=== result_argmax_fix7 ===
Fig. 1: result_argmax_fix7, the metal 3 layer
Scale: 8 px per um.
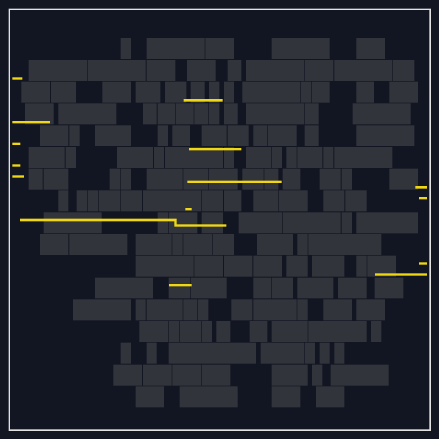

<file path="src/rtl/mnist_pkg.sv">
// Shared constants and FSM state type for the MNIST result argmax block.
package mnist_pkg;

    localparam int DATA_WIDTH  = 7;
    localparam int NUM_CLASSES = 10;

    typedef enum logic [1:0] {
        IDLE = 2'd0,
        SCAN = 2'd1,
        HOLD = 2'd2
    } argmax_state_t;

endpackage

</file>
<file path="src/rtl/result_argmax_fix7.sv">
// Scans the engine's class scores one per cycle and holds the argmax until accepted.
// Optional RESULT_ARGMAX_SCORE_EN adds the max_score output.
module result_argmax_fix7 #(
    parameter int DATA_WIDTH  = mnist_pkg::DATA_WIDTH,
    parameter int NUM_CLASSES = mnist_pkg::NUM_CLASSES
) (
    input  logic                         clk,
    input  logic                         rst,
    input  logic                         done,
    output logic [3:0]                   out_idx,
    input  logic signed [DATA_WIDTH-1:0] out,
    output logic [3:0]                   digit,
    output logic                         valid,
    input  logic                         ready,
`ifdef RESULT_ARGMAX_SCORE_EN
    output logic signed [DATA_WIDTH-1:0] max_score,
`endif
    output logic                         busy
);
    import mnist_pkg::*;

    localparam logic [3:0] LAST_IDX = 4'(NUM_CLASSES - 1);

    argmax_state_t               state;
    logic                        done_q;
    logic signed [DATA_WIDTH-1:0] max_q;
    logic [3:0]                  best_idx;
    logic                        start;
    logic                        take;

    assign start = done && !done_q;
    // Index 0 always loads; later scores win only when strictly greater.
    assign take  = (out_idx == '0) || (out > max_q);

    always_ff @(posedge clk) begin
        if (rst) begin
            state    <= IDLE;
            done_q   <= 1'b0;
            out_idx  <= '0;
            digit    <= '0;
            valid    <= 1'b0;
            busy     <= 1'b0;
            max_q    <= '0;
            best_idx <= '0;
`ifdef RESULT_ARGMAX_SCORE_EN
            max_score <= '0;
`endif
        end else begin
            done_q <= done;
            unique case (state)
                IDLE: begin
                    out_idx <= '0;
                    busy    <= 1'b0;
                    if (start) begin
                        state <= SCAN;
                        busy  <= 1'b1;
                    end
                end
                SCAN: begin
                    if (take) begin
                        max_q    <= out;
                        best_idx <= out_idx;
                    end
                    if (out_idx == LAST_IDX) begin
                        state   <= HOLD;
                        busy    <= 1'b0;
                        out_idx <= '0;
                        valid   <= 1'b1;
                        // Final sample folds in here rather than a cycle later.
                        digit   <= take ? out_idx : best_idx;
`ifdef RESULT_ARGMAX_SCORE_EN
                        max_score <= take ? out : max_q;
`endif
                    end else begin
                        out_idx <= out_idx + 4'd1;
                    end
                end
                HOLD: begin
                    out_idx <= '0;
                    if (ready) begin
                        state <= IDLE;
                        valid <= 1'b0;
                    end
                end
                default: begin
                    state   <= IDLE;
                    out_idx <= '0;
                    valid   <= 1'b0;
                    busy    <= 1'b0;
                end
            endcase
        end
    end

endmodule

</file>
<file path="config.mk">
export PLATFORM = sky130hd
export DESIGN_NAME = result_argmax_fix7
export DESIGN_NICKNAME = d
export VERILOG_FILES = /design/src/rtl/mnist_pkg.sv /design/src/rtl/result_argmax_fix7.sv
export SDC_FILE = /design/constraint.sdc
export NUM_CORES = 1
export LEC_CHECK = 0
export CORE_UTILIZATION = 46
export DETAILED_ROUTE_END_ITERATION = 8
export PLACE_DENSITY = 0.79
export SLEW_MARGIN = 0
export SYNTH_ARGS = -nofsm -noshare
export SYNTH_HDL_FRONTEND = slang
export SYNTH_SLANG_ARGS = --single-unit
export TNS_END_PERCENT = 5
</file>
<file path="constraint.sdc">
create_clock -name clk -period 1.9 [get_ports clk]
set_input_delay 0.19 -clock clk [delete_from_list [all_inputs] [get_ports clk]]
set_output_delay 0.19 -clock clk [all_outputs]
set_load 0.01 [all_outputs]
</file>
=== multicycle_ctrl_flat ===
**src/rtl/multicycle_ctrl_if.sv**
```systemverilog
// Control bundle between the multicycle controller and the RV32I datapath.
// The controller (master) reads the IR and drives every enable and mux select.
interface multicycle_ctrl_if;
    logic [31:0] instr;
    logic        pc_write;
    logic        ir_write;
    logic        mem_write;
    logic        reg_write;
    logic        mdr_write;
    logic [2:0]  imm_ctrl;
    logic [3:0]  alu_ctrl;
    logic        alu_in2_ctrl;
    logic        addrsrc_ctrl;
    logic        regwrite_ctrl;
    logic        trap;
    logic [3:0]  state_dbg;

    modport master (
        input  instr,
        output pc_write, ir_write, mem_write, reg_write, mdr_write,
        output imm_ctrl, alu_ctrl, alu_in2_ctrl, addrsrc_ctrl, regwrite_ctrl,
        output trap, state_dbg
    );

    modport slave (
        output instr,
        input  pc_write, ir_write, mem_write, reg_write, mdr_write,
        input  imm_ctrl, alu_ctrl, alu_in2_ctrl, addrsrc_ctrl, regwrite_ctrl,
        input  trap, state_dbg
    );
endinterface

```
**src/rtl/multicycle_ctrl.sv**
```systemverilog
// Moore control FSM sequencing the multicycle RV32I datapath.
// Supports R/I-ALU, LW, SW, LUI, FENCE (NOP); ECALL/EBREAK/illegal trap.
// MEM_WAIT adds wait cycles to FETCH, MEMRD and MEMWR.
module multicycle_ctrl #(
    parameter int MEM_WAIT        = 0,
    parameter bit TRAP_ON_ILLEGAL = 1'b1
) (
    input logic              clk,
    input logic              rst,
    multicycle_ctrl_if.master bus
);

    typedef enum logic [3:0] {
        S_FETCH  = 4'd0,
        S_DECODE = 4'd1,
        S_MEMADR = 4'd2,
        S_MEMRD  = 4'd3,
        S_MEMWB  = 4'd4,
        S_MEMWR  = 4'd5,
        S_EXEC   = 4'd6,
        S_ALUWB  = 4'd7,
        S_TRAP   = 4'd8
    } state_t;

    typedef enum logic [2:0] {
        C_R, C_IALU, C_LUI, C_LW, C_SW, C_FENCE, C_SYS, C_ILL
    } iclass_t;

    localparam logic [3:0] WAIT_LAST = 4'(MEM_WAIT);

    localparam logic [2:0] IMM_I = 3'b000;
    localparam logic [2:0] IMM_S = 3'b001;
    localparam logic [2:0] IMM_U = 3'b011;

    localparam logic [3:0] ALU_ADD  = 4'b0000;
    localparam logic [3:0] ALU_SUB  = 4'b0001;
    localparam logic [3:0] ALU_SLL  = 4'b0010;
    localparam logic [3:0] ALU_SLT  = 4'b0011;
    localparam logic [3:0] ALU_SLTU = 4'b0100;
    localparam logic [3:0] ALU_XOR  = 4'b0101;
    localparam logic [3:0] ALU_SRL  = 4'b0110;
    localparam logic [3:0] ALU_SRA  = 4'b0111;
    localparam logic [3:0] ALU_OR   = 4'b1000;
    localparam logic [3:0] ALU_AND  = 4'b1001;
    localparam logic [3:0] ALU_PASS = 4'b1010;

    state_t     state, state_nxt;
    logic [3:0] wait_cnt;
    logic       wait_done;
    iclass_t    iclass;

    logic [6:0] opcode;
    logic [2:0] funct3;
    logic       bit30;
    logic       unused_bits;

    assign opcode      = bus.instr[6:0];
    assign funct3      = bus.instr[14:12];
    assign bit30       = bus.instr[30];
    assign unused_bits = ^{bus.instr[31], bus.instr[29:15], bus.instr[11:7]};
    assign wait_done   = (wait_cnt == WAIT_LAST);

    // funct3 -> ALU op; SUB only for R-type with bit30, SRA for either form
    function automatic logic [3:0] alu_map(input logic [2:0] f3, input logic b30,
                                           input logic is_r);
        logic [3:0] op;
        case (f3)
            3'b000:  op = (is_r && b30) ? ALU_SUB : ALU_ADD;
            3'b001:  op = ALU_SLL;
            3'b010:  op = ALU_SLT;
            3'b011:  op = ALU_SLTU;
            3'b100:  op = ALU_XOR;
            3'b101:  op = b30 ? ALU_SRA : ALU_SRL;
            3'b110:  op = ALU_OR;
            default: op = ALU_AND;
        endcase
        return op;
    endfunction

    // Classify the opcode held in the IR
    always_comb begin
        case (opcode)
            7'b0110011: iclass = C_R;
            7'b0010011: iclass = C_IALU;
            7'b0110111: iclass = C_LUI;
            7'b0000011: iclass = C_LW;
            7'b0100011: iclass = C_SW;
            7'b0001111: iclass = C_FENCE;
            7'b1110011: iclass = C_SYS;
            default:    iclass = C_ILL;
        endcase
    end

    // State register; reset abandons any instruction in flight
    always_ff @(posedge clk or posedge rst) begin
        if (rst) state <= S_FETCH;
        else     state <= state_nxt;
    end

    // Wait counter: clears on every state change, saturates at MEM_WAIT
    always_ff @(posedge clk or posedge rst) begin
        if (rst)                     wait_cnt <= 4'd0;
        else if (state_nxt != state) wait_cnt <= 4'd0;
        else if (!wait_done)         wait_cnt <= wait_cnt + 4'd1;
    end

    // Next-state logic
    always_comb begin
        state_nxt = state;
        case (state)
            S_FETCH:  if (wait_done) state_nxt = S_DECODE;
            S_DECODE: begin
                case (iclass)
                    C_R, C_IALU, C_LUI: state_nxt = S_EXEC;
                    C_LW, C_SW:         state_nxt = S_MEMADR;
                    C_FENCE:            state_nxt = S_FETCH;
                    C_SYS:              state_nxt = S_TRAP;
                    default:            state_nxt = TRAP_ON_ILLEGAL ? S_TRAP : S_FETCH;
                endcase
            end
            S_MEMADR: begin
                if (iclass == C_LW)      state_nxt = S_MEMRD;
                else if (iclass == C_SW) state_nxt = S_MEMWR;
                else                     state_nxt = S_FETCH;
            end
            S_MEMRD:  if (wait_done) state_nxt = S_MEMWB;
            S_MEMWB:  state_nxt = S_FETCH;
            S_MEMWR:  if (wait_done) state_nxt = S_FETCH;
            S_EXEC:   state_nxt = S_ALUWB;
            S_ALUWB:  state_nxt = S_FETCH;
            S_TRAP:   state_nxt = S_TRAP;
            default:  state_nxt = S_FETCH;
        endcase
    end

    // Moore outputs; forced quiet while rst is held so no partial write escapes
    always_comb begin
        bus.pc_write      = 1'b0;
        bus.ir_write      = 1'b0;
        bus.mem_write     = 1'b0;
        bus.reg_write     = 1'b0;
        bus.mdr_write     = 1'b0;
        bus.imm_ctrl      = IMM_I;
        bus.alu_ctrl      = ALU_ADD;
        bus.alu_in2_ctrl  = 1'b0;
        bus.addrsrc_ctrl  = 1'b0;
        bus.regwrite_ctrl = 1'b0;
        bus.trap          = 1'b0;
        bus.state_dbg     = rst ? 4'd0 : state;
        if (!rst) begin
            // ALU setup is shared by DECODE and the states that hold its result
            if (state == S_DECODE || state == S_EXEC || state == S_ALUWB) begin
                case (iclass)
                    C_R: bus.alu_ctrl = alu_map(funct3, bit30, 1'b1);
                    C_IALU: begin
                        bus.alu_ctrl     = alu_map(funct3, bit30, 1'b0);
                        bus.alu_in2_ctrl = 1'b1;
                    end
                    C_LUI: begin
                        bus.imm_ctrl     = IMM_U;
                        bus.alu_ctrl     = ALU_PASS;
                        bus.alu_in2_ctrl = 1'b1;
                    end
                    default: ;
                endcase
            end
            if ((state == S_DECODE || state == S_MEMADR || state == S_MEMRD ||
                 state == S_MEMWR || state == S_MEMWB) &&
                (iclass == C_LW || iclass == C_SW)) begin
                bus.alu_ctrl     = ALU_ADD;
                bus.alu_in2_ctrl = 1'b1;
                bus.imm_ctrl     = (iclass == C_SW) ? IMM_S : IMM_I;
            end
            case (state)
                S_FETCH: begin
                    bus.pc_write = wait_done;
                    bus.ir_write = wait_done;
                end
                S_MEMRD: begin
                    bus.addrsrc_ctrl = 1'b1;
                    bus.mdr_write    = wait_done;
                end
                S_MEMWR: begin
                    bus.addrsrc_ctrl = 1'b1;
                    bus.mem_write    = wait_done;
                end
                S_MEMWB: begin
                    bus.reg_write     = 1'b1;
                    bus.regwrite_ctrl = 1'b1;
                end
                S_ALUWB: bus.reg_write = 1'b1;
                S_TRAP:  bus.trap = 1'b1;
                default: ;
            endcase
        end
    end

endmodule

```
**src/flat_wrapper.sv**
```systemverilog
// flat-port wrapper written by rule: the top's interface ports become plain ports
module multicycle_ctrl_flat 
#(
    parameter int MEM_WAIT        = 0,
    parameter bit TRAP_ON_ILLEGAL = 1'b1
)
  (clk, rst, bus_instr, bus_pc_write, bus_ir_write, bus_mem_write, bus_reg_write, bus_mdr_write, bus_imm_ctrl, bus_alu_ctrl, bus_alu_in2_ctrl, bus_addrsrc_ctrl, bus_regwrite_ctrl, bus_trap, bus_state_dbg);
  multicycle_ctrl_if bus_i ();
  input logic clk;
  input logic rst;
  input wire logic [$bits(bus_i.instr)-1:0] bus_instr;
  output wire logic [$bits(bus_i.pc_write)-1:0] bus_pc_write;
  output wire logic [$bits(bus_i.ir_write)-1:0] bus_ir_write;
  output wire logic [$bits(bus_i.mem_write)-1:0] bus_mem_write;
  output wire logic [$bits(bus_i.reg_write)-1:0] bus_reg_write;
  output wire logic [$bits(bus_i.mdr_write)-1:0] bus_mdr_write;
  output wire logic [$bits(bus_i.imm_ctrl)-1:0] bus_imm_ctrl;
  output wire logic [$bits(bus_i.alu_ctrl)-1:0] bus_alu_ctrl;
  output wire logic [$bits(bus_i.alu_in2_ctrl)-1:0] bus_alu_in2_ctrl;
  output wire logic [$bits(bus_i.addrsrc_ctrl)-1:0] bus_addrsrc_ctrl;
  output wire logic [$bits(bus_i.regwrite_ctrl)-1:0] bus_regwrite_ctrl;
  output wire logic [$bits(bus_i.trap)-1:0] bus_trap;
  output wire logic [$bits(bus_i.state_dbg)-1:0] bus_state_dbg;
  assign bus_i.instr = bus_instr;
  assign bus_pc_write = bus_i.pc_write;
  assign bus_ir_write = bus_i.ir_write;
  assign bus_mem_write = bus_i.mem_write;
  assign bus_reg_write = bus_i.reg_write;
  assign bus_mdr_write = bus_i.mdr_write;
  assign bus_imm_ctrl = bus_i.imm_ctrl;
  assign bus_alu_ctrl = bus_i.alu_ctrl;
  assign bus_alu_in2_ctrl = bus_i.alu_in2_ctrl;
  assign bus_addrsrc_ctrl = bus_i.addrsrc_ctrl;
  assign bus_regwrite_ctrl = bus_i.regwrite_ctrl;
  assign bus_trap = bus_i.trap;
  assign bus_state_dbg = bus_i.state_dbg;
  multicycle_ctrl #(.MEM_WAIT(MEM_WAIT), .TRAP_ON_ILLEGAL(TRAP_ON_ILLEGAL)) u_core (.clk(clk), .rst(rst), .bus(bus_i));
endmodule
```
**config.mk**
```make
export PLATFORM = sky130hd
export DESIGN_NAME = multicycle_ctrl_flat
export DESIGN_NICKNAME = d
export VERILOG_FILES = /design/src/rtl/multicycle_ctrl_if.sv /design/src/rtl/multicycle_ctrl.sv /design/src/flat_wrapper.sv
export SDC_FILE = /design/constraint.sdc
export NUM_CORES = 1
export LEC_CHECK = 0
export CAP_MARGIN = 15
export CORE_UTILIZATION = 25
export CTS_CLUSTER_DIAMETER = 50
export CTS_CLUSTER_SIZE = 25
export DETAILED_ROUTE_END_ITERATION = 8
export DONT_BUFFER_PORTS = 1
export GPL_ROUTABILITY_DRIVEN = 0
export GPL_TIMING_DRIVEN = 0
export PLACE_DENSITY = 0.43
export SYNTH_ARGS = -nofsm -noshare
export SYNTH_HDL_FRONTEND = slang
export SYNTH_SLANG_ARGS = --single-unit
export TNS_END_PERCENT = 100
```
**constraint.sdc**
```tcl
create_clock -name clk -period 6.24 [get_ports clk]
set_clock_uncertainty 0.1 [all_clocks]
set_input_delay 1.872 -clock clk [delete_from_list [all_inputs] [get_ports clk]]
set_output_delay 1.872 -clock clk [all_outputs]
set_load 0.02 [all_outputs]
```
=== mux_2 ===
**config.mk**
```make
export PLATFORM = sky130hd
export DESIGN_NAME = mux_2
export DESIGN_NICKNAME = d
export VERILOG_FILES = /design/src/rtl/mux_2.sv
export SDC_FILE = /design/constraint.sdc
export NUM_CORES = 1
export LEC_CHECK = 0
export CAP_MARGIN = 40
export CORE_MARGIN = 4
export CORE_UTILIZATION = 40
export CTS_BUF_LIST = sky130_fd_sc_hd__clkbuf_4
export DETAILED_ROUTE_END_ITERATION = 8
export PLACE_DENSITY = 0.79
export SYNTH_ARGS = -nofsm -noshare
export SYNTH_HDL_FRONTEND = slang
export SYNTH_SLANG_ARGS = --single-unit
export TNS_END_PERCENT = 20
```
**constraint.sdc**
```tcl
create_clock -name clk -period 2 [get_ports clk]
set_clock_uncertainty 0.1 [all_clocks]
set_input_delay 0.4 -clock clk [delete_from_list [all_inputs] [get_ports clk]]
set_output_delay 0.4 -clock clk [all_outputs]
set_load 0.005 [all_outputs]
```
**src/rtl/mux_2.sv**
```systemverilog
// -----------------------------------------------------------------------------
// mux_2 : two-input WIDTH-bit word selector with a registered tap and
//         select-activity monitoring.
//
// Ports
//   clk           in   1      single clock, all state updates on rising edge
//   reset         in   1      synchronous, active-high reset
//   a             in   WIDTH  data word selected when s = 0
//   b             in   WIDTH  data word selected when s = 1
//   s             in   1      select (must be a clean 0/1)
//   y             out  WIDTH  combinational mux output, zero latency
//   y_q           out  WIDTH  registered copy of y, one-cycle latency
//   sel_toggle    out  1      one-cycle pulse after s differs from last edge
//   toggle_count  out  CNT_W  saturating count of select toggles
// -----------------------------------------------------------------------------
module mux_2 #(
  parameter int unsigned WIDTH = 8,
  parameter int unsigned CNT_W = 8
) (
  input  logic             clk,
  input  logic             reset,
  input  logic [WIDTH-1:0] a,
  input  logic [WIDTH-1:0] b,
  input  logic             s,
  output logic [WIDTH-1:0] y,
  output logic [WIDTH-1:0] y_q,
  output logic             sel_toggle,
  output logic [CNT_W-1:0] toggle_count
);

  localparam logic [CNT_W-1:0] CNT_MAX = {CNT_W{1'b1}};
  localparam logic [CNT_W-1:0] CNT_ONE = CNT_W'(1);

  logic [WIDTH-1:0] ydata_q,  ydata_d;
  logic             s_prev_q, s_prev_d;
  logic             toggle_q, toggle_d;
  logic [CNT_W-1:0] count_q,  count_d;
  logic             toggle_s;

  // Raw selector: independent of clk and reset so it stays valid in reset.
  always_comb begin
    if (s == 1'b0) begin
      y = a;
    end else begin
      y = b;
    end
  end

  // A toggle is any difference between the current select and the one
  // captured at the previous edge.
  assign toggle_s = (s != s_prev_q);

  // Next-state logic; reset dominates so a toggle seen in a reset cycle is
  // dropped entirely (no pulse, no count).
  always_comb begin
    ydata_d  = ydata_q;
    s_prev_d = s_prev_q;
    toggle_d = toggle_q;
    count_d  = count_q;
    if (reset) begin
      ydata_d  = {WIDTH{1'b0}};
      s_prev_d = 1'b0;
      toggle_d = 1'b0;
      count_d  = {CNT_W{1'b0}};
    end else begin
      ydata_d  = y;
      s_prev_d = s;
      toggle_d = toggle_s;
      // Saturate at all-ones rather than wrapping back to zero.
      if (toggle_s && (count_q != CNT_MAX)) begin
        count_d = count_q + CNT_ONE;
      end else begin
        count_d = count_q;
      end
    end
  end

  // State register; reset handling lives in the next-state logic above.
  always_ff @(posedge clk) begin
    ydata_q  <= ydata_d;
    s_prev_q <= s_prev_d;
    toggle_q <= toggle_d;
    count_q  <= count_d;
  end

  assign y_q          = ydata_q;
  assign sel_toggle   = toggle_q;
  assign toggle_count = count_q;

endmodule

```

==> gallery <==
Drive-strength map.
image #1
Scale: 4 px per um.
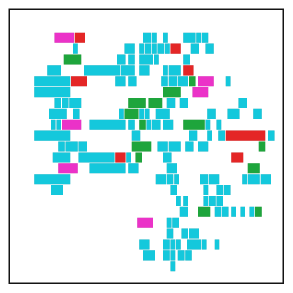
image #2
Scale: 4 px per um.
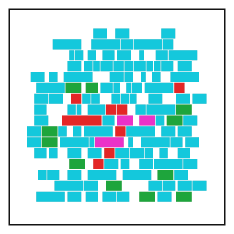
image #3
Scale: 6 px per um.
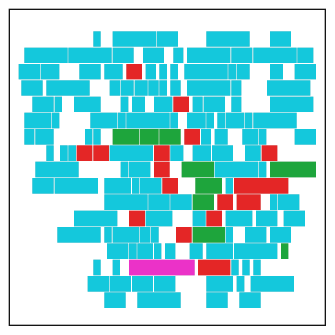
Image #2 comes from mux_2.
Image #3 comes from result_argmax_fix7.
Image #1 comes from multicycle_ctrl_flat.

Fig. 2: multicycle_ctrl_flat, wire density map
Scale: 6 px per um. 14 x 14 tiles, from dark purple (low) to yellow (high), scaled to the fullest tile. Values are wire area over tile area, all layers added.
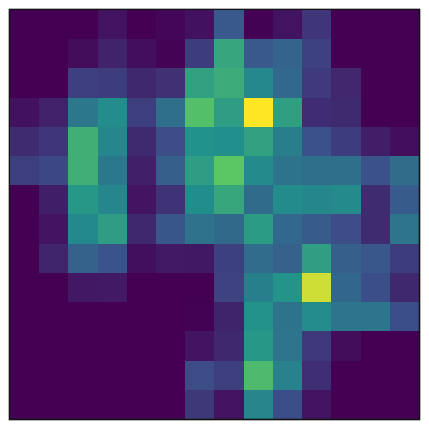
nearly empty tiles: 32%
mean over tiles: 0.099
emptiest ninth of the die: south-west
tiles over half the peak: 12%
fullest tile: 0.48
Tot GR Track Use: 13.9%
routed via count: 1053
drt wl/cell: 14.9 um

==> summary.txt, multicycle_ctrl_flat <==
flow finished, numbers: CP Launch Type input pin, yosys stat cell total roughly 150, RSZ-0062 raised after global routing false, Well Taps 50, post-synthesis cell type count 50, Post-CTS Setup Inserts 0, R2R Path Start u_core.wait_cnt[0], Leak roughly 0.49 nW, clock root cell clkbuf_8, n_diodes 0, Pwr per Cell Area 230 nW/um2, Buffers excl. clock 13, Basic Gates by Area 38.9%, register share of the cell area 16.7%, Hold Crit Class reg -> reg, Hold Path End u_core.wait_cnt[2], status completed, flip-flops 8, syn avg cell area 7.54 um2, initial antenna violation count 0, clk latency late pin 0.23 ns, YS chip area ~1100 um2, Floorplan Nets roughly 180
multicycle_ctrl_flat: state kept, by name (all words and copies together) (netlist names):
signal,flops
u_core.wait_cnt,4
u_core.state,4
multicycle_ctrl_flat: routing by layer:
layer | vias up | part of all wire (%) | track usage [%]
met5 | - | 0 | 0
met3 | 7 | 4.0 | 1.17
met2 | 28 | 51 | 24.4
li1 | 517 | - | -
met1 | 501 | 44 | 17.3
met4 | 0 | 1.6 | 5.21
multicycle_ctrl_flat: cells in the final DEF (no fill, tap or decap), types with 2 or more instances in the layout:
master,instances
nand4_1,3
nor3_1,8
xor2_1,3
or2b_1,2
a21oi_1,9
nand3b_1,3
nand2_1,12
xnor2_1,2
nor4_1,2
buf_2,5
nor2b_1,5
buf_6,3
nand2b_1,4
buf_4,4
dfrtp_1,8
nor2_1,17
mux2i_1,4
a21boi_0,2
inv_1,5
o21ai_0,7
clkbuf_8,3
nand3_1,4
or3_1,2
nor3b_1,3
ha_1,2
multicycle_ctrl_flat: power by group:
part | switching, mW | leakage [nW] | internal [mW]
clock | 0.0200 | 0.0216 | 0.0417
sequential | 0.00163 | 0.108 | 0.0589
combinational | 0.0971 | 0.358 | 0.0557
total | 0.119 | 0.488 | 0.156
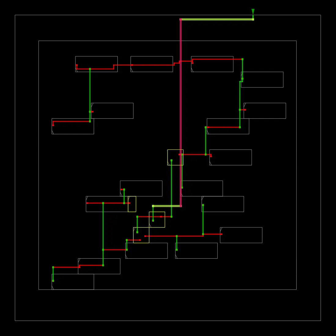
Fig. 3. Clock nets (mux_2).
total CTS buffers: 3
flip-flops: 18
# clk buffers: 3
CTS sink cnt: 18
clock-net power: 0.177 mW

Fig. 4: mux_2, wire density map
Scale: 8 px per um. 11 x 11 tiles, from dark purple (low) to yellow (high), scaled to the fullest tile. Values are wire area over tile area, all layers added.
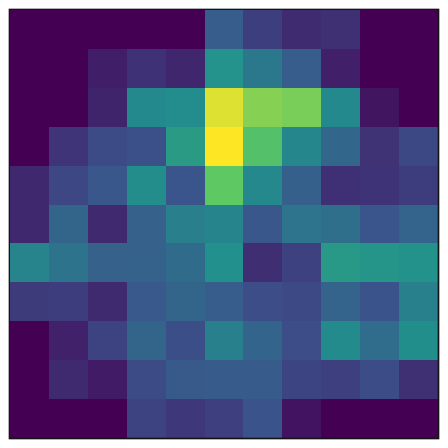
mean over tiles: 0.12
densest ninth of the die: north
nearly empty tiles: 19%
emptiest ninth of the die: north-west
tiles over half the peak: 9.1%
routed via count: 800
drt wl/cell: 13.5 um
Routed WL: 2.11 mm
Tot GR Track Use: 17.3%

==> summary.txt, mux_2 <==
flow finished, numbers: YS chip area about 830 um2, ys flops 18, status completed, relative slew slack 74.1%, Pwr per Cell Area 546 nW/um2, core utilization at floorplan 42.2%, Yosys top cell by area dfxtp_1, Layout area overhead 64.1%, hpwl dp 1.65 mm, xor+xnor area frac between 4 and 5%, most frequent logic cells in the routed design clkdlybuf4s50_1, dfxtp_1, nor2b_1, vias in the first global route 765, Commonest Layout Cell clkdlybuf4s50_1, Post-Place Cell Area 1330 um2, Leak 0.530 nW, top-count cell post-synth dfxtp_1, GRT busiest layer met2, I/O pin cnt between 40 and 50, Top non-seq family simple AND/OR/NAND/NOR gates, nets roughly 150, switching power between 0.15 and 0.2 mW, CP Launch Type flip-flop, Detailed Route Iter0 Violations 23, Seq share, synth 43.6%, CTS tree yes, Post-synth ARST share 0%, area fraction in mux cells between 10 and 15%, Complex Gates by Area 13.9%, drt pass-1 iters 4, CTS H-tree lvls 1, input/output buffers 43, total power 0.742 mW, Crit path largest cell delay ~0.56 ns, layout cells sized above 1 17.1%, Synth Instances 79, fmax roughly 0.54 GHz, initial antenna violation count 0, Die Y between 50 and 60 um, Std-Cell Core Area 1960 um2, sw frac a little under a quarter
==> mux_2: layout make-up <==
cell class / instances / area (um2)
fill: 171 / 604
timing repair buffer: 50 / 494
tap: 27 / 33.8
clock buffer: 3 / 22.5
multi-input combinational: 57 / 443
clock inverter: 1 / 3.75
sequential: 18 / 360
==> mux_2: power groups by stage <==
stage / clock, mW / combinational (mW) / sequential (mW)
after CTS: 0.189 / 0.177 / 0.391
after global placement: 0 / 0.177 / 0.398
after global routing: 0.212 / 0.189 / 0.394
after floorplan: 0 / 0.0625 / 0.399
after detailed placement: 0 / 0.182 / 0.399
final: 0.177 / 0.174 / 0.390
==> mux_2: sequential cells by signal, indices dropped and copies added, names as in the netlist <==
name	count
toggle_count	8
y_q	8
s_prev_q	1
sel_toggle	1
==> mux_2: timing repair <==
action | 4_1_cts | 5_1_grt
buffers inserted | 1 | 0
gates resized | 13 | 0
endpoints found under the setup margin | 8 | 0
==> mux_2: final timing paths <==
check | start | endpoint | slack, ns | cells after the start
min | toggle_count[1] | toggle_count[1] | 0.45 | 2
max reg2reg | toggle_count[0] | toggle_count[0] | 0.39 | 4
min reg2reg | toggle_count[1] | toggle_count[1] | 0.45 | 2
max | toggle_count[4] | toggle_count[4] | 0.14 | 1
Fig. 5: result_argmax_fix7, wire density map
Scale: 8 px per um. 10 x 10 tiles, from dark purple (low) to yellow (high), scaled to the fullest tile. Values are wire area over tile area, all layers added.
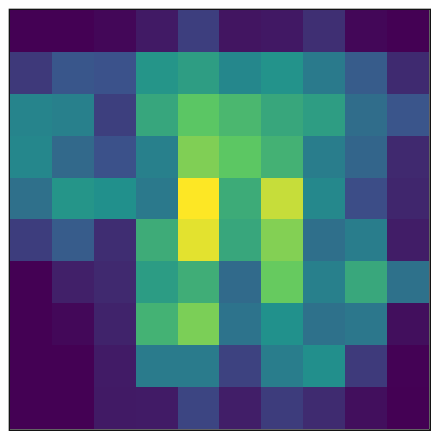
densest ninth of the die: center
emptiest ninth of the die: south-west
nearly empty tiles: 13%
mean over tiles: 0.14
tiles over half the peak: 25%
Routed WL: 2.51 mm
routed via count: 981

## Picture notes: Fig. 1
wire length on this layer: 67.8 um
main direction: horizontal
longest straight run: 19.3 um
GR Util met3: 4.35%

==> summary.txt, result_argmax_fix7 <==
flow finished, numbers: status finished with violations, failing checks negative setup slack, CTS H-tree lvls 1, Synth Instances approximately 130, relative slew slack 70.3%, nets 178, hold_ws roughly 0.44 ns, R2R Setup Slk -0.17 ns, largest fanout on the critical path 4, CP top delay family AND-OR/OR-AND gates, switching power 0.257 mW, Tot GR Track Use a little over a fifth, antenna viol nets, final 0, fin area 1550 um2, Floorplan Nets 146, post-cts gate resize count 2, hpwl dp 1.86 mm, logic area 659 um2, Final setup violation count 13, Arrival @ worst endpoint between 2 and 2.5 ns, Top cell area share 41.1%, Hold Crit Start done, post-route minimum period 2.07 ns, setup ws final -0.174 ns, CTS tree yes, ys flops 24, R2R Path Start max_q[6], max reg flops 7, post-layout period usage 109%, CP Launch Type flip-flop, cell-internal power roughly 0.83 mW, xor+xnor area frac under 10%, CTS sink cnt 24, main area contributors dfxtp_1, ha_1, mux2i_1, Bufs and invs on worst path 2, largest net degree at the start of global routing 21, Dominant Register Cell dfxtp_1, gpl congestion 0.800
[result_argmax_fix7: layout make-up]
class                           count  area share (%)
Tap cell                           28            2.27
Timing Repair Buffer               30            17.8
Multi-Input combinational cell     87            42.7
Inverter                           11            2.67
Clock inverter                      1            1.94
Sequential cell                    24            31.2
Clock buffer                        3            1.46
[result_argmax_fix7: power by group through the flow]
stage	clock [mW]	sequential, mW	combinational, mW
floorplan	0	0.542	0.105
global placement	0	0.541	0.167
detailed placement	0	0.542	0.174
CTS	0.377	0.531	0.179
global route	0.403	0.534	0.203
finish	0.373	0.531	0.184
[result_argmax_fix7: worst max path at each step]
stage                        start          end  slack, ns  cells after the start
after floorplan           max_q[6]  best_idx[0]      -0.05                      8
after global placement      out[6]     max_q[6]      -0.39                      8
after detailed placement    out[6]     max_q[5]      -0.49                      8
after CTS                 max_q[6]     max_q[5]      -0.17                      8
after global routing      max_q[6]     max_q[5]      -0.26                      8
final                     max_q[6]     max_q[5]      -0.17                      8
[result_argmax_fix7: routing by layer]
layer	routed length, um	part of all wire (%)	up-vias
li1	-	-	500
met1	1100	44	459
met2	1310	52	17
met3	67	2.7	5
met4	34	1.4	0
met5	0	0	-

=== cp0_unit ===
Fig. 6: cp0_unit, clock nets
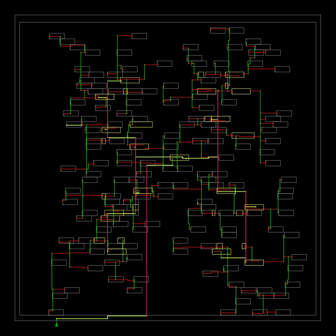

===== config.mk =====
export PLATFORM = sky130hd
export DESIGN_NAME = cp0_unit
export DESIGN_NICKNAME = d
export VERILOG_FILES = /design/src/rtl/cp0_unit.sv
export SDC_FILE = /design/constraint.sdc
export NUM_CORES = 1
export LEC_CHECK = 0
export CORE_MARGIN = 2
export CORE_UTILIZATION = 40
export DETAILED_ROUTE_END_ITERATION = 10
export HOLD_SLACK_MARGIN = 0.03
export MAX_ROUTING_LAYER = met4
export PLACE_DENSITY = 0.68
export SLEW_MARGIN = 10
export SYNTH_ARGS = -nofsm -noshare
export SYNTH_HDL_FRONTEND = slang
export SYNTH_SLANG_ARGS = --single-unit
export TNS_END_PERCENT = 100

===== constraint.sdc =====
create_clock -name clk -period 6.5 [get_ports clk]
set_clock_uncertainty 0.15 [all_clocks]
set_input_delay 0.975 -clock clk [delete_from_list [all_inputs] [get_ports clk]]
set_output_delay 0.975 -clock clk [all_outputs]
set_load 0.01 [all_outputs]

===== src/rtl/cp0_unit.sv =====
// Coprocessor-0 responder for the 5-stage pipeline.
// Holds Status, Cause, EPC, Count, Compare and BadVAddr, samples the
// external interrupt lines, serves mfc0 reads combinationally and raises
// flush/redirect for exceptions and eret retiring in WB.
module cp0_unit #(
  parameter logic [31:0] EX_ENTRY = 32'h0040_0004
) (
  input  logic        clk,
  input  logic        rst,
  input  logic        wb_valid,
  input  logic        ex,
  input  logic [4:0]  ex_code,
  input  logic        branch_delay,
  input  logic [31:0] pc,
  input  logic [31:0] bad_vaddr,
  input  logic        eret,
  input  logic        cp0_we,
  input  logic [4:0]  cp0_addr,
  input  logic [31:0] cp0_wdata,
  input  logic [1:0]  int_ext,
  output logic [31:0] cp0_rdata,
  output logic        flush,
  output logic [31:0] flush_pc,
  output logic [31:0] epc,
  output logic        ie,
  output logic        exl,
  output logic [7:0]  int_mask,
  output logic        int_req
);

  localparam logic [4:0] REG_BADVADDR = 5'd8;
  localparam logic [4:0] REG_COUNT    = 5'd9;
  localparam logic [4:0] REG_COMPARE  = 5'd11;
  localparam logic [4:0] REG_STATUS   = 5'd12;
  localparam logic [4:0] REG_CAUSE    = 5'd13;
  localparam logic [4:0] REG_EPC      = 5'd14;

  localparam logic [4:0] CODE_ADEL = 5'd4;
  localparam logic [4:0] CODE_ADES = 5'd5;

  // Architectural state
  logic [7:0]  status_im;
  logic        status_exl;
  logic        status_ie;
  logic        cause_bd;
  logic        cause_ti;
  logic [1:0]  cause_ip_sw;
  logic [4:0]  cause_exc;
  logic [31:0] epc_q;
  logic [31:0] count_q;
  logic [31:0] compare_q;
  logic [31:0] badvaddr_q;
  logic        tick;
  logic [1:0]  ip_hw;

  // Event decode
  logic        do_ex;
  logic        do_eret;
  logic        do_we;
  logic        wr_count;
  logic        wr_compare;
  logic        wr_status;
  logic        wr_cause;
  logic        wr_epc;
  logic [31:0] count_inc;
  logic        ti_set;
  logic [7:0]  ip;
  logic [31:0] status_word;
  logic [31:0] cause_word;
  logic        bad_addr_code;

  // Resolve ex > eret > mtc0 priority and decode the write target
  always_comb begin
    do_ex      = wb_valid & ex;
    do_eret    = wb_valid & eret & ~ex;
    do_we      = wb_valid & cp0_we & ~ex & ~eret;
    wr_count   = do_we & (cp0_addr == REG_COUNT);
    wr_compare = do_we & (cp0_addr == REG_COMPARE);
    wr_status  = do_we & (cp0_addr == REG_STATUS);
    wr_cause   = do_we & (cp0_addr == REG_CAUSE);
    wr_epc     = do_we & (cp0_addr == REG_EPC);
    bad_addr_code = (ex_code == CODE_ADEL) | (ex_code == CODE_ADES);
  end

  // Timer compare and pending-interrupt vector
  always_comb begin
    count_inc = count_q + 32'd1;
    ti_set    = tick & ~wr_count & (count_inc == compare_q);
    ip        = {cause_ti, 3'b000, ip_hw, cause_ip_sw};
  end

  // Status: exceptions set EXL, eret clears it, mtc0 writes IM/EXL/IE
  always_ff @(posedge clk) begin
    if (rst) begin
      status_im  <= 8'h00;
      status_exl <= 1'b0;
      status_ie  <= 1'b0;
    end else if (do_ex) begin
      status_exl <= 1'b1;
    end else if (do_eret) begin
      status_exl <= 1'b0;
    end else if (wr_status) begin
      status_im  <= cp0_wdata[15:8];
      status_exl <= cp0_wdata[1];
      status_ie  <= cp0_wdata[0];
    end
  end

  // Cause: exception code and BD captured on exceptions, software IP via mtc0
  always_ff @(posedge clk) begin
    if (rst) begin
      cause_exc   <= 5'd0;
      cause_bd    <= 1'b0;
      cause_ip_sw <= 2'b00;
    end else if (do_ex) begin
      cause_exc <= ex_code;
      if (!status_exl) begin
        cause_bd <= branch_delay;
      end
    end else if (wr_cause) begin
      cause_ip_sw <= cp0_wdata[9:8];
    end
  end

  // Timer interrupt flag: a Compare write clears it even if it would set now
  always_ff @(posedge clk) begin
    if (rst) begin
      cause_ti <= 1'b0;
    end else if (wr_compare) begin
      cause_ti <= 1'b0;
    end else if (ti_set) begin
      cause_ti <= 1'b1;
    end
  end

  // EPC: nested exceptions (EXL already set) keep the original return PC
  always_ff @(posedge clk) begin
    if (rst) begin
      epc_q <= 32'd0;
    end else if (do_ex) begin
      if (!status_exl) begin
        epc_q <= branch_delay ? (pc - 32'd4) : pc;
      end
    end else if (wr_epc) begin
      epc_q <= cp0_wdata;
    end
  end

  // BadVAddr: captured only for address-error exceptions, never written by mtc0
  always_ff @(posedge clk) begin
    if (rst) begin
      badvaddr_q <= 32'd0;
    end else if (do_ex && bad_addr_code) begin
      badvaddr_q <= bad_vaddr;
    end
  end

  // Half-rate tick that paces Count; unaffected by Count writes
  always_ff @(posedge clk) begin
    if (rst) begin
      tick <= 1'b0;
    end else begin
      tick <= ~tick;
    end
  end

  // Count: an mtc0 write takes precedence over the tick increment
  always_ff @(posedge clk) begin
    if (rst) begin
      count_q <= 32'd0;
    end else if (wr_count) begin
      count_q <= cp0_wdata;
    end else if (tick) begin
      count_q <= count_inc;
    end
  end

  // Compare register
  always_ff @(posedge clk) begin
    if (rst) begin
      compare_q <= 32'd0;
    end else if (wr_compare) begin
      compare_q <= cp0_wdata;
    end
  end

  // External interrupt lines are level-sampled each cycle, not latched
  always_ff @(posedge clk) begin
    if (rst) begin
      ip_hw <= 2'b00;
    end else begin
      ip_hw <= int_ext;
    end
  end

  // mfc0 read mux; unimplemented bits and addresses read zero
  always_comb begin
    status_word = {16'h0000, status_im, 6'b000000, status_exl, status_ie};
    cause_word  = {cause_bd, cause_ti, 14'h0000, ip, 1'b0, cause_exc, 2'b00};
    case (cp0_addr)
      REG_BADVADDR: cp0_rdata = badvaddr_q;
      REG_COUNT:    cp0_rdata = count_q;
      REG_COMPARE:  cp0_rdata = compare_q;
      REG_STATUS:   cp0_rdata = status_word;
      REG_CAUSE:    cp0_rdata = cause_word;
      REG_EPC:      cp0_rdata = epc_q;
      default:      cp0_rdata = 32'd0;
    endcase
  end

  // Pipeline-facing outputs; flush_pc uses the EPC value before any update
  always_comb begin
    flush    = ~rst & wb_valid & (ex | eret);
    flush_pc = ex ? EX_ENTRY : epc_q;
    epc      = epc_q;
    ie       = status_ie;
    exl      = status_exl;
    int_mask = status_im;
    int_req  = status_ie & ~status_exl & (|(ip & status_im));
  end

endmodule


=== hamming_link_receiver ===
$ cat src/rtl/hamming_link_receiver.sv
// rtl/hamming_link_receiver.sv - serial Hamming(7,4) frame receiver with single-error correction
module hamming_link_receiver #(
  parameter int ABORT_GAP = 2,
  parameter int CNT_W     = 8
) (
  input  logic             clk,
  input  logic             rst,
  input  logic             data_line,
  input  logic             strobe,
  output logic [0:3]       msg_out,
  output logic             msg_valid,
  output logic             corrected,
  output logic [2:0]       err_pos,
  output logic             frame_abort,
  output logic [CNT_W-1:0] frame_cnt,
  output logic [CNT_W-1:0] corr_cnt
);

  localparam int GAP_W = $clog2(ABORT_GAP + 2);

  typedef enum logic {IDLE, RECV} state_t;

  state_t           state, state_nxt;
  logic [5:0]       shreg, shreg_nxt;
  logic [2:0]       bitcnt, bitcnt_nxt;
  logic [GAP_W-1:0] gapcnt, gapcnt_nxt;
  logic             done, abort_nxt;
  logic [7:1]       code, fixed;
  logic [2:0]       syn;

  // shreg[k-1] holds code bit k; bit 7 is taken straight from the line
  always_comb begin
    code   = {data_line, shreg};
    syn[0] = code[1] ^ code[3] ^ code[5] ^ code[7];
    syn[1] = code[2] ^ code[3] ^ code[6] ^ code[7];
    syn[2] = code[4] ^ code[5] ^ code[6] ^ code[7];
    fixed  = code;
    for (int i = 1; i <= 7; i++) begin
      fixed[i] = code[i] ^ (syn == 3'(i));
    end
  end

  always_comb begin
    state_nxt  = state;
    shreg_nxt  = shreg;
    bitcnt_nxt = bitcnt;
    gapcnt_nxt = gapcnt;
    done       = 1'b0;
    abort_nxt  = 1'b0;
    case (state)
      IDLE: begin
        if (strobe) begin
          shreg_nxt  = {5'b0, data_line};
          bitcnt_nxt = 3'd1;
          gapcnt_nxt = '0;
          state_nxt  = RECV;
        end
      end
      RECV: begin
        if (strobe) begin
          gapcnt_nxt = '0;
          if (bitcnt == 3'd6) begin
            done       = 1'b1;
            bitcnt_nxt = '0;
            state_nxt  = IDLE;
          end else begin
            shreg_nxt[bitcnt] = data_line;
            bitcnt_nxt        = bitcnt + 3'd1;
          end
        end else if (gapcnt == GAP_W'(ABORT_GAP)) begin
          abort_nxt  = 1'b1;
          bitcnt_nxt = '0;
          gapcnt_nxt = '0;
          state_nxt  = IDLE;
        end else begin
          gapcnt_nxt = gapcnt + GAP_W'(1);
        end
      end
      default: state_nxt = IDLE;
    endcase
  end

  always_ff @(posedge clk or negedge rst) begin
    if (!rst) begin
      state       <= IDLE;
      shreg       <= '0;
      bitcnt      <= '0;
      gapcnt      <= '0;
      msg_out     <= '0;
      msg_valid   <= 1'b0;
      corrected   <= 1'b0;
      err_pos     <= '0;
      frame_abort <= 1'b0;
      frame_cnt   <= '0;
      corr_cnt    <= '0;
    end else begin
      state       <= state_nxt;
      shreg       <= shreg_nxt;
      bitcnt      <= bitcnt_nxt;
      gapcnt      <= gapcnt_nxt;
      msg_valid   <= done;
      corrected   <= done && (syn != 3'd0);
      frame_abort <= abort_nxt;
      if (done) begin
        msg_out <= {fixed[3], fixed[5], fixed[6], fixed[7]};
        err_pos <= syn;
        if (frame_cnt != '1) frame_cnt <= frame_cnt + CNT_W'(1);
        if (syn != 3'd0 && corr_cnt != '1) corr_cnt <= corr_cnt + CNT_W'(1);
      end
    end
  end

endmodule

$ cat config.mk
export PLATFORM = sky130hd
export DESIGN_NAME = hamming_link_receiver
export DESIGN_NICKNAME = d
export VERILOG_FILES = /design/src/rtl/hamming_link_receiver.sv
export SDC_FILE = /design/constraint.sdc
export NUM_CORES = 1
export LEC_CHECK = 0
export CAP_MARGIN = 30
export CORE_UTILIZATION = 56
export DETAILED_ROUTE_END_ITERATION = 16
export PLACE_DENSITY_LB_ADDON = 0.2
export RECOVER_POWER = 50
export SETUP_SLACK_MARGIN = 0.2
export SLEW_MARGIN = 20
export SYNTH_ARGS = -nofsm -noshare
export SYNTH_HDL_FRONTEND = slang
export SYNTH_SLANG_ARGS = --single-unit
$ cat constraint.sdc
create_clock -name clk -period 4.59 [get_ports clk]
set_input_delay 0.918 -clock clk [delete_from_list [all_inputs] [get_ports clk]]
set_output_delay 0.918 -clock clk [all_outputs]
set_load 0.005 [all_outputs]

==> gallery <==
Placement by cell class.
Plate I
Scale: 8 px per um.
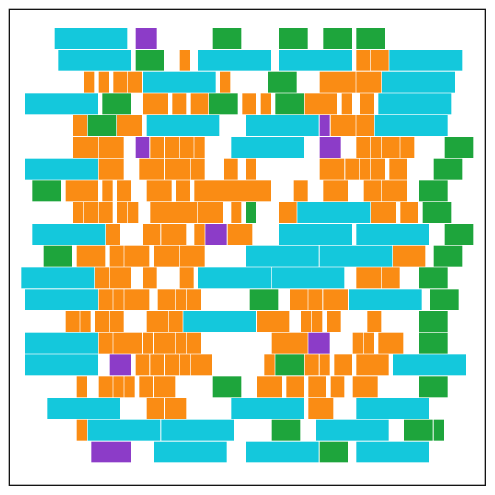
Plate II
Scale: 3 px per um.
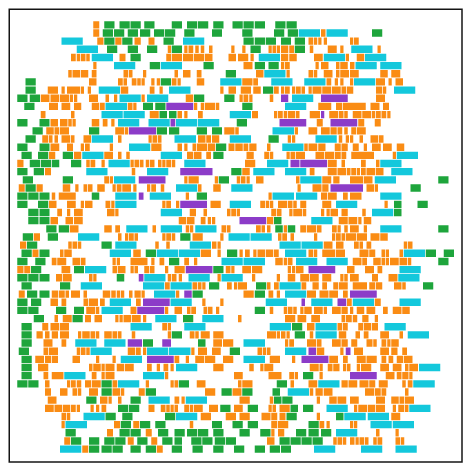
The one with the largest die is Plate II.
The one with the highest utilization is Plate I.
cp0_unit is Plate II.
hamming_link_receiver is Plate I.

Fig. 7: cp0_unit, wire density map
Scale: 2 px per um. 30 x 30 tiles, from dark purple (low) to yellow (high), scaled to the fullest tile. Values are wire area over tile area, all layers added.
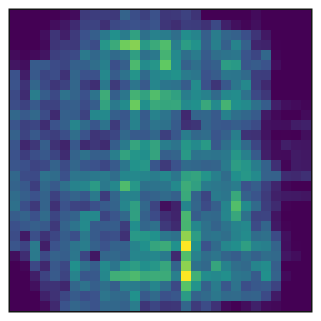
tiles over half the peak: 10%
mean over tiles: 0.24
fullest tile: 0.86
nearly empty tiles: 12%
emptiest ninth of the die: north-east
drt wl/cell: 21.0 um
Tot GR Track Use: 30.0%
routed via count: 9165

## Picture notes: Fig. 6
CTS sink cnt: 150
clk latency late pin: 0.43 ns
total CTS buffers: 17
# clk buffers: 20
clock-net power: 0.978 mW

==> summary.txt, cp0_unit <==
flow finished, numbers: CP top delay family buffers and inverters, vias in the first global route 8243, antenna viol nets, final 0, cell count after placement 1551, inverters 5, Max Cap Viol 0, syn avg cell area 7.57 um2, clock slew at reported path FFs 0.06 ns, input/output buffers 222, CP Cell Sequence clkdlybuf4s50_1, nand2b_1, nor3_2, buf_4, a22oi_1, nand3_1, clkdlybuf4s50_1, Slew Viols, Final 0, # DRC 0, total power 2.21 mW, CTS H-tree lvls 4, status completed, setup ws final about 1.5 ns, maximum vdd drop approximately 0.00012 V, logic share of the area 45.4%, top-count cell post-synth nand2_1, area fraction in mux cells 0.700%, Crit path largest cell delay slightly above 0.9 ns, met2 wire len ~14 mm, logic area 5230 um2, Layout area overhead 34.1%, fin area 11500 um2, nets 1412, first-pass GRT wire length approximately 50 mm, clock network area share 5.00%, ys flops ~150, initial antenna violation count 1, Post-CTS Setup Inserts 0, EDFF count, synth 0, clock root cell clkbuf_16, register area 3000 um2, Longest Clk Path Bufs 2, RSZ-0062 raised after global routing false, number of logic gates ~880, Yosys top cell by area dfxtp_1
-- cp0_unit: tightest hold or removal path: cells and delay by family (launching register included) --
kind / cells / cell delay, ns
flip-flops: 1 / 0.31
AND/OR/NAND/NOR: 1 / 0.05
AND-OR/OR-AND: 1 / 0.05
-- cp0_unit: worst paths after layout --
check / start / end / slack, ns / depth (start not counted)
worst min-delay path: badvaddr_q[17] / badvaddr_q[17] / 0.31 / 2
worst min register to register: badvaddr_q[17] / badvaddr_q[17] / 0.31 / 2
worst max-delay path: cp0_addr[0] / cp0_rdata[11] / 1.54 / 7
worst max register to register: count_q[0] / cause_ti / 3.17 / 8
-- cp0_unit: routing by layer --
metal  track usage (%)  vias to the layer above
met5                 -                        -
met4              9.34                        0
met3              4.88                       56
met2              42.9                      402
met1              43.1                     4360
li1                  -                     4347
-- cp0_unit: state kept, by name (all words and copies together) (netlist names) --
register,flops
ip_hw,2
epc,32
exl,1
cause_exc,5
int_mask,8
tick,1
cause_ti,1
badvaddr_q,32
ie,1
cause_ip_sw,2
compare_q,32
cause_bd,1
count_q,32
-- cp0_unit: power by group --
group	switching, mW	internal (mW)
clock	0.404	0.575
sequential	0.0276	0.938
combinational	0.134	0.134
total	0.565	1.65
Fig. 8: hamming_link_receiver, wire density map
Scale: 6 px per um. 12 x 12 tiles, from dark purple (low) to yellow (high), scaled to the fullest tile. Values are wire area over tile area, all layers added.
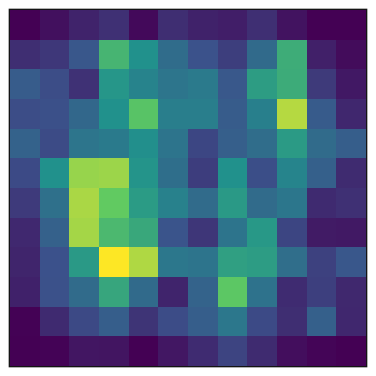
mean over tiles: 0.15
fullest tile: 0.50
nearly empty tiles: 6.2%
tiles over half the peak: 19%
emptiest ninth of the die: south-east
drt wl/cell: 13.2 um
Tot GR Track Use: 22.8%
Routed WL: 3.40 mm

==> summary.txt, hamming_link_receiver <==
flow finished, numbers: status finished with violations, failing checks max-capacitance violations, max-slew violations, RSZ-0062 raised after global routing false, main area contributors dfrtp_1, xnor2_1, a21oi_1, met3 wire length around 150 um, Slew Viols, Final 39, yosys stat cell total 180, Detailed Route Iter0 Violations 75, Hold Crit Depth 1, depth of the most critical reg-to-reg path 5, core utilization at floorplan approximately 60%, die area 3520 um2, Max Cap Viol 1, worst-margin pin slew 1.91 ns, most frequent logic cells in the routed design dfrtp_1, clkdlybuf4s50_1, xnor2_1, EDFF count, synth 0, # DRC 0
hamming_link_receiver: cell families (layout without fill, tap and decap cells):
| group | count (synthesis) | in the layout | synth area share, % |
|---|---|---|---|
| mux | 5 | 5 | 3.06 |
| fa+ha+maj | 2 | 2 | 1.36 |
| xor+xnor | 24 | 24 | 11.8 |
| flops | 38 | 38 | 51.7 |
| simple gates | 62 | 62 | 17.0 |
| buf+inv | 10 | 43 | 2.11 |
| compound gates | 39 | 39 | 13.0 |
hamming_link_receiver: how the worst max path moves through the flow:
stage / to / slack [ns] / depth (start not counted)
after floorplan: corr_cnt[1] / 2.15 / 6
after global placement: corr_cnt[1] / 1.58 / 6
after detailed placement: corr_cnt[1] / 1.50 / 6
after CTS: corr_cnt[1] / 1.88 / 6
after global routing: frame_cnt[1] / 1.26 / 6
final: frame_cnt[1] / 1.41 / 6
hamming_link_receiver: through the flow:
step	area, um2	cells	setup WS [ns]	hold WS (ns)	util (%)
3_3_place_gp	2180	249	1.58	0.485	70.7
5_1_grt	2230	257	1.26	0.531	72.4
4_1_cts	2240	257	1.88	0.513	72.7
6_report	2230	257	1.41	0.509	72.4
2_1_floorplan	1840	180	2.15	0.489	-
3_5_place_dp	2180	249	1.50	0.498	70.7

=== program_loader_flat ===
[src/rtl/program_loader_pkg.sv]
// Shared types and constants for the program loader: FSM states and SAP-1 opcodes.
package program_loader_pkg;

    localparam int unsigned DefDataWidth = 8;
    localparam int unsigned DefDepth     = 16;

    typedef enum logic [2:0] {
        StFill    = 3'd0,
        StArm     = 3'd1,
        StProg    = 3'd2,
        StRestart = 3'd3,
        StRun     = 3'd4
    } state_e;

    // Opcode field is the upper nibble of a program word.
    localparam logic [3:0] OpHlt = 4'd0;
    localparam logic [3:0] OpLda = 4'd1;
    localparam logic [3:0] OpAdd = 4'd2;
    localparam logic [3:0] OpSub = 4'd3;
    localparam logic [3:0] OpOut = 4'd4;
    localparam logic [3:0] OpSta = 4'd5;
    localparam logic [3:0] OpLdi = 4'd6;
    localparam logic [3:0] OpJmp = 4'd7;

endpackage

[src/rtl/program_loader_if.sv]
// Host-side valid/ready byte stream feeding the program loader.
interface program_loader_if #(
    parameter int unsigned DATA_WIDTH = 8
) ();

    logic                  in_valid;
    logic [DATA_WIDTH-1:0] in_data;
    logic                  in_ready;

    modport master (output in_valid, output in_data, input in_ready);
    modport slave  (input in_valid, input in_data, output in_ready);

endinterface

[src/rtl/program_loader_buffer.sv]
// Program word store: one synchronous write port, one asynchronous read port, never cleared.
module program_loader_buffer #(
    parameter int unsigned DATA_WIDTH = 8,
    parameter int unsigned DEPTH      = 16,
    parameter int unsigned ADDR_WIDTH = 4
) (
    input  logic                  clk,
    input  logic                  wr_en,
    input  logic [ADDR_WIDTH-1:0] wr_addr,
    input  logic [DATA_WIDTH-1:0] wr_data,
    input  logic [ADDR_WIDTH-1:0] rd_addr,
    output logic [DATA_WIDTH-1:0] rd_data
);

    logic [DATA_WIDTH-1:0] mem [DEPTH];

    // Write port: contents survive reset so a reload is the only way to change them.
    always_ff @(posedge clk) begin
        if (wr_en) begin
            mem[wr_addr] <= wr_data;
        end
    end

    assign rd_data = mem[rd_addr];

endmodule

[src/rtl/program_loader.sv]
// Buffers a program from the host, then serves it word by word to the CPU and restarts it.
module program_loader
    import program_loader_pkg::*;
#(
    parameter int unsigned DATA_WIDTH     = 8,
    parameter int unsigned DEPTH          = 16,
    parameter int unsigned ADDR_WIDTH     = 4,
    parameter int unsigned RESTART_CYCLES = 2
) (
    input  logic                  clk,
    input  logic                  reset,
    program_loader_if.slave       host,
    input  logic                  load_req,
    input  logic                  ready,
    input  logic                  read_ui_in,
    input  logic                  done_load,
    input  logic                  HF,
    output logic                  programming,
    output logic [DATA_WIDTH-1:0] prog_data,
    output logic                  cpu_resetn,
    output logic [ADDR_WIDTH:0]   loaded_count,
    output logic                  halted,
    output logic                  proto_err
);

    localparam int unsigned CntWidth = (RESTART_CYCLES > 2) ? $clog2(RESTART_CYCLES) : 1;
    localparam logic [CntWidth-1:0]   CntLast   = CntWidth'(RESTART_CYCLES - 1);
    localparam logic [ADDR_WIDTH-1:0] PtrLast   = ADDR_WIDTH'(DEPTH - 1);
    localparam logic [ADDR_WIDTH:0]   CountFull = (ADDR_WIDTH + 1)'(DEPTH);

    state_e                state_q, state_d;
    logic [ADDR_WIDTH-1:0] wr_ptr_q, wr_ptr_d;
    logic [ADDR_WIDTH-1:0] rd_ptr_q, rd_ptr_d;
    logic [CntWidth-1:0]   cnt_q, cnt_d;
    logic [ADDR_WIDTH:0]   loaded_q, loaded_d;
    logic                  halted_q, halted_d;
    logic                  err_q, err_d;
    logic                  seen_read_q, seen_read_d;
    logic                  wr_en;
    logic                  bad_strobe;

    // CPU fetch-stage indicator is informational only.
    logic unused_ready;
    assign unused_ready = ready;

    assign host.in_ready = (state_q == StFill);
    assign wr_en         = host.in_valid && (state_q == StFill);
    assign programming   = (state_q == StArm) || (state_q == StProg);
    assign cpu_resetn    = (state_q == StProg) || (state_q == StRun);
    assign loaded_count  = loaded_q;
    assign halted        = halted_q;
    assign proto_err     = err_q;

    // A done_load counts as unannounced unless a read_ui_in came since the previous done_load.
    assign bad_strobe = (read_ui_in && done_load)
                     || ((read_ui_in || done_load) && (state_q != StProg))
                     || ((state_q == StProg) && done_load && !seen_read_q);

    // Word server: rd_ptr is registered, so prog_data only moves on a done_load edge.
    program_loader_buffer #(
        .DATA_WIDTH (DATA_WIDTH),
        .DEPTH      (DEPTH),
        .ADDR_WIDTH (ADDR_WIDTH)
    ) u_buffer (
        .clk     (clk),
        .wr_en   (wr_en),
        .wr_addr (wr_ptr_q),
        .wr_data (host.in_data),
        .rd_addr (rd_ptr_q),
        .rd_data (prog_data)
    );

    // State register bank.
    always_ff @(posedge clk or posedge reset) begin
        if (reset) begin
            state_q     <= StFill;
            wr_ptr_q    <= '0;
            rd_ptr_q    <= '0;
            cnt_q       <= '0;
            loaded_q    <= '0;
            halted_q    <= 1'b0;
            err_q       <= 1'b0;
            seen_read_q <= 1'b0;
        end else begin
            state_q     <= state_d;
            wr_ptr_q    <= wr_ptr_d;
            rd_ptr_q    <= rd_ptr_d;
            cnt_q       <= cnt_d;
            loaded_q    <= loaded_d;
            halted_q    <= halted_d;
            err_q       <= err_d;
            seen_read_q <= seen_read_d;
        end
    end

    // Next-state logic: fill, arm, serve, restart, run.
    always_comb begin
        state_d     = state_q;
        wr_ptr_d    = wr_ptr_q;
        rd_ptr_d    = rd_ptr_q;
        cnt_d       = cnt_q;
        loaded_d    = loaded_q;
        halted_d    = halted_q;
        err_d       = err_q || bad_strobe;
        seen_read_d = seen_read_q;

        case (state_q)
            StFill: begin
                if (wr_en) begin
                    wr_ptr_d = wr_ptr_q + 1'b1;
                    if (wr_ptr_q == PtrLast) begin
                        state_d = StArm;
                        cnt_d   = '0;
                    end
                end
            end
            StArm: begin
                if (cnt_q == CntLast) begin
                    state_d     = StProg;
                    cnt_d       = '0;
                    seen_read_d = 1'b0;
                end else begin
                    cnt_d = cnt_q + 1'b1;
                end
            end
            StProg: begin
                if (read_ui_in) begin
                    seen_read_d = 1'b1;
                end
                if (done_load) begin
                    seen_read_d = 1'b0;
                    rd_ptr_d    = rd_ptr_q + 1'b1;
                    if (loaded_q != CountFull) begin
                        loaded_d = loaded_q + 1'b1;
                    end
                    if (rd_ptr_q == PtrLast) begin
                        state_d = StRestart;
                        cnt_d   = '0;
                    end
                end
            end
            StRestart: begin
                if (cnt_q == CntLast) begin
                    state_d = StRun;
                    cnt_d   = '0;
                end else begin
                    cnt_d = cnt_q + 1'b1;
                end
            end
            StRun: begin
                if (HF) begin
                    halted_d = 1'b1;
                end
                if (load_req) begin
                    state_d  = StFill;
                    wr_ptr_d = '0;
                    rd_ptr_d = '0;
                    loaded_d = '0;
                    halted_d = 1'b0;
                    err_d    = 1'b0;
                end
            end
            default: state_d = StFill;
        endcase
    end

endmodule

[src/flat_wrapper.sv]
// flat-port wrapper written by rule: the top's interface ports become plain ports
module program_loader_flat import program_loader_pkg::*;
#(
    parameter int unsigned DATA_WIDTH     = 8,
    parameter int unsigned DEPTH          = 16,
    parameter int unsigned ADDR_WIDTH     = 4,
    parameter int unsigned RESTART_CYCLES = 2
)
  (clk, reset, load_req, ready, read_ui_in, done_load, HF, programming, prog_data, cpu_resetn, loaded_count, halted, proto_err, host_in_valid, host_in_data, host_in_ready);
  program_loader_if #(.DATA_WIDTH(DATA_WIDTH)) host_i ();
  input  logic clk;
  input  logic reset;
  input  logic load_req;
  input  logic ready;
  input  logic read_ui_in;
  input  logic done_load;
  input  logic HF;
  output logic programming;
  output logic [DATA_WIDTH-1:0] prog_data;
  output logic cpu_resetn;
  output logic [ADDR_WIDTH:0] loaded_count;
  output logic halted;
  output logic proto_err;
  input wire logic [$bits(host_i.in_valid)-1:0] host_in_valid;
  input wire logic [$bits(host_i.in_data)-1:0] host_in_data;
  output wire logic [$bits(host_i.in_ready)-1:0] host_in_ready;
  assign host_i.in_valid = host_in_valid;
  assign host_i.in_data = host_in_data;
  assign host_in_ready = host_i.in_ready;
  program_loader #(.DATA_WIDTH(DATA_WIDTH), .DEPTH(DEPTH), .ADDR_WIDTH(ADDR_WIDTH), .RESTART_CYCLES(RESTART_CYCLES)) u_core (.clk(clk), .reset(reset), .host(host_i), .load_req(load_req), .ready(ready), .read_ui_in(read_ui_in), .done_load(done_load), .HF(HF), .programming(programming), .prog_data(prog_data), .cpu_resetn(cpu_resetn), .loaded_count(loaded_count), .halted(halted), .proto_err(proto_err));
endmodule
[config.mk]
export PLATFORM = sky130hd
export DESIGN_NAME = program_loader_flat
export DESIGN_NICKNAME = d
export VERILOG_FILES = /design/src/rtl/program_loader_pkg.sv /design/src/rtl/program_loader_if.sv /design/src/rtl/program_loader_buffer.sv /design/src/rtl/program_loader.sv /design/src/flat_wrapper.sv
export SDC_FILE = /design/constraint.sdc
export NUM_CORES = 1
export LEC_CHECK = 0
export CORE_MARGIN = 3
export CORE_UTILIZATION = 64
export DETAILED_ROUTE_END_ITERATION = 7
export MAX_ROUTING_LAYER = met4
export PLACE_DENSITY = 0.9
export SETUP_SLACK_MARGIN = 0.02
export SYNTH_ARGS = -nofsm -noshare
export SYNTH_HDL_FRONTEND = slang
export SYNTH_HIERARCHICAL = 1
export SYNTH_SLANG_ARGS = --single-unit
[constraint.sdc]
create_clock -name clk -period 5.2 [get_ports clk]
set_input_delay 1.3 -clock clk [delete_from_list [all_inputs] [get_ports clk]]
set_output_delay 1.3 -clock clk [all_outputs]
set_load 0.05 [all_outputs]
=== iterative_muldiv_unit_flat ===
`src/rtl/iterative_muldiv_unit_if.sv`:
```
// Request/response bundle between the EX stage and the multiply/divide unit.
// master = pipeline side, slave = the unit.
interface iterative_muldiv_unit_if #(
  parameter int WIDTH = 32
);
  logic             start;
  logic [2:0]       op;
  logic [WIDTH-1:0] rs_data;
  logic [WIDTH-1:0] rt_data;
  logic             abort;
  logic             busy;
  logic             done;
  logic             div_by_zero;
  logic [WIDTH-1:0] hi;
  logic [WIDTH-1:0] lo;

  modport master (
    output start, op, rs_data, rt_data, abort,
    input  busy, done, div_by_zero, hi, lo
  );

  modport slave (
    input  start, op, rs_data, rt_data, abort,
    output busy, done, div_by_zero, hi, lo
  );
endinterface

```
`src/rtl/iterative_muldiv_unit.sv`:
```
// Iterative MULT/MULTU/DIV/DIVU with HI/LO; done WIDTH/BPC+1 edges after launch.
// No backpressure: busy stalls the pipeline, starts while busy are dropped, abort flushes.
module iterative_muldiv_unit #(
  parameter int WIDTH = 32,
  parameter int BPC   = 1
) (
  input  logic                  clk,
  input  logic                  rst,
  iterative_muldiv_unit_if.slave bus
);
  localparam int N  = WIDTH / BPC;
  localparam int CW = $clog2(N + 1);

  typedef enum logic [1:0] {S_IDLE, S_RUN, S_FIX} state_t;

  state_t             state_q, state_d;
  logic [CW-1:0]      cnt_q, cnt_d;
  logic               is_div_q, is_div_d;
  logic               neg_q, neg_d;
  logic               neg_rem_q, neg_rem_d;
  logic [WIDTH-1:0]   opa_q, opa_d;
  logic [2*WIDTH-1:0] acc_q, acc_d;
  logic [WIDTH-1:0]   hi_q, hi_d;
  logic [WIDTH-1:0]   lo_q, lo_d;
  logic               busy_q, busy_d;
  logic               done_q, done_d;
  logic               dbz_q, dbz_d;

  logic [2*WIDTH-1:0] acc_step;
  logic [WIDTH:0]     sum;
  logic [WIDTH:0]     shifted;

  // acc = {partial product, multiplier} for multiply, {remainder, quotient} for divide
  always_comb begin
    acc_step = acc_q;
    sum      = '0;
    shifted  = '0;
    for (int i = 0; i < BPC; i++) begin
      if (is_div_q) begin
        shifted = {acc_step[2*WIDTH-1:WIDTH], acc_step[WIDTH-1]};
        if (shifted >= {1'b0, opa_q}) begin
          shifted  = shifted - {1'b0, opa_q};
          acc_step = {shifted[WIDTH-1:0], acc_step[WIDTH-2:0], 1'b1};
        end else begin
          acc_step = {shifted[WIDTH-1:0], acc_step[WIDTH-2:0], 1'b0};
        end
      end else begin
        sum      = {1'b0, acc_step[2*WIDTH-1:WIDTH]} + (acc_step[0] ? {1'b0, opa_q} : '0);
        acc_step = {sum, acc_step[WIDTH-1:1]};
      end
    end
  end

  logic               sgn_op, rs_neg, rt_neg;
  logic [WIDTH-1:0]   rs_abs, rt_abs;
  logic [2*WIDTH-1:0] prod_fix;
  logic [WIDTH-1:0]   quo_fix, rem_fix;

  always_comb begin
    state_d   = state_q;
    cnt_d     = cnt_q;
    is_div_d  = is_div_q;
    neg_d     = neg_q;
    neg_rem_d = neg_rem_q;
    opa_d     = opa_q;
    acc_d     = acc_q;
    hi_d      = hi_q;
    lo_d      = lo_q;
    busy_d    = busy_q;
    done_d    = 1'b0;
    dbz_d     = 1'b0;

    sgn_op   = ~bus.op[0];
    rs_neg   = sgn_op & bus.rs_data[WIDTH-1];
    rt_neg   = sgn_op & bus.rt_data[WIDTH-1];
    rs_abs   = rs_neg ? -bus.rs_data : bus.rs_data;
    rt_abs   = rt_neg ? -bus.rt_data : bus.rt_data;
    prod_fix = neg_q ? -acc_q : acc_q;
    quo_fix  = neg_q ? -acc_q[WIDTH-1:0] : acc_q[WIDTH-1:0];
    rem_fix  = neg_rem_q ? -acc_q[2*WIDTH-1:WIDTH] : acc_q[2*WIDTH-1:WIDTH];

    case (state_q)
      S_IDLE: begin
        if (bus.start && !bus.abort) begin
          case (bus.op)
            3'b000, 3'b001, 3'b010, 3'b011: begin
              if (bus.op[1] && bus.rt_data == '0) begin
                hi_d   = bus.rs_data;
                lo_d   = '1;
                done_d = 1'b1;
                dbz_d  = 1'b1;
              end else begin
                state_d   = S_RUN;
                busy_d    = 1'b1;
                cnt_d     = CW'(N);
                is_div_d  = bus.op[1];
                neg_d     = rs_neg ^ rt_neg;
                neg_rem_d = rs_neg;
                opa_d     = bus.op[1] ? rt_abs : rs_abs;
                acc_d     = {{WIDTH{1'b0}}, bus.op[1] ? rs_abs : rt_abs};
              end
            end
            3'b100: begin
              hi_d   = bus.rs_data;
              done_d = 1'b1;
            end
            3'b101: begin
              lo_d   = bus.rs_data;
              done_d = 1'b1;
            end
            default: ;
          endcase
        end
      end
      S_RUN: begin
        if (bus.abort) begin
          state_d = S_IDLE;
          busy_d  = 1'b0;
        end else begin
          acc_d = acc_step;
          cnt_d = cnt_q - CW'(1);
          if (cnt_q == CW'(1)) state_d = S_FIX;
        end
      end
      S_FIX: begin
        state_d = S_IDLE;
        busy_d  = 1'b0;
        if (!bus.abort) begin
          hi_d   = is_div_q ? rem_fix : prod_fix[2*WIDTH-1:WIDTH];
          lo_d   = is_div_q ? quo_fix : prod_fix[WIDTH-1:0];
          done_d = 1'b1;
        end
      end
      default: begin
        state_d = S_IDLE;
        busy_d  = 1'b0;
      end
    endcase
  end

  always_ff @(posedge clk or negedge rst) begin
    if (!rst) begin
      state_q   <= S_IDLE;
      cnt_q     <= '0;
      is_div_q  <= 1'b0;
      neg_q     <= 1'b0;
      neg_rem_q <= 1'b0;
      opa_q     <= '0;
      acc_q     <= '0;
      hi_q      <= '0;
      lo_q      <= '0;
      busy_q    <= 1'b0;
      done_q    <= 1'b0;
      dbz_q     <= 1'b0;
    end else begin
      state_q   <= state_d;
      cnt_q     <= cnt_d;
      is_div_q  <= is_div_d;
      neg_q     <= neg_d;
      neg_rem_q <= neg_rem_d;
      opa_q     <= opa_d;
      acc_q     <= acc_d;
      hi_q      <= hi_d;
      lo_q      <= lo_d;
      busy_q    <= busy_d;
      done_q    <= done_d;
      dbz_q     <= dbz_d;
    end
  end

  assign bus.busy        = busy_q;
  assign bus.done        = done_q;
  assign bus.div_by_zero = dbz_q;
  assign bus.hi          = hi_q;
  assign bus.lo          = lo_q;
endmodule

```
`src/flat_wrapper.sv`:
```
// flat-port wrapper written by rule: the top's interface ports become plain ports
module iterative_muldiv_unit_flat 
#(
  parameter int WIDTH = 32,
  parameter int BPC   = 1
)
  (clk, rst, bus_start, bus_op, bus_rs_data, bus_rt_data, bus_abort, bus_busy, bus_done, bus_div_by_zero, bus_hi, bus_lo);
  iterative_muldiv_unit_if #(.WIDTH(WIDTH)) bus_i ();
  input  logic clk;
  input  logic rst;
  input wire logic [$bits(bus_i.start)-1:0] bus_start;
  input wire logic [$bits(bus_i.op)-1:0] bus_op;
  input wire logic [$bits(bus_i.rs_data)-1:0] bus_rs_data;
  input wire logic [$bits(bus_i.rt_data)-1:0] bus_rt_data;
  input wire logic [$bits(bus_i.abort)-1:0] bus_abort;
  output wire logic [$bits(bus_i.busy)-1:0] bus_busy;
  output wire logic [$bits(bus_i.done)-1:0] bus_done;
  output wire logic [$bits(bus_i.div_by_zero)-1:0] bus_div_by_zero;
  output wire logic [$bits(bus_i.hi)-1:0] bus_hi;
  output wire logic [$bits(bus_i.lo)-1:0] bus_lo;
  assign bus_i.start = bus_start;
  assign bus_i.op = bus_op;
  assign bus_i.rs_data = bus_rs_data;
  assign bus_i.rt_data = bus_rt_data;
  assign bus_i.abort = bus_abort;
  assign bus_busy = bus_i.busy;
  assign bus_done = bus_i.done;
  assign bus_div_by_zero = bus_i.div_by_zero;
  assign bus_hi = bus_i.hi;
  assign bus_lo = bus_i.lo;
  iterative_muldiv_unit #(.WIDTH(WIDTH), .BPC(BPC)) u_core (.clk(clk), .rst(rst), .bus(bus_i));
endmodule
```
`config.mk`:
```
export PLATFORM = sky130hd
export DESIGN_NAME = iterative_muldiv_unit_flat
export DESIGN_NICKNAME = d
export VERILOG_FILES = /design/src/rtl/iterative_muldiv_unit_if.sv /design/src/rtl/iterative_muldiv_unit.sv /design/src/flat_wrapper.sv
export SDC_FILE = /design/constraint.sdc
export NUM_CORES = 1
export LEC_CHECK = 0
export CORE_MARGIN = 10
export CORE_UTILIZATION = 45
export CTS_CLUSTER_DIAMETER = 80
export DETAILED_ROUTE_END_ITERATION = 6
export GPL_TIMING_DRIVEN = 0
export HOLD_SLACK_MARGIN = 0.08
export SETUP_SLACK_MARGIN = 0.05
export SYNTH_ARGS = -nofsm -noshare
export SYNTH_HDL_FRONTEND = slang
export SYNTH_SLANG_ARGS = --single-unit
```
`constraint.sdc`:
```
create_clock -name clk -period 3.7 [get_ports clk]
set_input_delay 0.555 -clock clk [delete_from_list [all_inputs] [get_ports clk]]
set_output_delay 0.555 -clock clk [all_outputs]
set_load 0.05 [all_outputs]
```
=== id_ex_stage ===
--- src/rtl/id_ex_stage.sv ---
// ID/EX pipeline register with load-use hazard detection, bubble insertion and flush squash.
// Optional hazard-bubble counter (output bubble_cnt) is enabled by defining ID_EX_PERF_CNT_EN.
module id_ex_stage #(
    parameter int XLEN = 64,
    parameter int RAW  = 5
) (
    input  logic            clk,
    input  logic            rst_n,
    input  logic            id_valid,
    input  logic            id_alusrc,
    input  logic            id_memtoreg,
    input  logic            id_regwrite,
    input  logic            id_memread,
    input  logic            id_memwrite,
    input  logic            id_branch,
    input  logic            id_aluop1,
    input  logic            id_aluop0,
    input  logic [XLEN-1:0] id_pc,
    input  logic [XLEN-1:0] id_rs1_data,
    input  logic [XLEN-1:0] id_rs2_data,
    input  logic [XLEN-1:0] id_imm,
    input  logic [RAW-1:0]  id_rs1,
    input  logic [RAW-1:0]  id_rs2,
    input  logic [RAW-1:0]  id_rd,
    input  logic [2:0]      id_funct3,
    input  logic            id_funct7b5,
    input  logic            flush,
    input  logic            hold,
    output logic            stall,
    output logic            ex_valid,
    output logic            ex_alusrc,
    output logic            ex_memtoreg,
    output logic            ex_regwrite,
    output logic            ex_memread,
    output logic            ex_memwrite,
    output logic            ex_branch,
    output logic            ex_aluop1,
    output logic            ex_aluop0,
    output logic [XLEN-1:0] ex_pc,
    output logic [XLEN-1:0] ex_rs1_data,
    output logic [XLEN-1:0] ex_rs2_data,
    output logic [XLEN-1:0] ex_imm,
    output logic [RAW-1:0]  ex_rs1,
    output logic [RAW-1:0]  ex_rs2,
    output logic [RAW-1:0]  ex_rd,
    output logic [2:0]      ex_funct3,
    output logic            ex_funct7b5
`ifdef ID_EX_PERF_CNT_EN
    ,
    output logic [31:0]     bubble_cnt
`endif
);

    // Control bit order: alusrc, memtoreg, regwrite, memread, memwrite, branch, aluop1, aluop0
    logic            r_valid;
    logic [7:0]      r_ctrl;
    logic [XLEN-1:0] r_pc;
    logic [XLEN-1:0] r_rs1_data;
    logic [XLEN-1:0] r_rs2_data;
    logic [XLEN-1:0] r_imm;
    logic [RAW-1:0]  r_rs1;
    logic [RAW-1:0]  r_rs2;
    logic [RAW-1:0]  r_rd;
    logic [2:0]      r_funct3;
    logic            r_funct7b5;

    logic [7:0] w_id_ctrl;
    logic       w_uses_rs2;
    logic       w_hazard;
    logic       w_bubble;

    assign w_id_ctrl  = {id_alusrc, id_memtoreg, id_regwrite, id_memread,
                         id_memwrite, id_branch, id_aluop1, id_aluop0};
    assign w_uses_rs2 = ~id_alusrc | id_memwrite;

    // Load in EX whose destination feeds the instruction now in decode.
    assign w_hazard = r_valid & r_ctrl[4] & (r_rd != '0) & id_valid &
                      ((id_rs1 == r_rd) | (w_uses_rs2 & (id_rs2 == r_rd)));

    assign stall    = (w_hazard | hold) & ~flush;
    assign w_bubble = flush | (~hold & w_hazard);

    always_ff @(posedge clk or negedge rst_n) begin
        if (!rst_n) begin
            r_valid    <= 1'b0;
            r_ctrl     <= '0;
            r_pc       <= '0;
            r_rs1_data <= '0;
            r_rs2_data <= '0;
            r_imm      <= '0;
            r_rs1      <= '0;
            r_rs2      <= '0;
            r_rd       <= '0;
            r_funct3   <= '0;
            r_funct7b5 <= 1'b0;
        end else if (w_bubble) begin
            r_valid    <= 1'b0;
            r_ctrl     <= '0;
            r_pc       <= '0;
            r_rs1_data <= '0;
            r_rs2_data <= '0;
            r_imm      <= '0;
            r_rs1      <= '0;
            r_rs2      <= '0;
            r_rd       <= '0;
            r_funct3   <= '0;
            r_funct7b5 <= 1'b0;
        end else if (!hold) begin
            r_valid    <= id_valid;
            r_ctrl     <= id_valid ? w_id_ctrl : 8'h00;
            r_pc       <= id_pc;
            r_rs1_data <= id_rs1_data;
            r_rs2_data <= id_rs2_data;
            r_imm      <= id_imm;
            r_rs1      <= id_rs1;
            r_rs2      <= id_rs2;
            r_rd       <= id_rd;
            r_funct3   <= id_funct3;
            r_funct7b5 <= id_funct7b5;
        end
    end

`ifdef ID_EX_PERF_CNT_EN
    logic [31:0] r_bubble_cnt;

    // Only hazard bubbles count; flush bubbles and held cycles do not.
    always_ff @(posedge clk or negedge rst_n) begin
        if (!rst_n) begin
            r_bubble_cnt <= '0;
        end else if (!flush && !hold && w_hazard) begin
            r_bubble_cnt <= r_bubble_cnt + 32'd1;
        end
    end

    assign bubble_cnt = r_bubble_cnt;
`endif

    assign ex_valid    = r_valid;
    assign ex_alusrc   = r_ctrl[7];
    assign ex_memtoreg = r_ctrl[6];
    assign ex_regwrite = r_ctrl[5];
    assign ex_memread  = r_ctrl[4];
    assign ex_memwrite = r_ctrl[3];
    assign ex_branch   = r_ctrl[2];
    assign ex_aluop1   = r_ctrl[1];
    assign ex_aluop0   = r_ctrl[0];
    assign ex_pc       = r_pc;
    assign ex_rs1_data = r_rs1_data;
    assign ex_rs2_data = r_rs2_data;
    assign ex_imm      = r_imm;
    assign ex_rs1      = r_rs1;
    assign ex_rs2      = r_rs2;
    assign ex_rd       = r_rd;
    assign ex_funct3   = r_funct3;
    assign ex_funct7b5 = r_funct7b5;

endmodule

--- config.mk ---
export PLATFORM = sky130hd
export DESIGN_NAME = id_ex_stage
export DESIGN_NICKNAME = d
export VERILOG_FILES = /design/src/rtl/id_ex_stage.sv
export SDC_FILE = /design/constraint.sdc
export NUM_CORES = 1
export LEC_CHECK = 0
export CORE_AREA = 5 5 219 221
export CTS_CLUSTER_SIZE = 20
export DETAILED_ROUTE_END_ITERATION = 8
export DIE_AREA = 0 0 224 226
export PLACE_DENSITY = 0.64
export SYNTH_ARGS = -nofsm -noshare
export SYNTH_HDL_FRONTEND = slang
export SYNTH_SLANG_ARGS = --single-unit
--- constraint.sdc ---
create_clock -name clk -period 2.1 [get_ports clk]
set_input_delay 0.42 -clock clk [delete_from_list [all_inputs] [get_ports clk]]
set_output_delay 0.42 -clock clk [all_outputs]
set_load 0.05 [all_outputs]
Fig. 9: iterative_muldiv_unit_flat, wire density map
Scale: 2 px per um. 21 x 21 tiles, from dark purple (low) to yellow (high), scaled to the fullest tile. Values are wire area over tile area, all layers added.
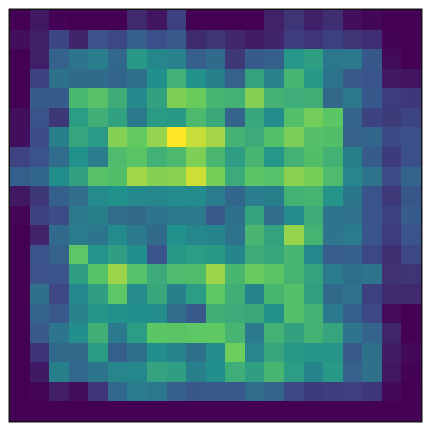
nearly empty tiles: 12%
fullest tile: 0.70
densest ninth of the die: center
routed via count: 16400
Tot GR Track Use: 30.6%
drt wl/cell: 25.0 um

==> summary.txt, iterative_muldiv_unit_flat <==
flow finished, numbers: core utilization at floorplan 45.9%, YS warnings 0, fillers 3293, cts-stage hold buffer count 1, Worst setup EP type flip-flop, Longest Clk Path Bufs 2, status finished with violations, Congestion Overflow GR 0, Dominant Register Cell dfrtp_1, Floorplan Nets roughly 2200, most common library cells after synthesis nand2_1, nor2_1, o21ai_0, main area contributors dfrtp_1, xnor2_1, o21ai_0, Seq share, synth 28.1%, Synth Instances approximately 2000, comb pwr between 10 and 15 mW, # clk buffers 17, fmax 0.280 GHz, CP dominant cell by count o21ai_1, cell count after placement 2591, worst-margin pin slew between 0.8 and 0.9 ns, xor+xnor area frac about a tenth, Finished Core Util 54.9%, n_diodes 2, Top class by area multi-input combinational cells, Buffers excl. clock between 200 and 300, YS chip area 15500 um2, initial antenna violation count 0, Final Hold Vio Count 0, # DRC 1, Top non-seq family AND-OR/OR-AND gates, clock root cell clkbuf_16, failing checks design-rule violations, final std cells w/o fill 2637
==> iterative_muldiv_unit_flat: registers in the layout (all words and copies together), names as in the netlist <==
| name | count |
|---|---|
| u_core.bus.hi | 32 |
| u_core.acc_q | 64 |
| u_core.state_q | 2 |
| u_core.is_div_q | 1 |
| u_core.bus.done | 1 |
| u_core.cnt_q | 6 |
| u_core.neg_q | 1 |
| u_core.neg_rem_q | 1 |
| u_core.bus.div_by_zero | 1 |
| u_core.opa_q | 32 |
| u_core.bus.lo | 32 |
| u_core.bus.busy | 1 |
==> iterative_muldiv_unit_flat: routing by layer <==
layer  track usage (%)  vias to the layer above  share of wire, %
li1                  -                     7544                 -
met1              42.9                     7890                44
met2              44.1                      830                42
met3              9.50                       86                12
met4              8.72                        0               2.5
met5                 0                        -                 0
==> iterative_muldiv_unit_flat: worst reg2reg max path: stages (launching register included) <==
cell	delay, ns
dfrtp_2	0.47
inv_4	0.12
ha_2	0.23
or4b_1	0.50
or4_4	0.56
or2_1	0.30
or4_1	0.53
o21ai_1	0.17
o21ai_1	0.11
xnor2_2	0.24
mux2i_1	0.12
o21ai_1	0.14
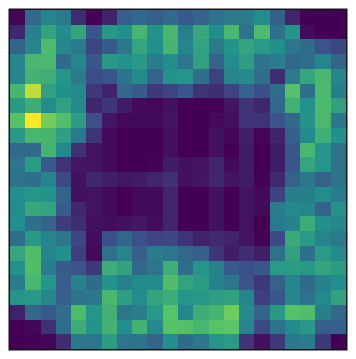
Fig. 10. Wire density map (id_ex_stage).
Scale: 1.5 px per um. 22 x 23 tiles, from dark purple (low) to yellow (high), scaled to the fullest tile. Values are wire area over tile area, all layers added.
mean over tiles: 0.17
densest ninth of the die: south
tiles over half the peak: 25%
emptiest ninth of the die: center
nearly empty tiles: 9.9%
fullest tile: 0.53
Tot GR Track Use: 19.1%
drt wl/cell: 21.0 um

==> summary.txt, id_ex_stage <==
flow finished, numbers: Post-synth ARST share 100%, Layout area overhead 64.7%, M1 WL 21.0 mm, Complex Gates by Area 30.4%, status finished with violations, Final setup violation count 1, Longest Clk Path Bufs 3, GR Util met3 5.21%, post-route minimum period 2.51 ns, inverters 1, relative slew slack 62.1%, vias in the first global route 13400, fmax 0.399 GHz, setup ws final -0.408 ns, RR Endpoint ex_pc[56], Leak 9.47 nW, main area contributors dfrtp_1, a32oi_1, nand2_1, post-layout period usage 119%, Die X about 220 um, failing checks negative setup slack, final setup TNS -0.408 ns, GRT busiest layer met2, Top cell area share 54.2%, Buffers excl. clock 706, Hold Crit Class in -> async, fin area approximately 22000 um2, Detailed Route Iter0 Violations 1067, Post-Place Cell Area between 20000 and 25000 um2, ys flops around 280, Congestion Overflow GR 0, Vias/cell around 5.3, CTS sink cnt roughly 280, Top non-seq family AND-OR/OR-AND gates, input/output buffers 572, register share of the cell area 32.9%, cts-stage hold buffer count 1, maximum vdd drop 0.000675 V
## id_ex_stage: cells in the final DEF (no fill, tap or decap), types with 2 or more instances in the layout
cell type and count:
a21o_1 18, a22o_1 18, a32oi_1 260, buf_12 43
buf_16 3, buf_4 95, buf_6 5, buf_8 2
clkbuf_1 4, clkbuf_16 50, clkbuf_8 9, clkdlybuf4s50_1 286
clkinv_2 4, clkinvlp_4 3, dfrtp_1 279, dfrtp_2 5
diode_2 2, dlygate4sd2_1 258, nand2_1 273, nand3_1 6
nor3b_1 17, o21ai_0 86, o21ai_1 174, o221ai_1 6
xnor2_1 6, xnor2_2 2, xor2_1 2
## id_ex_stage: worst max-delay path, cell delays in order (launching register included)
cell and delay [ns]:
dfrtp_2 0.43, or4_4 0.53, o2111ai_4 0.22, nor2_2 0.06, a21o_4 0.20, buf_12 0.14
## id_ex_stage: report_power, final
group	switching (mW)	total [mW]	internal [mW]
Clock	2.35	5.99	3.64
Sequential	0.333	6.36	6.02
Combinational	3.45	5.22	1.78
Total	6.13	17.6	11.4
Fig. 11: program_loader_flat, placement by cell class
Scale: 4 px per um.
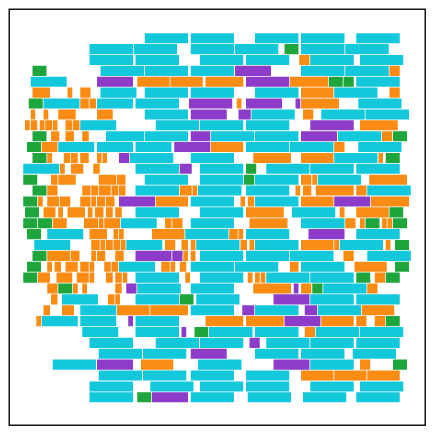
| color | class | cells | share of their area |
|---|---|---|---|
| green | other buffers and delay cells | 36 | 5.1% |
| orange | all other logic | 177 | 24% |
| cyan | flops | 148 | 63% |
| purple | clock drivers and dummy loads | 32 | 8.4% |
Std-Cell Core Area: 8980 um2
fin area: 7080 um2

==> summary.txt, program_loader_flat <==
flow finished, numbers: RSZ-0062 raised after global routing false, Tot GR Track Use 26.7%, nets 400, Yosys top cell by area edfxtp_1, Final Hold Vio Count 0, most frequent logic cells in the routed design edfxtp_1, clkdlybuf4s50_1, nand2_1, CP Launch Type flip-flop, Seq pwr share between 30% and 40%, CP top delay family flip-flops, R2R Path Start u_core/state_q[1], area fraction in mux cells approximately an eighth, routed via count 3417, Complex Gates by Area approximately 4.6%, post-layout period usage 91.5%, Commonest Layout Cell edfxtp_1, clock slew at reported path FFs about 0.060 ns, CTS tree yes, ys flops 148, uppermost routed layer met4, largest net degree at the start of global routing 36, depth of the most critical reg-to-reg path 5, GR Util met3 6.09%, Hold Path End u_core/seen_read_q, Detailed Route Iter0 Violations around 330, CP Depth 4, n_diodes 0, YS warnings 6, most common library cells after synthesis edfxtp_1, nand2_1, dfrtp_1, nor2_1, mux4_2, YS chip area around 6100 um2, post-cts gate resize count 0, GRT busiest layer met2, status completed, combinational power share 32.2%, Hold Crit Depth 1, drt wl/cell about 25 um, Top non-seq family multiplexers
program_loader_flat: cell type report:
type / count / area [um2]
clock buffers: 21 / 429
clock inverters: 11 / 155
fillers: 462 / 1890
inverters: 5 / 18.8
multi-input cells: 172 / 1630
flip-flops and latches: 148 / 4350
well taps: 126 / 158
repair buffers: 36 / 350
program_loader_flat: per-stage QoR:
step	cell area (um2)	setup WS [ns]	total power, mW	utilization, %	hold slack (ns)
6_report	7080	0.441	4.18	78.9	0.500
3_5_place_dp	6500	1.01	2.97	72.4	0.487
3_3_place_gp	6500	1.03	2.93	72.4	0.474
4_1_cts	7080	0.393	4.20	78.9	0.501
5_1_grt	7080	0.297	4.35	78.9	0.528
2_1_floorplan	6100	1.95	2.58	-	0.462
program_loader_flat: power by group through the flow:
stage | registers, mW | clock network [mW] | logic [mW]
5_1_grt | 1.66 | 1.27 | 1.42
3_5_place_dp | 1.65 | 0 | 1.32
6_report | 1.63 | 1.20 | 1.35
4_1_cts | 1.64 | 1.21 | 1.35
2_1_floorplan | 1.57 | 0 | 1.01
3_3_place_gp | 1.64 | 0 | 1.28

=== pc_unit ===
Fig. 12: pc_unit, the metal 3 layer
Scale: 6 px per um.
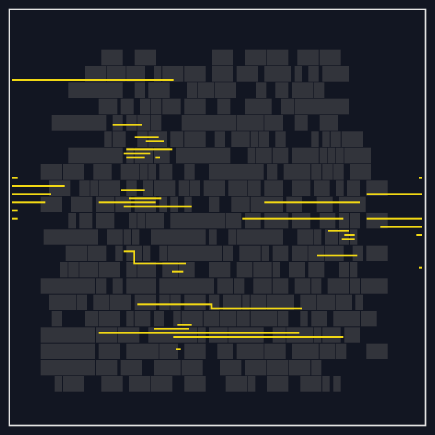

`config.mk`:
```
export PLATFORM = sky130hd
export DESIGN_NAME = pc_unit
export DESIGN_NICKNAME = d
export VERILOG_FILES = /design/src/rtl/pc_unit_pkg.sv /design/src/rtl/pc_next_sel.sv /design/src/rtl/pc_unit.sv
export SDC_FILE = /design/constraint.sdc
export NUM_CORES = 1
export LEC_CHECK = 0
export CAP_MARGIN = 10
export CORE_MARGIN = 5
export CORE_UTILIZATION = 47
export DETAILED_ROUTE_END_ITERATION = 7
export GPL_ROUTABILITY_DRIVEN = 0
export PLACE_DENSITY = 0.77
export SYNTH_ARGS = -nofsm -noshare
export SYNTH_HDL_FRONTEND = slang
export SYNTH_SLANG_ARGS = --single-unit
```
`constraint.sdc`:
```
create_clock -name clock -period 2.4 [get_ports clock]
set_input_delay 0.48 -clock clock [delete_from_list [all_inputs] [get_ports clock]]
set_output_delay 0.48 -clock clock [all_outputs]
set_load 0.02 [all_outputs]
```
`src/rtl/pc_unit_pkg.sv`:
```
`default_nettype none
// ============================================================================
// Module   : pc_unit_pkg
// Purpose  : Shared definitions for the ONC-16 program counter: datapath
//            widths, target-source selector encodings and the reset address.
// Ports    : none (package)
// Revision : 1.0 - initial release
// ============================================================================
package pc_unit_pkg;

    localparam int DATA_W       = 16;
    localparam int PC_IMR_SEL_W = 1;
    localparam int PC_BR_SEL_W  = 1;

    // Target-source selector: zero picks PC-relative, any nonzero picks rs.
    localparam int PC_SEL_IMM = 0;
    localparam int PC_SEL_REG = 1;

    localparam logic [DATA_W-1:0] PC_RESET_ADDR = 16'h0000;

endpackage : pc_unit_pkg
`default_nettype wire

```
`src/rtl/pc_next_sel.sv`:
```
`default_nettype none
// ============================================================================
// Module   : pc_next_sel
// Purpose  : Combinational next-address selection for the program counter.
//            bre = 0            -> pc + INC_STEP (sequential fetch)
//            bre = 1, sel == 0  -> pc + imm      (relative to current pc)
//            bre = 1, sel != 0  -> rs            (register absolute)
//            All sums wrap modulo 2^DATA_W.
// Ports    : pc      in  DATA_W        current PC
//            imm     in  DATA_W        signed branch offset
//            rs      in  DATA_W        register branch target
//            imr_sel in  PC_IMR_SEL_W  target-source selector
//            bre     in  1             branch enable
//            next_pc out DATA_W        address to load on the next edge
// Revision : 1.0 - initial release
// ============================================================================
module pc_next_sel
    import pc_unit_pkg::*;
#(
    parameter int DATA_W       = pc_unit_pkg::DATA_W,
    parameter int PC_IMR_SEL_W = pc_unit_pkg::PC_IMR_SEL_W,
    parameter int INC_STEP     = 1
) (
    input  logic [DATA_W-1:0]       pc,
    input  logic [DATA_W-1:0]       imm,
    input  logic [DATA_W-1:0]       rs,
    input  logic [PC_IMR_SEL_W-1:0] imr_sel,
    input  logic                    bre,
    output logic [DATA_W-1:0]       next_pc
);

    localparam logic [DATA_W-1:0]       c_inc     = DATA_W'(INC_STEP);
    localparam logic [PC_IMR_SEL_W-1:0] c_sel_imm = PC_IMR_SEL_W'(PC_SEL_IMM);

    always_comb begin
        next_pc = pc + c_inc;
        // bre is tested first so an unknown selector cannot leak into the
        // sequential path.
        if (bre) begin
            if (imr_sel == c_sel_imm) begin
                // Two's-complement add of the raw offset gives the signed,
                // wrapping result directly.
                next_pc = pc + imm;
            end else begin
                next_pc = rs;
            end
        end
    end

endmodule : pc_next_sel
`default_nettype wire

```
`src/rtl/pc_unit.sv`:
```
`default_nettype none
// ============================================================================
// Module   : pc_unit
// Purpose  : 16-bit program counter for the ONC-16 core. Advances once per
//            clock, or loads a PC-relative / register-absolute branch target
//            when bre is set. Target appears on out one edge after bre is
//            sampled.
// Ports    : clock   in  1             system clock, rising-edge
//            n_rst   in  1             asynchronous reset, active-low
//            imm     in  DATA_W        signed branch offset
//            rs      in  DATA_W        register branch target
//            imr_sel in  PC_IMR_SEL_W  0 = relative, nonzero = register
//            bre     in  1             branch enable
//            hold    in  1             (PC_HOLD_EN only) freeze the PC
//            out     out DATA_W        current PC (registered)
// Options  : define PC_HOLD_EN to add the hold input.
// Revision : 1.0 - initial release
// ============================================================================
module pc_unit
    import pc_unit_pkg::*;
#(
    parameter int                DATA_W       = pc_unit_pkg::DATA_W,
    parameter int                PC_IMR_SEL_W = pc_unit_pkg::PC_IMR_SEL_W,
    parameter logic [DATA_W-1:0] RESET_ADDR   = pc_unit_pkg::PC_RESET_ADDR,
    parameter int                INC_STEP     = 1
) (
    input  logic                    clock,
    input  logic                    n_rst,
    input  logic [DATA_W-1:0]       imm,
    input  logic [DATA_W-1:0]       rs,
    input  logic [PC_IMR_SEL_W-1:0] imr_sel,
    input  logic                    bre,
`ifdef PC_HOLD_EN
    input  logic                    hold,
`endif
    output logic [DATA_W-1:0]       out
);

    logic [DATA_W-1:0] r_pc;
    logic [DATA_W-1:0] w_next_pc;
    logic              w_load;

    pc_next_sel #(
        .DATA_W       (DATA_W),
        .PC_IMR_SEL_W (PC_IMR_SEL_W),
        .INC_STEP     (INC_STEP)
    ) u_next_sel (
        .pc      (r_pc),
        .imm     (imm),
        .rs      (rs),
        .imr_sel (imr_sel),
        .bre     (bre),
        .next_pc (w_next_pc)
    );

`ifdef PC_HOLD_EN
    // Hold overrides both increment and branch.
    assign w_load = ~hold;
`else
    assign w_load = 1'b1;
`endif

    always_ff @(posedge clock or negedge n_rst) begin
        if (!n_rst) begin
            r_pc <= RESET_ADDR;
        end else if (w_load) begin
            r_pc <= w_next_pc;
        end
    end

    assign out = r_pc;

endmodule : pc_unit
`default_nettype wire

```
=== lifo_reorder ===
### src/rtl/lifo_reorder_pkg.sv
// Bank state encodings shared by the NTT reorder blocks.
package lifo_reorder_pkg;

  typedef logic [1:0] bank_state_t;

  localparam bank_state_t BANK_EMPTY   = 2'd0;
  localparam bank_state_t BANK_FULL    = 2'd1;
  localparam bank_state_t BANK_READING = 2'd2;

endpackage

### src/rtl/lifo_reorder_bank_ram.sv
// Simple dual-port RAM holding both ping-pong banks; the read register is the block output.
module lifo_reorder_bank_ram #(
  parameter int DEPTH = 8,
  parameter int DATA  = 32
) (
  input  logic                          clk,
  input  logic                          rst,
  input  logic                          we,
  input  logic [$clog2(2*DEPTH)-1:0]    waddr,
  input  logic [DATA-1:0]               wdata,
  input  logic                          re,
  input  logic [$clog2(2*DEPTH)-1:0]    raddr,
  output logic [DATA-1:0]               rdata
);

  logic [DATA-1:0] mem [2*DEPTH];

  always_ff @(posedge clk) begin
    if (we) mem[waddr] <= wdata;
  end

  // Only the output register is reset; array contents survive reset.
  always_ff @(posedge clk) begin
    if (rst) rdata <= '0;
    else if (re) rdata <= mem[raddr];
  end

endmodule

### src/rtl/lifo_reorder.sv
// Ping-pong block-reversal buffer: fills one bank in order while the other is read back in reverse.
module lifo_reorder
  import lifo_reorder_pkg::*;
#(
  parameter int DEPTH = 8,
  parameter int DATA  = 32
) (
  input  logic            clk,
  input  logic            rst,
  input  logic            in_valid,
  output logic            in_ready,
  input  logic [DATA-1:0] data_in,
  output logic            out_valid,
  input  logic            out_ready,
  output logic [DATA-1:0] data_out,
  output logic            out_last
);

  // Handshake: a transfer happens on a rising edge where valid && ready are both high;
  // valid never waits on ready, and out_valid/data_out/out_last hold while out_ready is low.

  localparam int CW = $clog2(DEPTH);
  localparam logic [CW-1:0] CNT_MAX = CW'(DEPTH - 1);

  bank_state_t   state [2];
  logic          wr_bank;
  logic          rd_bank;
  logic [CW-1:0] wr_cnt;
  logic [CW-1:0] rd_cnt;
  logic          wr_en;
  logic          load;
  logic          rd_avail;
  logic          rd_en;

  assign in_ready = (state[wr_bank] == BANK_EMPTY);
  assign wr_en    = in_valid && in_ready;
  assign load     = !out_valid || out_ready;
  assign rd_avail = (state[rd_bank] != BANK_EMPTY);
  assign rd_en    = load && rd_avail;

  // Write and read never touch the same bank in one cycle: one needs EMPTY, the other not.
  always_ff @(posedge clk) begin
    if (rst) begin
      state[0]  <= BANK_EMPTY;
      state[1]  <= BANK_EMPTY;
      wr_bank   <= 1'b0;
      rd_bank   <= 1'b0;
      wr_cnt    <= '0;
      rd_cnt    <= CNT_MAX;
      out_valid <= 1'b0;
      out_last  <= 1'b0;
    end else begin
      if (wr_en) begin
        wr_cnt <= wr_cnt + 1'b1;
        if (wr_cnt == CNT_MAX) begin
          state[wr_bank] <= BANK_FULL;
          wr_bank        <= ~wr_bank;
        end
      end
      if (load) out_valid <= rd_avail;
      if (rd_en) begin
        out_last <= (rd_cnt == '0);
        rd_cnt   <= rd_cnt - 1'b1;
        if (rd_cnt == '0) begin
          state[rd_bank] <= BANK_EMPTY;
          rd_bank        <= ~rd_bank;
        end else begin
          state[rd_bank] <= BANK_READING;
        end
      end
    end
  end

  lifo_reorder_bank_ram #(
    .DEPTH (DEPTH),
    .DATA  (DATA)
  ) u_ram (
    .clk   (clk),
    .rst   (rst),
    .we    (wr_en),
    .waddr ({wr_bank, wr_cnt}),
    .wdata (data_in),
    .re    (rd_en),
    .raddr ({rd_bank, rd_cnt}),
    .rdata (data_out)
  );

endmodule
### config.mk
export PLATFORM = sky130hd
export DESIGN_NAME = lifo_reorder
export DESIGN_NICKNAME = d
export VERILOG_FILES = /design/src/rtl/lifo_reorder_pkg.sv /design/src/rtl/lifo_reorder_bank_ram.sv /design/src/rtl/lifo_reorder.sv
export SDC_FILE = /design/constraint.sdc
export NUM_CORES = 1
export LEC_CHECK = 0
export CELL_PAD_IN_SITES_DETAIL_PLACEMENT = 1
export CELL_PAD_IN_SITES_GLOBAL_PLACEMENT = 2
export CORE_MARGIN = 1
export CORE_UTILIZATION = 37
export CTS_CLUSTER_DIAMETER = 30
export CTS_CLUSTER_SIZE = 25
export DETAILED_ROUTE_END_ITERATION = 12
export GPL_ROUTABILITY_DRIVEN = 1
export PLACE_DENSITY = 0.7
export SYNTH_ARGS = -nofsm -noshare
export SYNTH_HDL_FRONTEND = slang
export SYNTH_SLANG_ARGS = --single-unit
export TNS_END_PERCENT = 30
### constraint.sdc
create_clock -name clk -period 4.4 [get_ports clk]
set_input_delay 0.44 -clock clk [delete_from_list [all_inputs] [get_ports clk]]
set_output_delay 0.44 -clock clk [all_outputs]
set_load 0.03 [all_outputs]
=== rr_mux_arbiter ===
==> config.mk <==
export PLATFORM = sky130hd
export DESIGN_NAME = rr_mux_arbiter
export DESIGN_NICKNAME = d
export VERILOG_FILES = /design/src/rtl/rr_mux_arbiter.sv
export SDC_FILE = /design/constraint.sdc
export NUM_CORES = 1
export LEC_CHECK = 0
export CAP_MARGIN = 0
export CORE_MARGIN = 4
export CORE_UTILIZATION = 43
export DETAILED_ROUTE_END_ITERATION = 10
export PLACE_DENSITY = 0.89
export REMOVE_ABC_BUFFERS = 1
export SLEW_MARGIN = 20
export SYNTH_ARGS = -nofsm -noshare
export SYNTH_HDL_FRONTEND = slang
export SYNTH_SLANG_ARGS = --single-unit
==> constraint.sdc <==
create_clock -name clk -period 5.35 [get_ports clk]
set_clock_uncertainty 0.1 [all_clocks]
set_input_delay 0.535 -clock clk [delete_from_list [all_inputs] [get_ports clk]]
set_output_delay 0.535 -clock clk [all_outputs]
set_load 0.03 [all_outputs]
==> src/rtl/rr_mux_arbiter.sv <==
// Round-robin arbiter owning the 8:1 bus mux select; grants one lane at a time.
// Define RR_MUX_ARB_BURST_LIMIT_EN to release a grant after MAX_BURST beats.
module rr_mux_arbiter #(
  parameter int WIDTH     = 8,
  parameter int MAX_BURST = 4
) (
  input  logic               clk,
  input  logic               rst_n,
  input  logic [7:0]         req,
  input  logic [8*WIDTH-1:0] din,
  input  logic               dout_ready,
  output logic [7:0]         gnt,
  output logic [2:0]         sel,
  output logic [WIDTH-1:0]   dout,
  output logic               dout_valid,
  output logic               busy
);

  typedef enum logic {IDLE, BUSY} state_e;

  localparam logic [7:0] BURST_LAST = 8'(MAX_BURST - 1);
`ifdef RR_MUX_ARB_BURST_LIMIT_EN
  localparam bit LIMIT_EN = 1'b1;
`else
  localparam bit LIMIT_EN = 1'b0;
`endif

  state_e     state_q;
  logic [7:0] gnt_q;
  logic [2:0] sel_q;
  logic [2:0] ptr_q;
  logic [7:0] beat_cnt_q;

  logic [WIDTH-1:0] lane [8];
  logic [2:0]       win_d;
  logic [2:0]       scan_idx;
  logic             win_found;
  logic             beat;
  logic             release_d;

  for (genvar i = 0; i < 8; i++) begin : g_lane
    assign lane[i] = din[WIDTH*i +: WIDTH];
  end

  // First requesting lane at or after ptr, wrapping 7 -> 0.
  always_comb begin
    win_d     = ptr_q;
    win_found = 1'b0;
    scan_idx  = '0;
    for (int k = 0; k < 8; k++) begin
      scan_idx = ptr_q + 3'(k);
      if (!win_found && req[scan_idx]) begin
        win_d     = scan_idx;
        win_found = 1'b1;
      end
    end
  end

  always_comb begin
    dout       = '0;
    dout_valid = 1'b0;
    if (state_q == BUSY) begin
      dout       = lane[sel_q];
      dout_valid = req[sel_q];
    end
  end

  assign beat      = dout_valid & dout_ready;
  assign release_d = !req[sel_q] || (LIMIT_EN && beat && (beat_cnt_q == BURST_LAST));

  always_ff @(posedge clk or negedge rst_n) begin
    if (!rst_n) begin
      state_q    <= IDLE;
      gnt_q      <= '0;
      sel_q      <= '0;
      ptr_q      <= '0;
      beat_cnt_q <= '0;
    end else begin
      case (state_q)
        IDLE: begin
          if (|req) begin
            sel_q      <= win_d;
            gnt_q      <= 8'b1 << win_d;
            beat_cnt_q <= '0;
            state_q    <= BUSY;
          end
        end
        BUSY: begin
          if (beat) beat_cnt_q <= beat_cnt_q + 8'd1;
          // Priority rotates past the lane just served, so it goes last next round.
          if (release_d) begin
            state_q <= IDLE;
            gnt_q   <= '0;
            ptr_q   <= sel_q + 3'd1;
          end
        end
        default: state_q <= IDLE;
      endcase
    end
  end

  assign gnt  = gnt_q;
  assign sel  = sel_q;
  assign busy = (state_q == BUSY);

endmodule

=== servo_pulse_decoder ===
## src/rtl/servo_pulse_decoder.sv

```systemverilog
// Servo PWM receiver: measures the synchronized high time of each pulse and maps it
// back to an 8-bit position code, flagging short/long pulses and loss of signal.
module servo_pulse_decoder #(
    parameter int SYNC_STAGES   = 2,
    parameter int PULSE_MIN     = 50000,
    parameter int STEP          = 196,
    parameter int PULSE_MAX     = 105000,
    parameter int FRAME_TIMEOUT = 1250000,
    parameter int CNT_W         = 21
) (
    input  logic       clk,
    input  logic       rst_n,
    input  logic       servo_in,
    output logic [7:0] pos,
    output logic       pos_valid,
    output logic       err_short,
    output logic       err_long,
    output logic       signal_lost
);
    localparam int PW = (STEP > 1) ? $clog2(STEP) : 1;
    localparam logic [CNT_W-1:0] PMIN  = CNT_W'(PULSE_MIN);
    localparam logic [CNT_W-1:0] PMAX  = CNT_W'(PULSE_MAX);
    localparam logic [CNT_W-1:0] FTO   = CNT_W'(FRAME_TIMEOUT);
    localparam logic [CNT_W-1:0] FLUSH = CNT_W'(SYNC_STAGES);
    localparam logic [PW-1:0]    PLAST = PW'(STEP - 1);

    typedef enum logic [1:0] {ARM, WAIT_RISE, MEASURE, WAIT_FALL} state_t;

    state_t                 state_q;
    logic [SYNC_STAGES-1:0] sync_q;
    logic                   prev_q;
    logic [CNT_W-1:0]       wcnt_q, wcnt_d;
    logic [CNT_W-1:0]       frame_q, frame_d;
    logic [PW-1:0]          presc_q, presc_d;
    logic [7:0]             step_q, step_d;
    logic [7:0]             pos_q;
    logic                   pos_valid_q, err_short_q, err_long_q, signal_lost_q;
    logic                   sync_w, rise, fall;

    always_ff @(posedge clk) begin
        if (!rst_n) begin
            sync_q <= '0;
            prev_q <= 1'b0;
        end else begin
            sync_q <= {sync_q[SYNC_STAGES-2:0], servo_in};
            prev_q <= sync_q[SYNC_STAGES-1];
        end
    end

    assign sync_w = sync_q[SYNC_STAGES-1];
    assign rise   = sync_w & ~prev_q;
    assign fall   = ~sync_w & prev_q;

    // presc tracks (W-PULSE_MIN) mod STEP and step the saturated quotient, so the
    // position is ready the moment the fall is seen without any divider.
    always_comb begin
        wcnt_d  = wcnt_q + 1'b1;
        frame_d = (frame_q == FTO) ? frame_q : frame_q + 1'b1;
        presc_d = presc_q;
        step_d  = step_q;
        if (wcnt_q >= PMIN) begin
            if (presc_q == PLAST) begin
                presc_d = '0;
                if (step_q != 8'hFF) step_d = step_q + 8'd1;
            end else begin
                presc_d = presc_q + 1'b1;
            end
        end
    end

    always_ff @(posedge clk) begin
        if (!rst_n) begin
            state_q       <= ARM;
            wcnt_q        <= '0;
            frame_q       <= '0;
            presc_q       <= '0;
            step_q        <= '0;
            pos_q         <= '0;
            pos_valid_q   <= 1'b0;
            err_short_q   <= 1'b0;
            err_long_q    <= 1'b0;
            signal_lost_q <= 1'b0;
        end else begin
            pos_valid_q <= 1'b0;
            err_short_q <= 1'b0;
            err_long_q  <= 1'b0;
            // The frame counter measures time since the last rise, whatever the state.
            if (rise) begin
                frame_q <= '0;
            end else begin
                frame_q <= frame_d;
                if (frame_d == FTO) signal_lost_q <= 1'b1;
            end
            case (state_q)
                // Let the synchronizer flush before trusting a low, so a pulse in
                // progress at reset release is discarded rather than half-measured.
                ARM: begin
                    if (wcnt_q <= FLUSH) wcnt_q <= wcnt_d;
                    else if (!sync_w)    state_q <= WAIT_RISE;
                end
                WAIT_RISE: begin
                    if (rise) begin
                        wcnt_q  <= CNT_W'(1);
                        presc_q <= '0;
                        step_q  <= '0;
                        state_q <= MEASURE;
                    end
                end
                MEASURE: begin
                    if (fall) begin
                        state_q <= WAIT_RISE;
                        if (wcnt_q < PMIN) begin
                            err_short_q <= 1'b1;
                        end else begin
                            pos_q         <= step_q;
                            pos_valid_q   <= 1'b1;
                            signal_lost_q <= 1'b0;
                        end
                    end else begin
                        wcnt_q  <= wcnt_d;
                        presc_q <= presc_d;
                        step_q  <= step_d;
                        if (wcnt_q == PMAX) begin
                            err_long_q <= 1'b1;
                            state_q    <= WAIT_FALL;
                        end
                    end
                end
                WAIT_FALL: begin
                    if (!sync_w) state_q <= WAIT_RISE;
                end
                default: state_q <= ARM;
            endcase
        end
    end

    assign pos         = pos_q;
    assign pos_valid   = pos_valid_q;
    assign err_short   = err_short_q;
    assign err_long    = err_long_q;
    assign signal_lost = signal_lost_q;

endmodule
```

## config.mk

```make
export PLATFORM = sky130hd
export DESIGN_NAME = servo_pulse_decoder
export DESIGN_NICKNAME = d
export VERILOG_FILES = /design/src/rtl/servo_pulse_decoder.sv
export SDC_FILE = /design/constraint.sdc
export NUM_CORES = 1
export LEC_CHECK = 0
export ABC_AREA = 1
export ABC_CLOCK_PERIOD_IN_PS = 2450
export CAP_MARGIN = 10
export CORE_ASPECT_RATIO = 0.5
export CORE_MARGIN = 2
export CORE_UTILIZATION = 50
export CTS_BUF_LIST = sky130_fd_sc_hd__clkbuf_8
export DETAILED_ROUTE_END_ITERATION = 7
export GPL_TIMING_DRIVEN = 0
export PLACE_DENSITY = 0.73
export SLEW_MARGIN = 40
export SYNTH_ARGS = -nofsm -noshare
export SYNTH_HDL_FRONTEND = slang
export SYNTH_SLANG_ARGS = --single-unit
```

## constraint.sdc

```tcl
create_clock -name clk -period 2.45 [get_ports clk]
set_clock_uncertainty 0.2 [all_clocks]
set_input_delay 0.245 -clock clk [delete_from_list [all_inputs] [get_ports clk]]
set_output_delay 0.245 -clock clk [all_outputs]
set_load 0.05 [all_outputs]
```

Fig. 13: lifo_reorder, placement by cell class
Scale: 2 px per um.
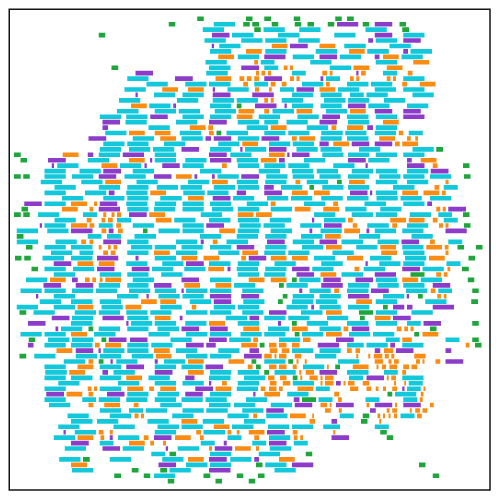
| color | class | cells | share of their area |
|---|---|---|---|
| purple | clock drivers and dummy loads | 206 | 15% |
| cyan | flops | 560 | 64% |
| green | other buffers and delay cells | 99 | 3.7% |
| orange | all other logic | 343 | 17% |
Finished Core Util: 47.8%
fin area: 26500 um2
Std-Cell Core Area: 55400 um2
register share of the cell area: 61.8%

Fig. 14: lifo_reorder, clock nets
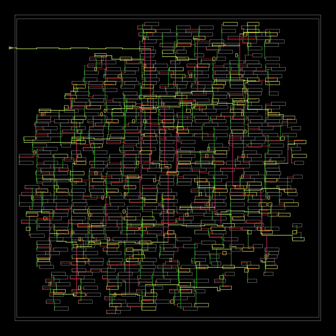
total CTS buffers: 108
clock-net power: 8.57 mW
CTS sink cnt: 560

==> summary.txt, lifo_reorder <==
flow finished, numbers: CP Cell Sequence nor3b_1, o21a_1, buf_4, nand2_1, nor2_4, buf_4, Crit path largest cell delay around 0.79 ns, Yosys top cell by area edfxtp_1, depth of the most critical reg-to-reg path 6, initial antenna violation count 0, status completed, nets 1155, Worst setup EP type flip-flop, Hold Crit Start out_last, Core Rows about 86, Crit-path slowest cell nor2_4, Seq pwr share between 30% and 40%, yosys adder share 0.419%, Cell Area, Synth about 21000 um2, clock share of power about 55%, Hold Crit Depth 2, cell count after placement 1750, core utilization at floorplan between 30 and 40%, syn avg cell area 21.7 um2, Pwr per Cell Area 589 nW/um2, M1 WL 22.5 mm, n_diodes 0, CP Class reg -> reg, clock root cell clkbuf_16, most frequent logic cells in the routed design edfxtp_1, mux4_2, clkbuf_16, met2 wire len 24.4 mm, Routed WL 50.6 mm, comb pwr 1.01 mW, Complex Gates by Area 4.43%, layout cells sized above 1 between 20% and 30%, post-cts gate resize count 0, Floorplan Nets 1005, clock slew at reported path FFs 0.05 ns, Place WS 1.40 ns
lifo_reorder: cell type report:
cell class | instances | area [um2]
Clock inverter | 71 | 935
Tap cell | 748 | 936
Multi-Input combinational cell | 336 | 4350
Clock buffer | 135 | 2920
Fill cell | 5004 | 28900
Sequential cell | 560 | 16400
Inverter | 7 | 26.3
Timing Repair Buffer | 99 | 956
lifo_reorder: synthesized netlist by cell type (2+ instances only):
| library cell | n |
|---|---|
| a21oi_1 | 5 |
| a22oi_1 | 64 |
| a31oi_1 | 32 |
| buf_2 | 13 |
| buf_4 | 3 |
| buf_6 | 8 |
| clkbuf_1 | 35 |
| dfxtp_1 | 46 |
| edfxtp_1 | 514 |
| ha_1 | 7 |
| inv_1 | 7 |
| mux2i_1 | 2 |
| mux4_2 | 128 |
| nand2_1 | 11 |
| nand2b_1 | 2 |
| nor2_1 | 20 |
| nor2b_1 | 4 |
| nor3_1 | 7 |
| nor3b_1 | 2 |
| o211ai_1 | 2 |
| o21a_1 | 2 |
| o21ai_0 | 30 |
| o21ai_1 | 3 |
| xnor2_1 | 3 |
lifo_reorder: routing by layer:
layer,vias up,GRT usage [%]
met5,-,0
met4,0,5.38
met3,74,4.44
met2,312,28.8
met1,5515,25.3
li1,4413,-
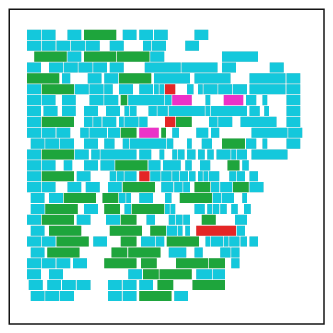
Fig. 15. Drive-strength map (rr_mux_arbiter).
Scale: 4 px per um.
| color | size | cells | share |
|---|---|---|---|
| magenta | drive 6 and up | 3 | 1.0% |
| green | drive 2 | 47 | 16% |
| cyan | drive 1 or less | 236 | 81% |
| red | drive 3 to 4 | 4 | 1.4% |
setup ws final: 0.836 ns
Layout area overhead: 48.6%
Buffers excl. clock: 97
fin area: 3160 um2

==> summary.txt, rr_mux_arbiter <==
flow finished, numbers: Finished Core Util 66.4%, Synth Instances just over 200, CTS sink cnt 15, Slew Viols, Final 0, Arrival @ worst endpoint 4.60 ns, Post-Place Cell Area 3110 um2, clock network area share 1.47%, final setup TNS 0 ns, relative slew slack 44.4%, top-count cell post-synth mux4_2, Place WS about 0.93 ns, Std-Cell Core Area around 4800 um2, Die Y 78.3 um, Routed WL roughly 6.2 mm, post-cts gate resize count 0, Crit-path slowest cell ha_1, die area 6130 um2, # clk buffers 3, cell-internal power 1.03 mW, largest fanout on the critical path 14, clk latency late pin 0.25 ns, YS warnings 0, Worst setup EP type flip-flop, first-pass GRT wire length between 10 and 15 mm, Top class by area multi-input combinational cells, cts-stage hold buffer count 0, logic area ~1700 um2, Longest Clk Path Bufs 2, Top cell area share 29.7%, routed via count 2086, status completed, Crit path largest cell delay approximately 0.70 ns, clock share of power 4.4%, Dominant Register Cell dfrtp_1
[rr_mux_arbiter: worst reg2reg max path, stage by stage, from the launching register on]
cell     delay (ns)
dfrtp_1        0.68
inv_1          0.20
ha_1           0.70
mux2_2         0.43
mux4_2         0.51
o32ai_4        0.35
or3b_1         0.48
or3_1          0.37
o32a_1         0.19
o21ai_1        0.23
a32o_1         0.22
[rr_mux_arbiter: path summary, 6_finish.rpt]
| check | cells past startpoint | end | from | slack, ns |
|---|---|---|---|---|
| setup / recovery | 10 | gnt[2] | ptr_q[1] | 0.84 |
| hold / removal | 2 | gnt[5] | gnt[5] | 0.38 |
| setup reg to reg | 10 | gnt[2] | ptr_q[1] | 0.84 |
| hold reg to reg | 2 | gnt[5] | gnt[5] | 0.38 |
| max in group asynchronous | 1 | busy | rst_n | 4.14 |
| min in group asynchronous | 1 | gnt[1] | rst_n | 0.59 |
[rr_mux_arbiter: sequential cells by signal (all words and copies together) (netlist names)]
name / cells
sel: 3
busy: 1
ptr_q: 3
gnt: 8
[rr_mux_arbiter: layer usage]
metal	routed length, um	part of all wire (%)
met1	2350	38
met3	557	9.0
met2	3200	52
met5	0	0
met4	61	0.99
Fig. 16: pc_unit, wire density map
Scale: 6 px per um. 14 x 14 tiles, from dark purple (low) to yellow (high), scaled to the fullest tile. Values are wire area over tile area, all layers added.
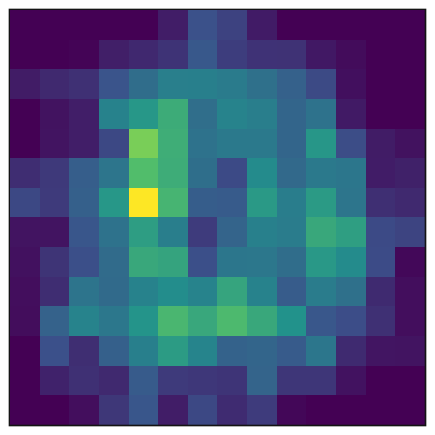
fullest tile: 0.68
mean over tiles: 0.17
emptiest ninth of the die: north-east
nearly empty tiles: 16%
densest ninth of the die: center
tiles over half the peak: 13%
Tot GR Track Use: 22.3%
Routed WL: 5.18 mm
drt wl/cell: 16.0 um
routed via count: 1795

Fig. 17: pc_unit, drive-strength map
Scale: 4 px per um.
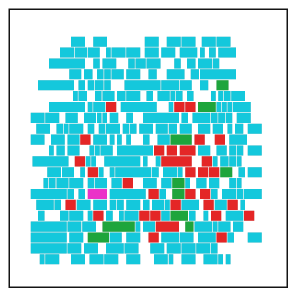
| color | size | cells | share |
|---|---|---|---|
| green | drive 2 | 10 | 3.6% |
| red | drive 3 to 4 | 32 | 12% |
| cyan | drive 1 or less | 235 | 85% |
| magenta | drive 6 and up | 1 | 0.36% |
Buffers excl. clock: 77
fin area: 2460 um2
Layout area overhead: 49.5%
setup ws final: 0.0914 ns

About Fig. 12:
share of all routed wire: 5.5%
wire length on this layer: 285 um
longest straight run: 33.1 um
GR Util met3: 5.09%

==> summary.txt, pc_unit <==
flow finished, numbers: most frequent logic cells in the routed design clkdlybuf4s50_1, nand2_1, buf_4, Worst Setup EP out[10], GRT busiest layer met2, CP Depth 10, ys flops 16, maximum vdd drop 0.000686 V, final setup TNS 0 ns, sw frac about 46%, final std cells w/o fill 324, Crit path largest cell delay 0.42 ns, n_diodes 0, CTS sink cnt 16, Leak between 1 and 1.5 nW, total CTS buffers 3, Basic Gates by Area 20.1%, post-layout period usage 96.2%, # clk buffers 4, Synth Instances 204, hpwl dp 4.20 mm, largest fanout on the critical path 3, CTS H-tree lvls 1, Detailed Route Iter0 Violations 105, max reg flops 16, Signal buf overhead about 29%, nets about 330, Crit-path slowest cell fa_2, Complex Gates by Area 22.2%, Longest Clk Path Bufs 2, Post-synth ARST share 100%, RSZ-0062 raised after global routing true, Arrival @ worst endpoint 2.54 ns, worst-margin pin slew 0.723 ns, Top class by area multi-input combinational cells, input/output buffers 51, register share of the cell area 16.3%, clock root cell clkbuf_4, status completed, Congestion Overflow GR 0, met2 GRT Util 36.3%, yosys adder share between 10 and 15%, Critical Path Start imm[0], first-pass GRT wire length 8.67 mm, Hold Crit Depth 1, R2R Path Start out[0], YS chip area 1640 um2
## pc_unit: power groups by stage
stage | clock, mW | combinational [mW] | sequential [mW]
2_1_floorplan | 0 | 0.866 | 0.612
3_3_place_gp | 0 | 1.61 | 0.511
3_5_place_dp | 0 | 1.64 | 0.516
4_1_cts | 0.185 | 1.66 | 0.512
5_1_grt | 0.197 | 1.91 | 0.538
6_report | 0.181 | 1.74 | 0.521
## pc_unit: Yosys cell counts, types with 2 or more instances
library cell / number / share of area [%]
a31oi_1: 2 / 0.76
inv_1: 3 / 0.69
a21oi_2: 2 / 1.1
nor2_1: 15 / 3.4
nand3b_1: 2 / 0.91
clkbuf_1: 6 / 1.4
ha_1: 16 / 12
nor2b_1: 4 / 1.5
xor2_1: 8 / 4.3
nor3_1: 2 / 0.61
a41o_1: 2 / 1.2
mux2i_1: 8 / 4.9
o22ai_1: 4 / 1.5
and3_1: 3 / 1.1
xnor2_1: 16 / 8.5
o21ai_0: 15 / 4.6
dfrtp_1: 16 / 24
nand3_1: 10 / 3.0
a21oi_1: 23 / 7.0
nand2_1: 27 / 6.2
Fig. 18: servo_pulse_decoder, drive-strength map
Scale: 3 px per um.
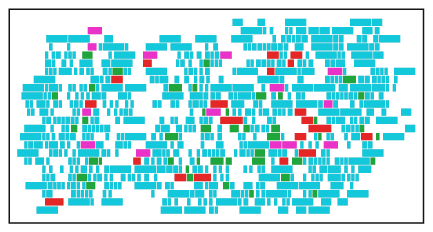
| color | size | cells | share |
|---|---|---|---|
| green | drive 2 | 43 | 6.3% |
| cyan | drive 1 or less | 607 | 89% |
| red | drive 3 to 4 | 20 | 2.9% |
| magenta | drive 6 and up | 14 | 2.0% |
fin area: 4930 um2
Layout area overhead: 10.5%
setup ws final: 0.246 ns

==> summary.txt, servo_pulse_decoder <==
flow finished, numbers: yosys adder share 3.09%, status completed, GRT busiest layer met2, YS chip area 4460 um2, Die Y 70.8 um, drt pass-1 iters 5, syn avg cell area 6.82 um2, Core Rows 24, Slew Viols, Final 0, core utilization at floorplan 51.4%, hpwl dp 7.99 mm, Hold Crit Class in -> reg, Die X 138 um, Critical Path Start wcnt_q[0], CP Depth 10, # DRC 0, Top cell area share roughly a third, main area contributors dfxtp_1, nand2_1, nor2_1, R2R Path Start wcnt_q[0], total power between 3 and 4 mW, CP top delay family simple AND/OR/NAND/NOR gates
servo_pulse_decoder: final cells by class:
type	instances	area share (%)
Tap cell	117	2.97
Buffer	13	1.42
Inverter	87	6.70
Sequential cell	75	30.5
Timing Repair Buffer	14	2.84
Clock buffer	9	2.51
Clock inverter	7	1.19
Multi-Input combinational cell	479	51.9
servo_pulse_decoder: kinds of logic after synthesis:
group	after synthesis
buf+inv	100
xor+xnor	27
fa+ha+maj	11
simple gates	375
compound gates	66
flops	75
servo_pulse_decoder: power breakdown:
part	leakage [nW]	total [mW]	internal, mW	switching, mW
logic	1.23	0.958	0.298	0.661
registers	0.606	1.32	1.27	0.0543
clock network	0.0868	0.895	0.381	0.514
servo_pulse_decoder: registers in the layout (all words and copies together) (netlist names):
| name | flops |
|---|---|
| pos_valid | 1 |
| prev_q | 1 |
| err_long | 1 |
| state_q | 2 |
| step_q | 8 |
| err_short | 1 |
| sync_q | 2 |
| frame_q | 21 |
| pos | 8 |
| presc_q | 8 |
| wcnt_q | 21 |
| signal_lost | 1 |


==> screenshots <==
Drive-strength map.
picture 1
Scale: 4 px per um.
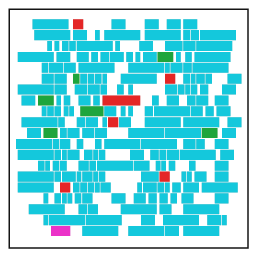
picture 2
Scale: 3 px per um.
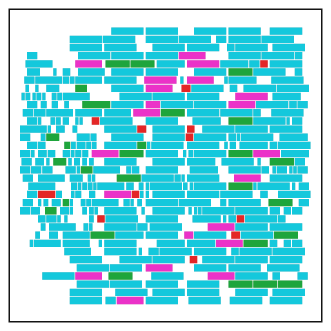
picture 3
Scale: 2 px per um.
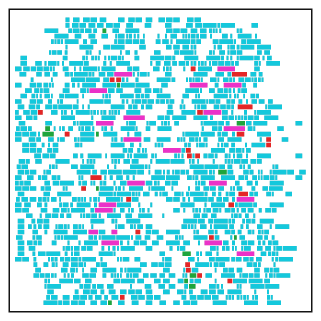
picture 4
Scale: 1.5 px per um.
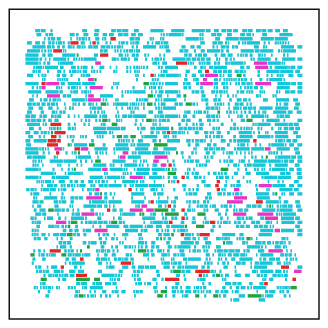
picture 4: iterative_muldiv_unit_flat
picture 3: cp0_unit
picture 2: program_loader_flat
picture 1: hamming_link_receiver

Key to picture 2:
| color | size | cells | share |
|---|---|---|---|
| magenta | drive 6 and up | 21 | 5.3% |
| green | drive 2 | 27 | 6.9% |
| cyan | drive 1 or less | 333 | 85% |
| red | drive 3 to 4 | 12 | 3.1% |


## Gallery

Clock nets.
(a)
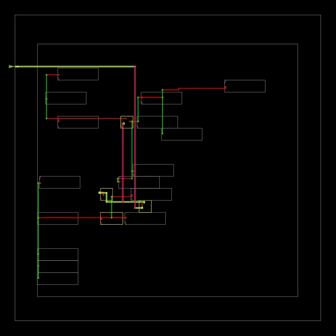
(b)
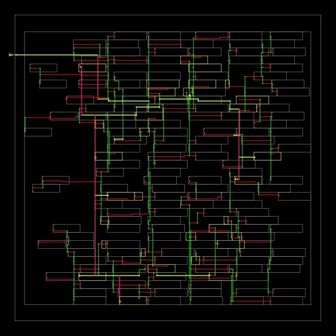
(c)
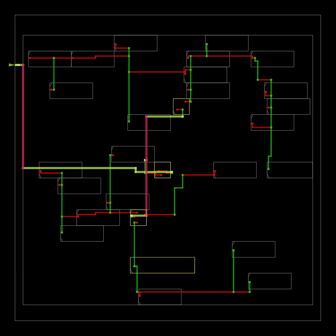
(d)
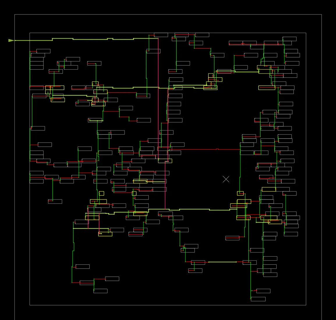
(e)
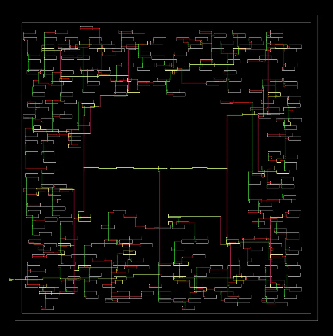
(f)
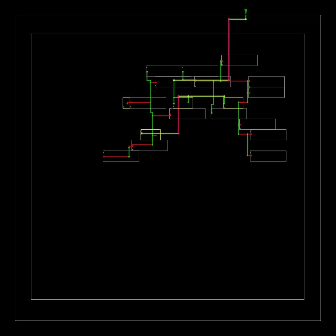
For result_argmax_fix7, see (c).
For iterative_muldiv_unit_flat, see (d).
For program_loader_flat, see (b).
For id_ex_stage, see (e).
For pc_unit, see (a).
For rr_mux_arbiter, see (f).

Power figures rest on the tool's default switching activity, not on a simulated workload.
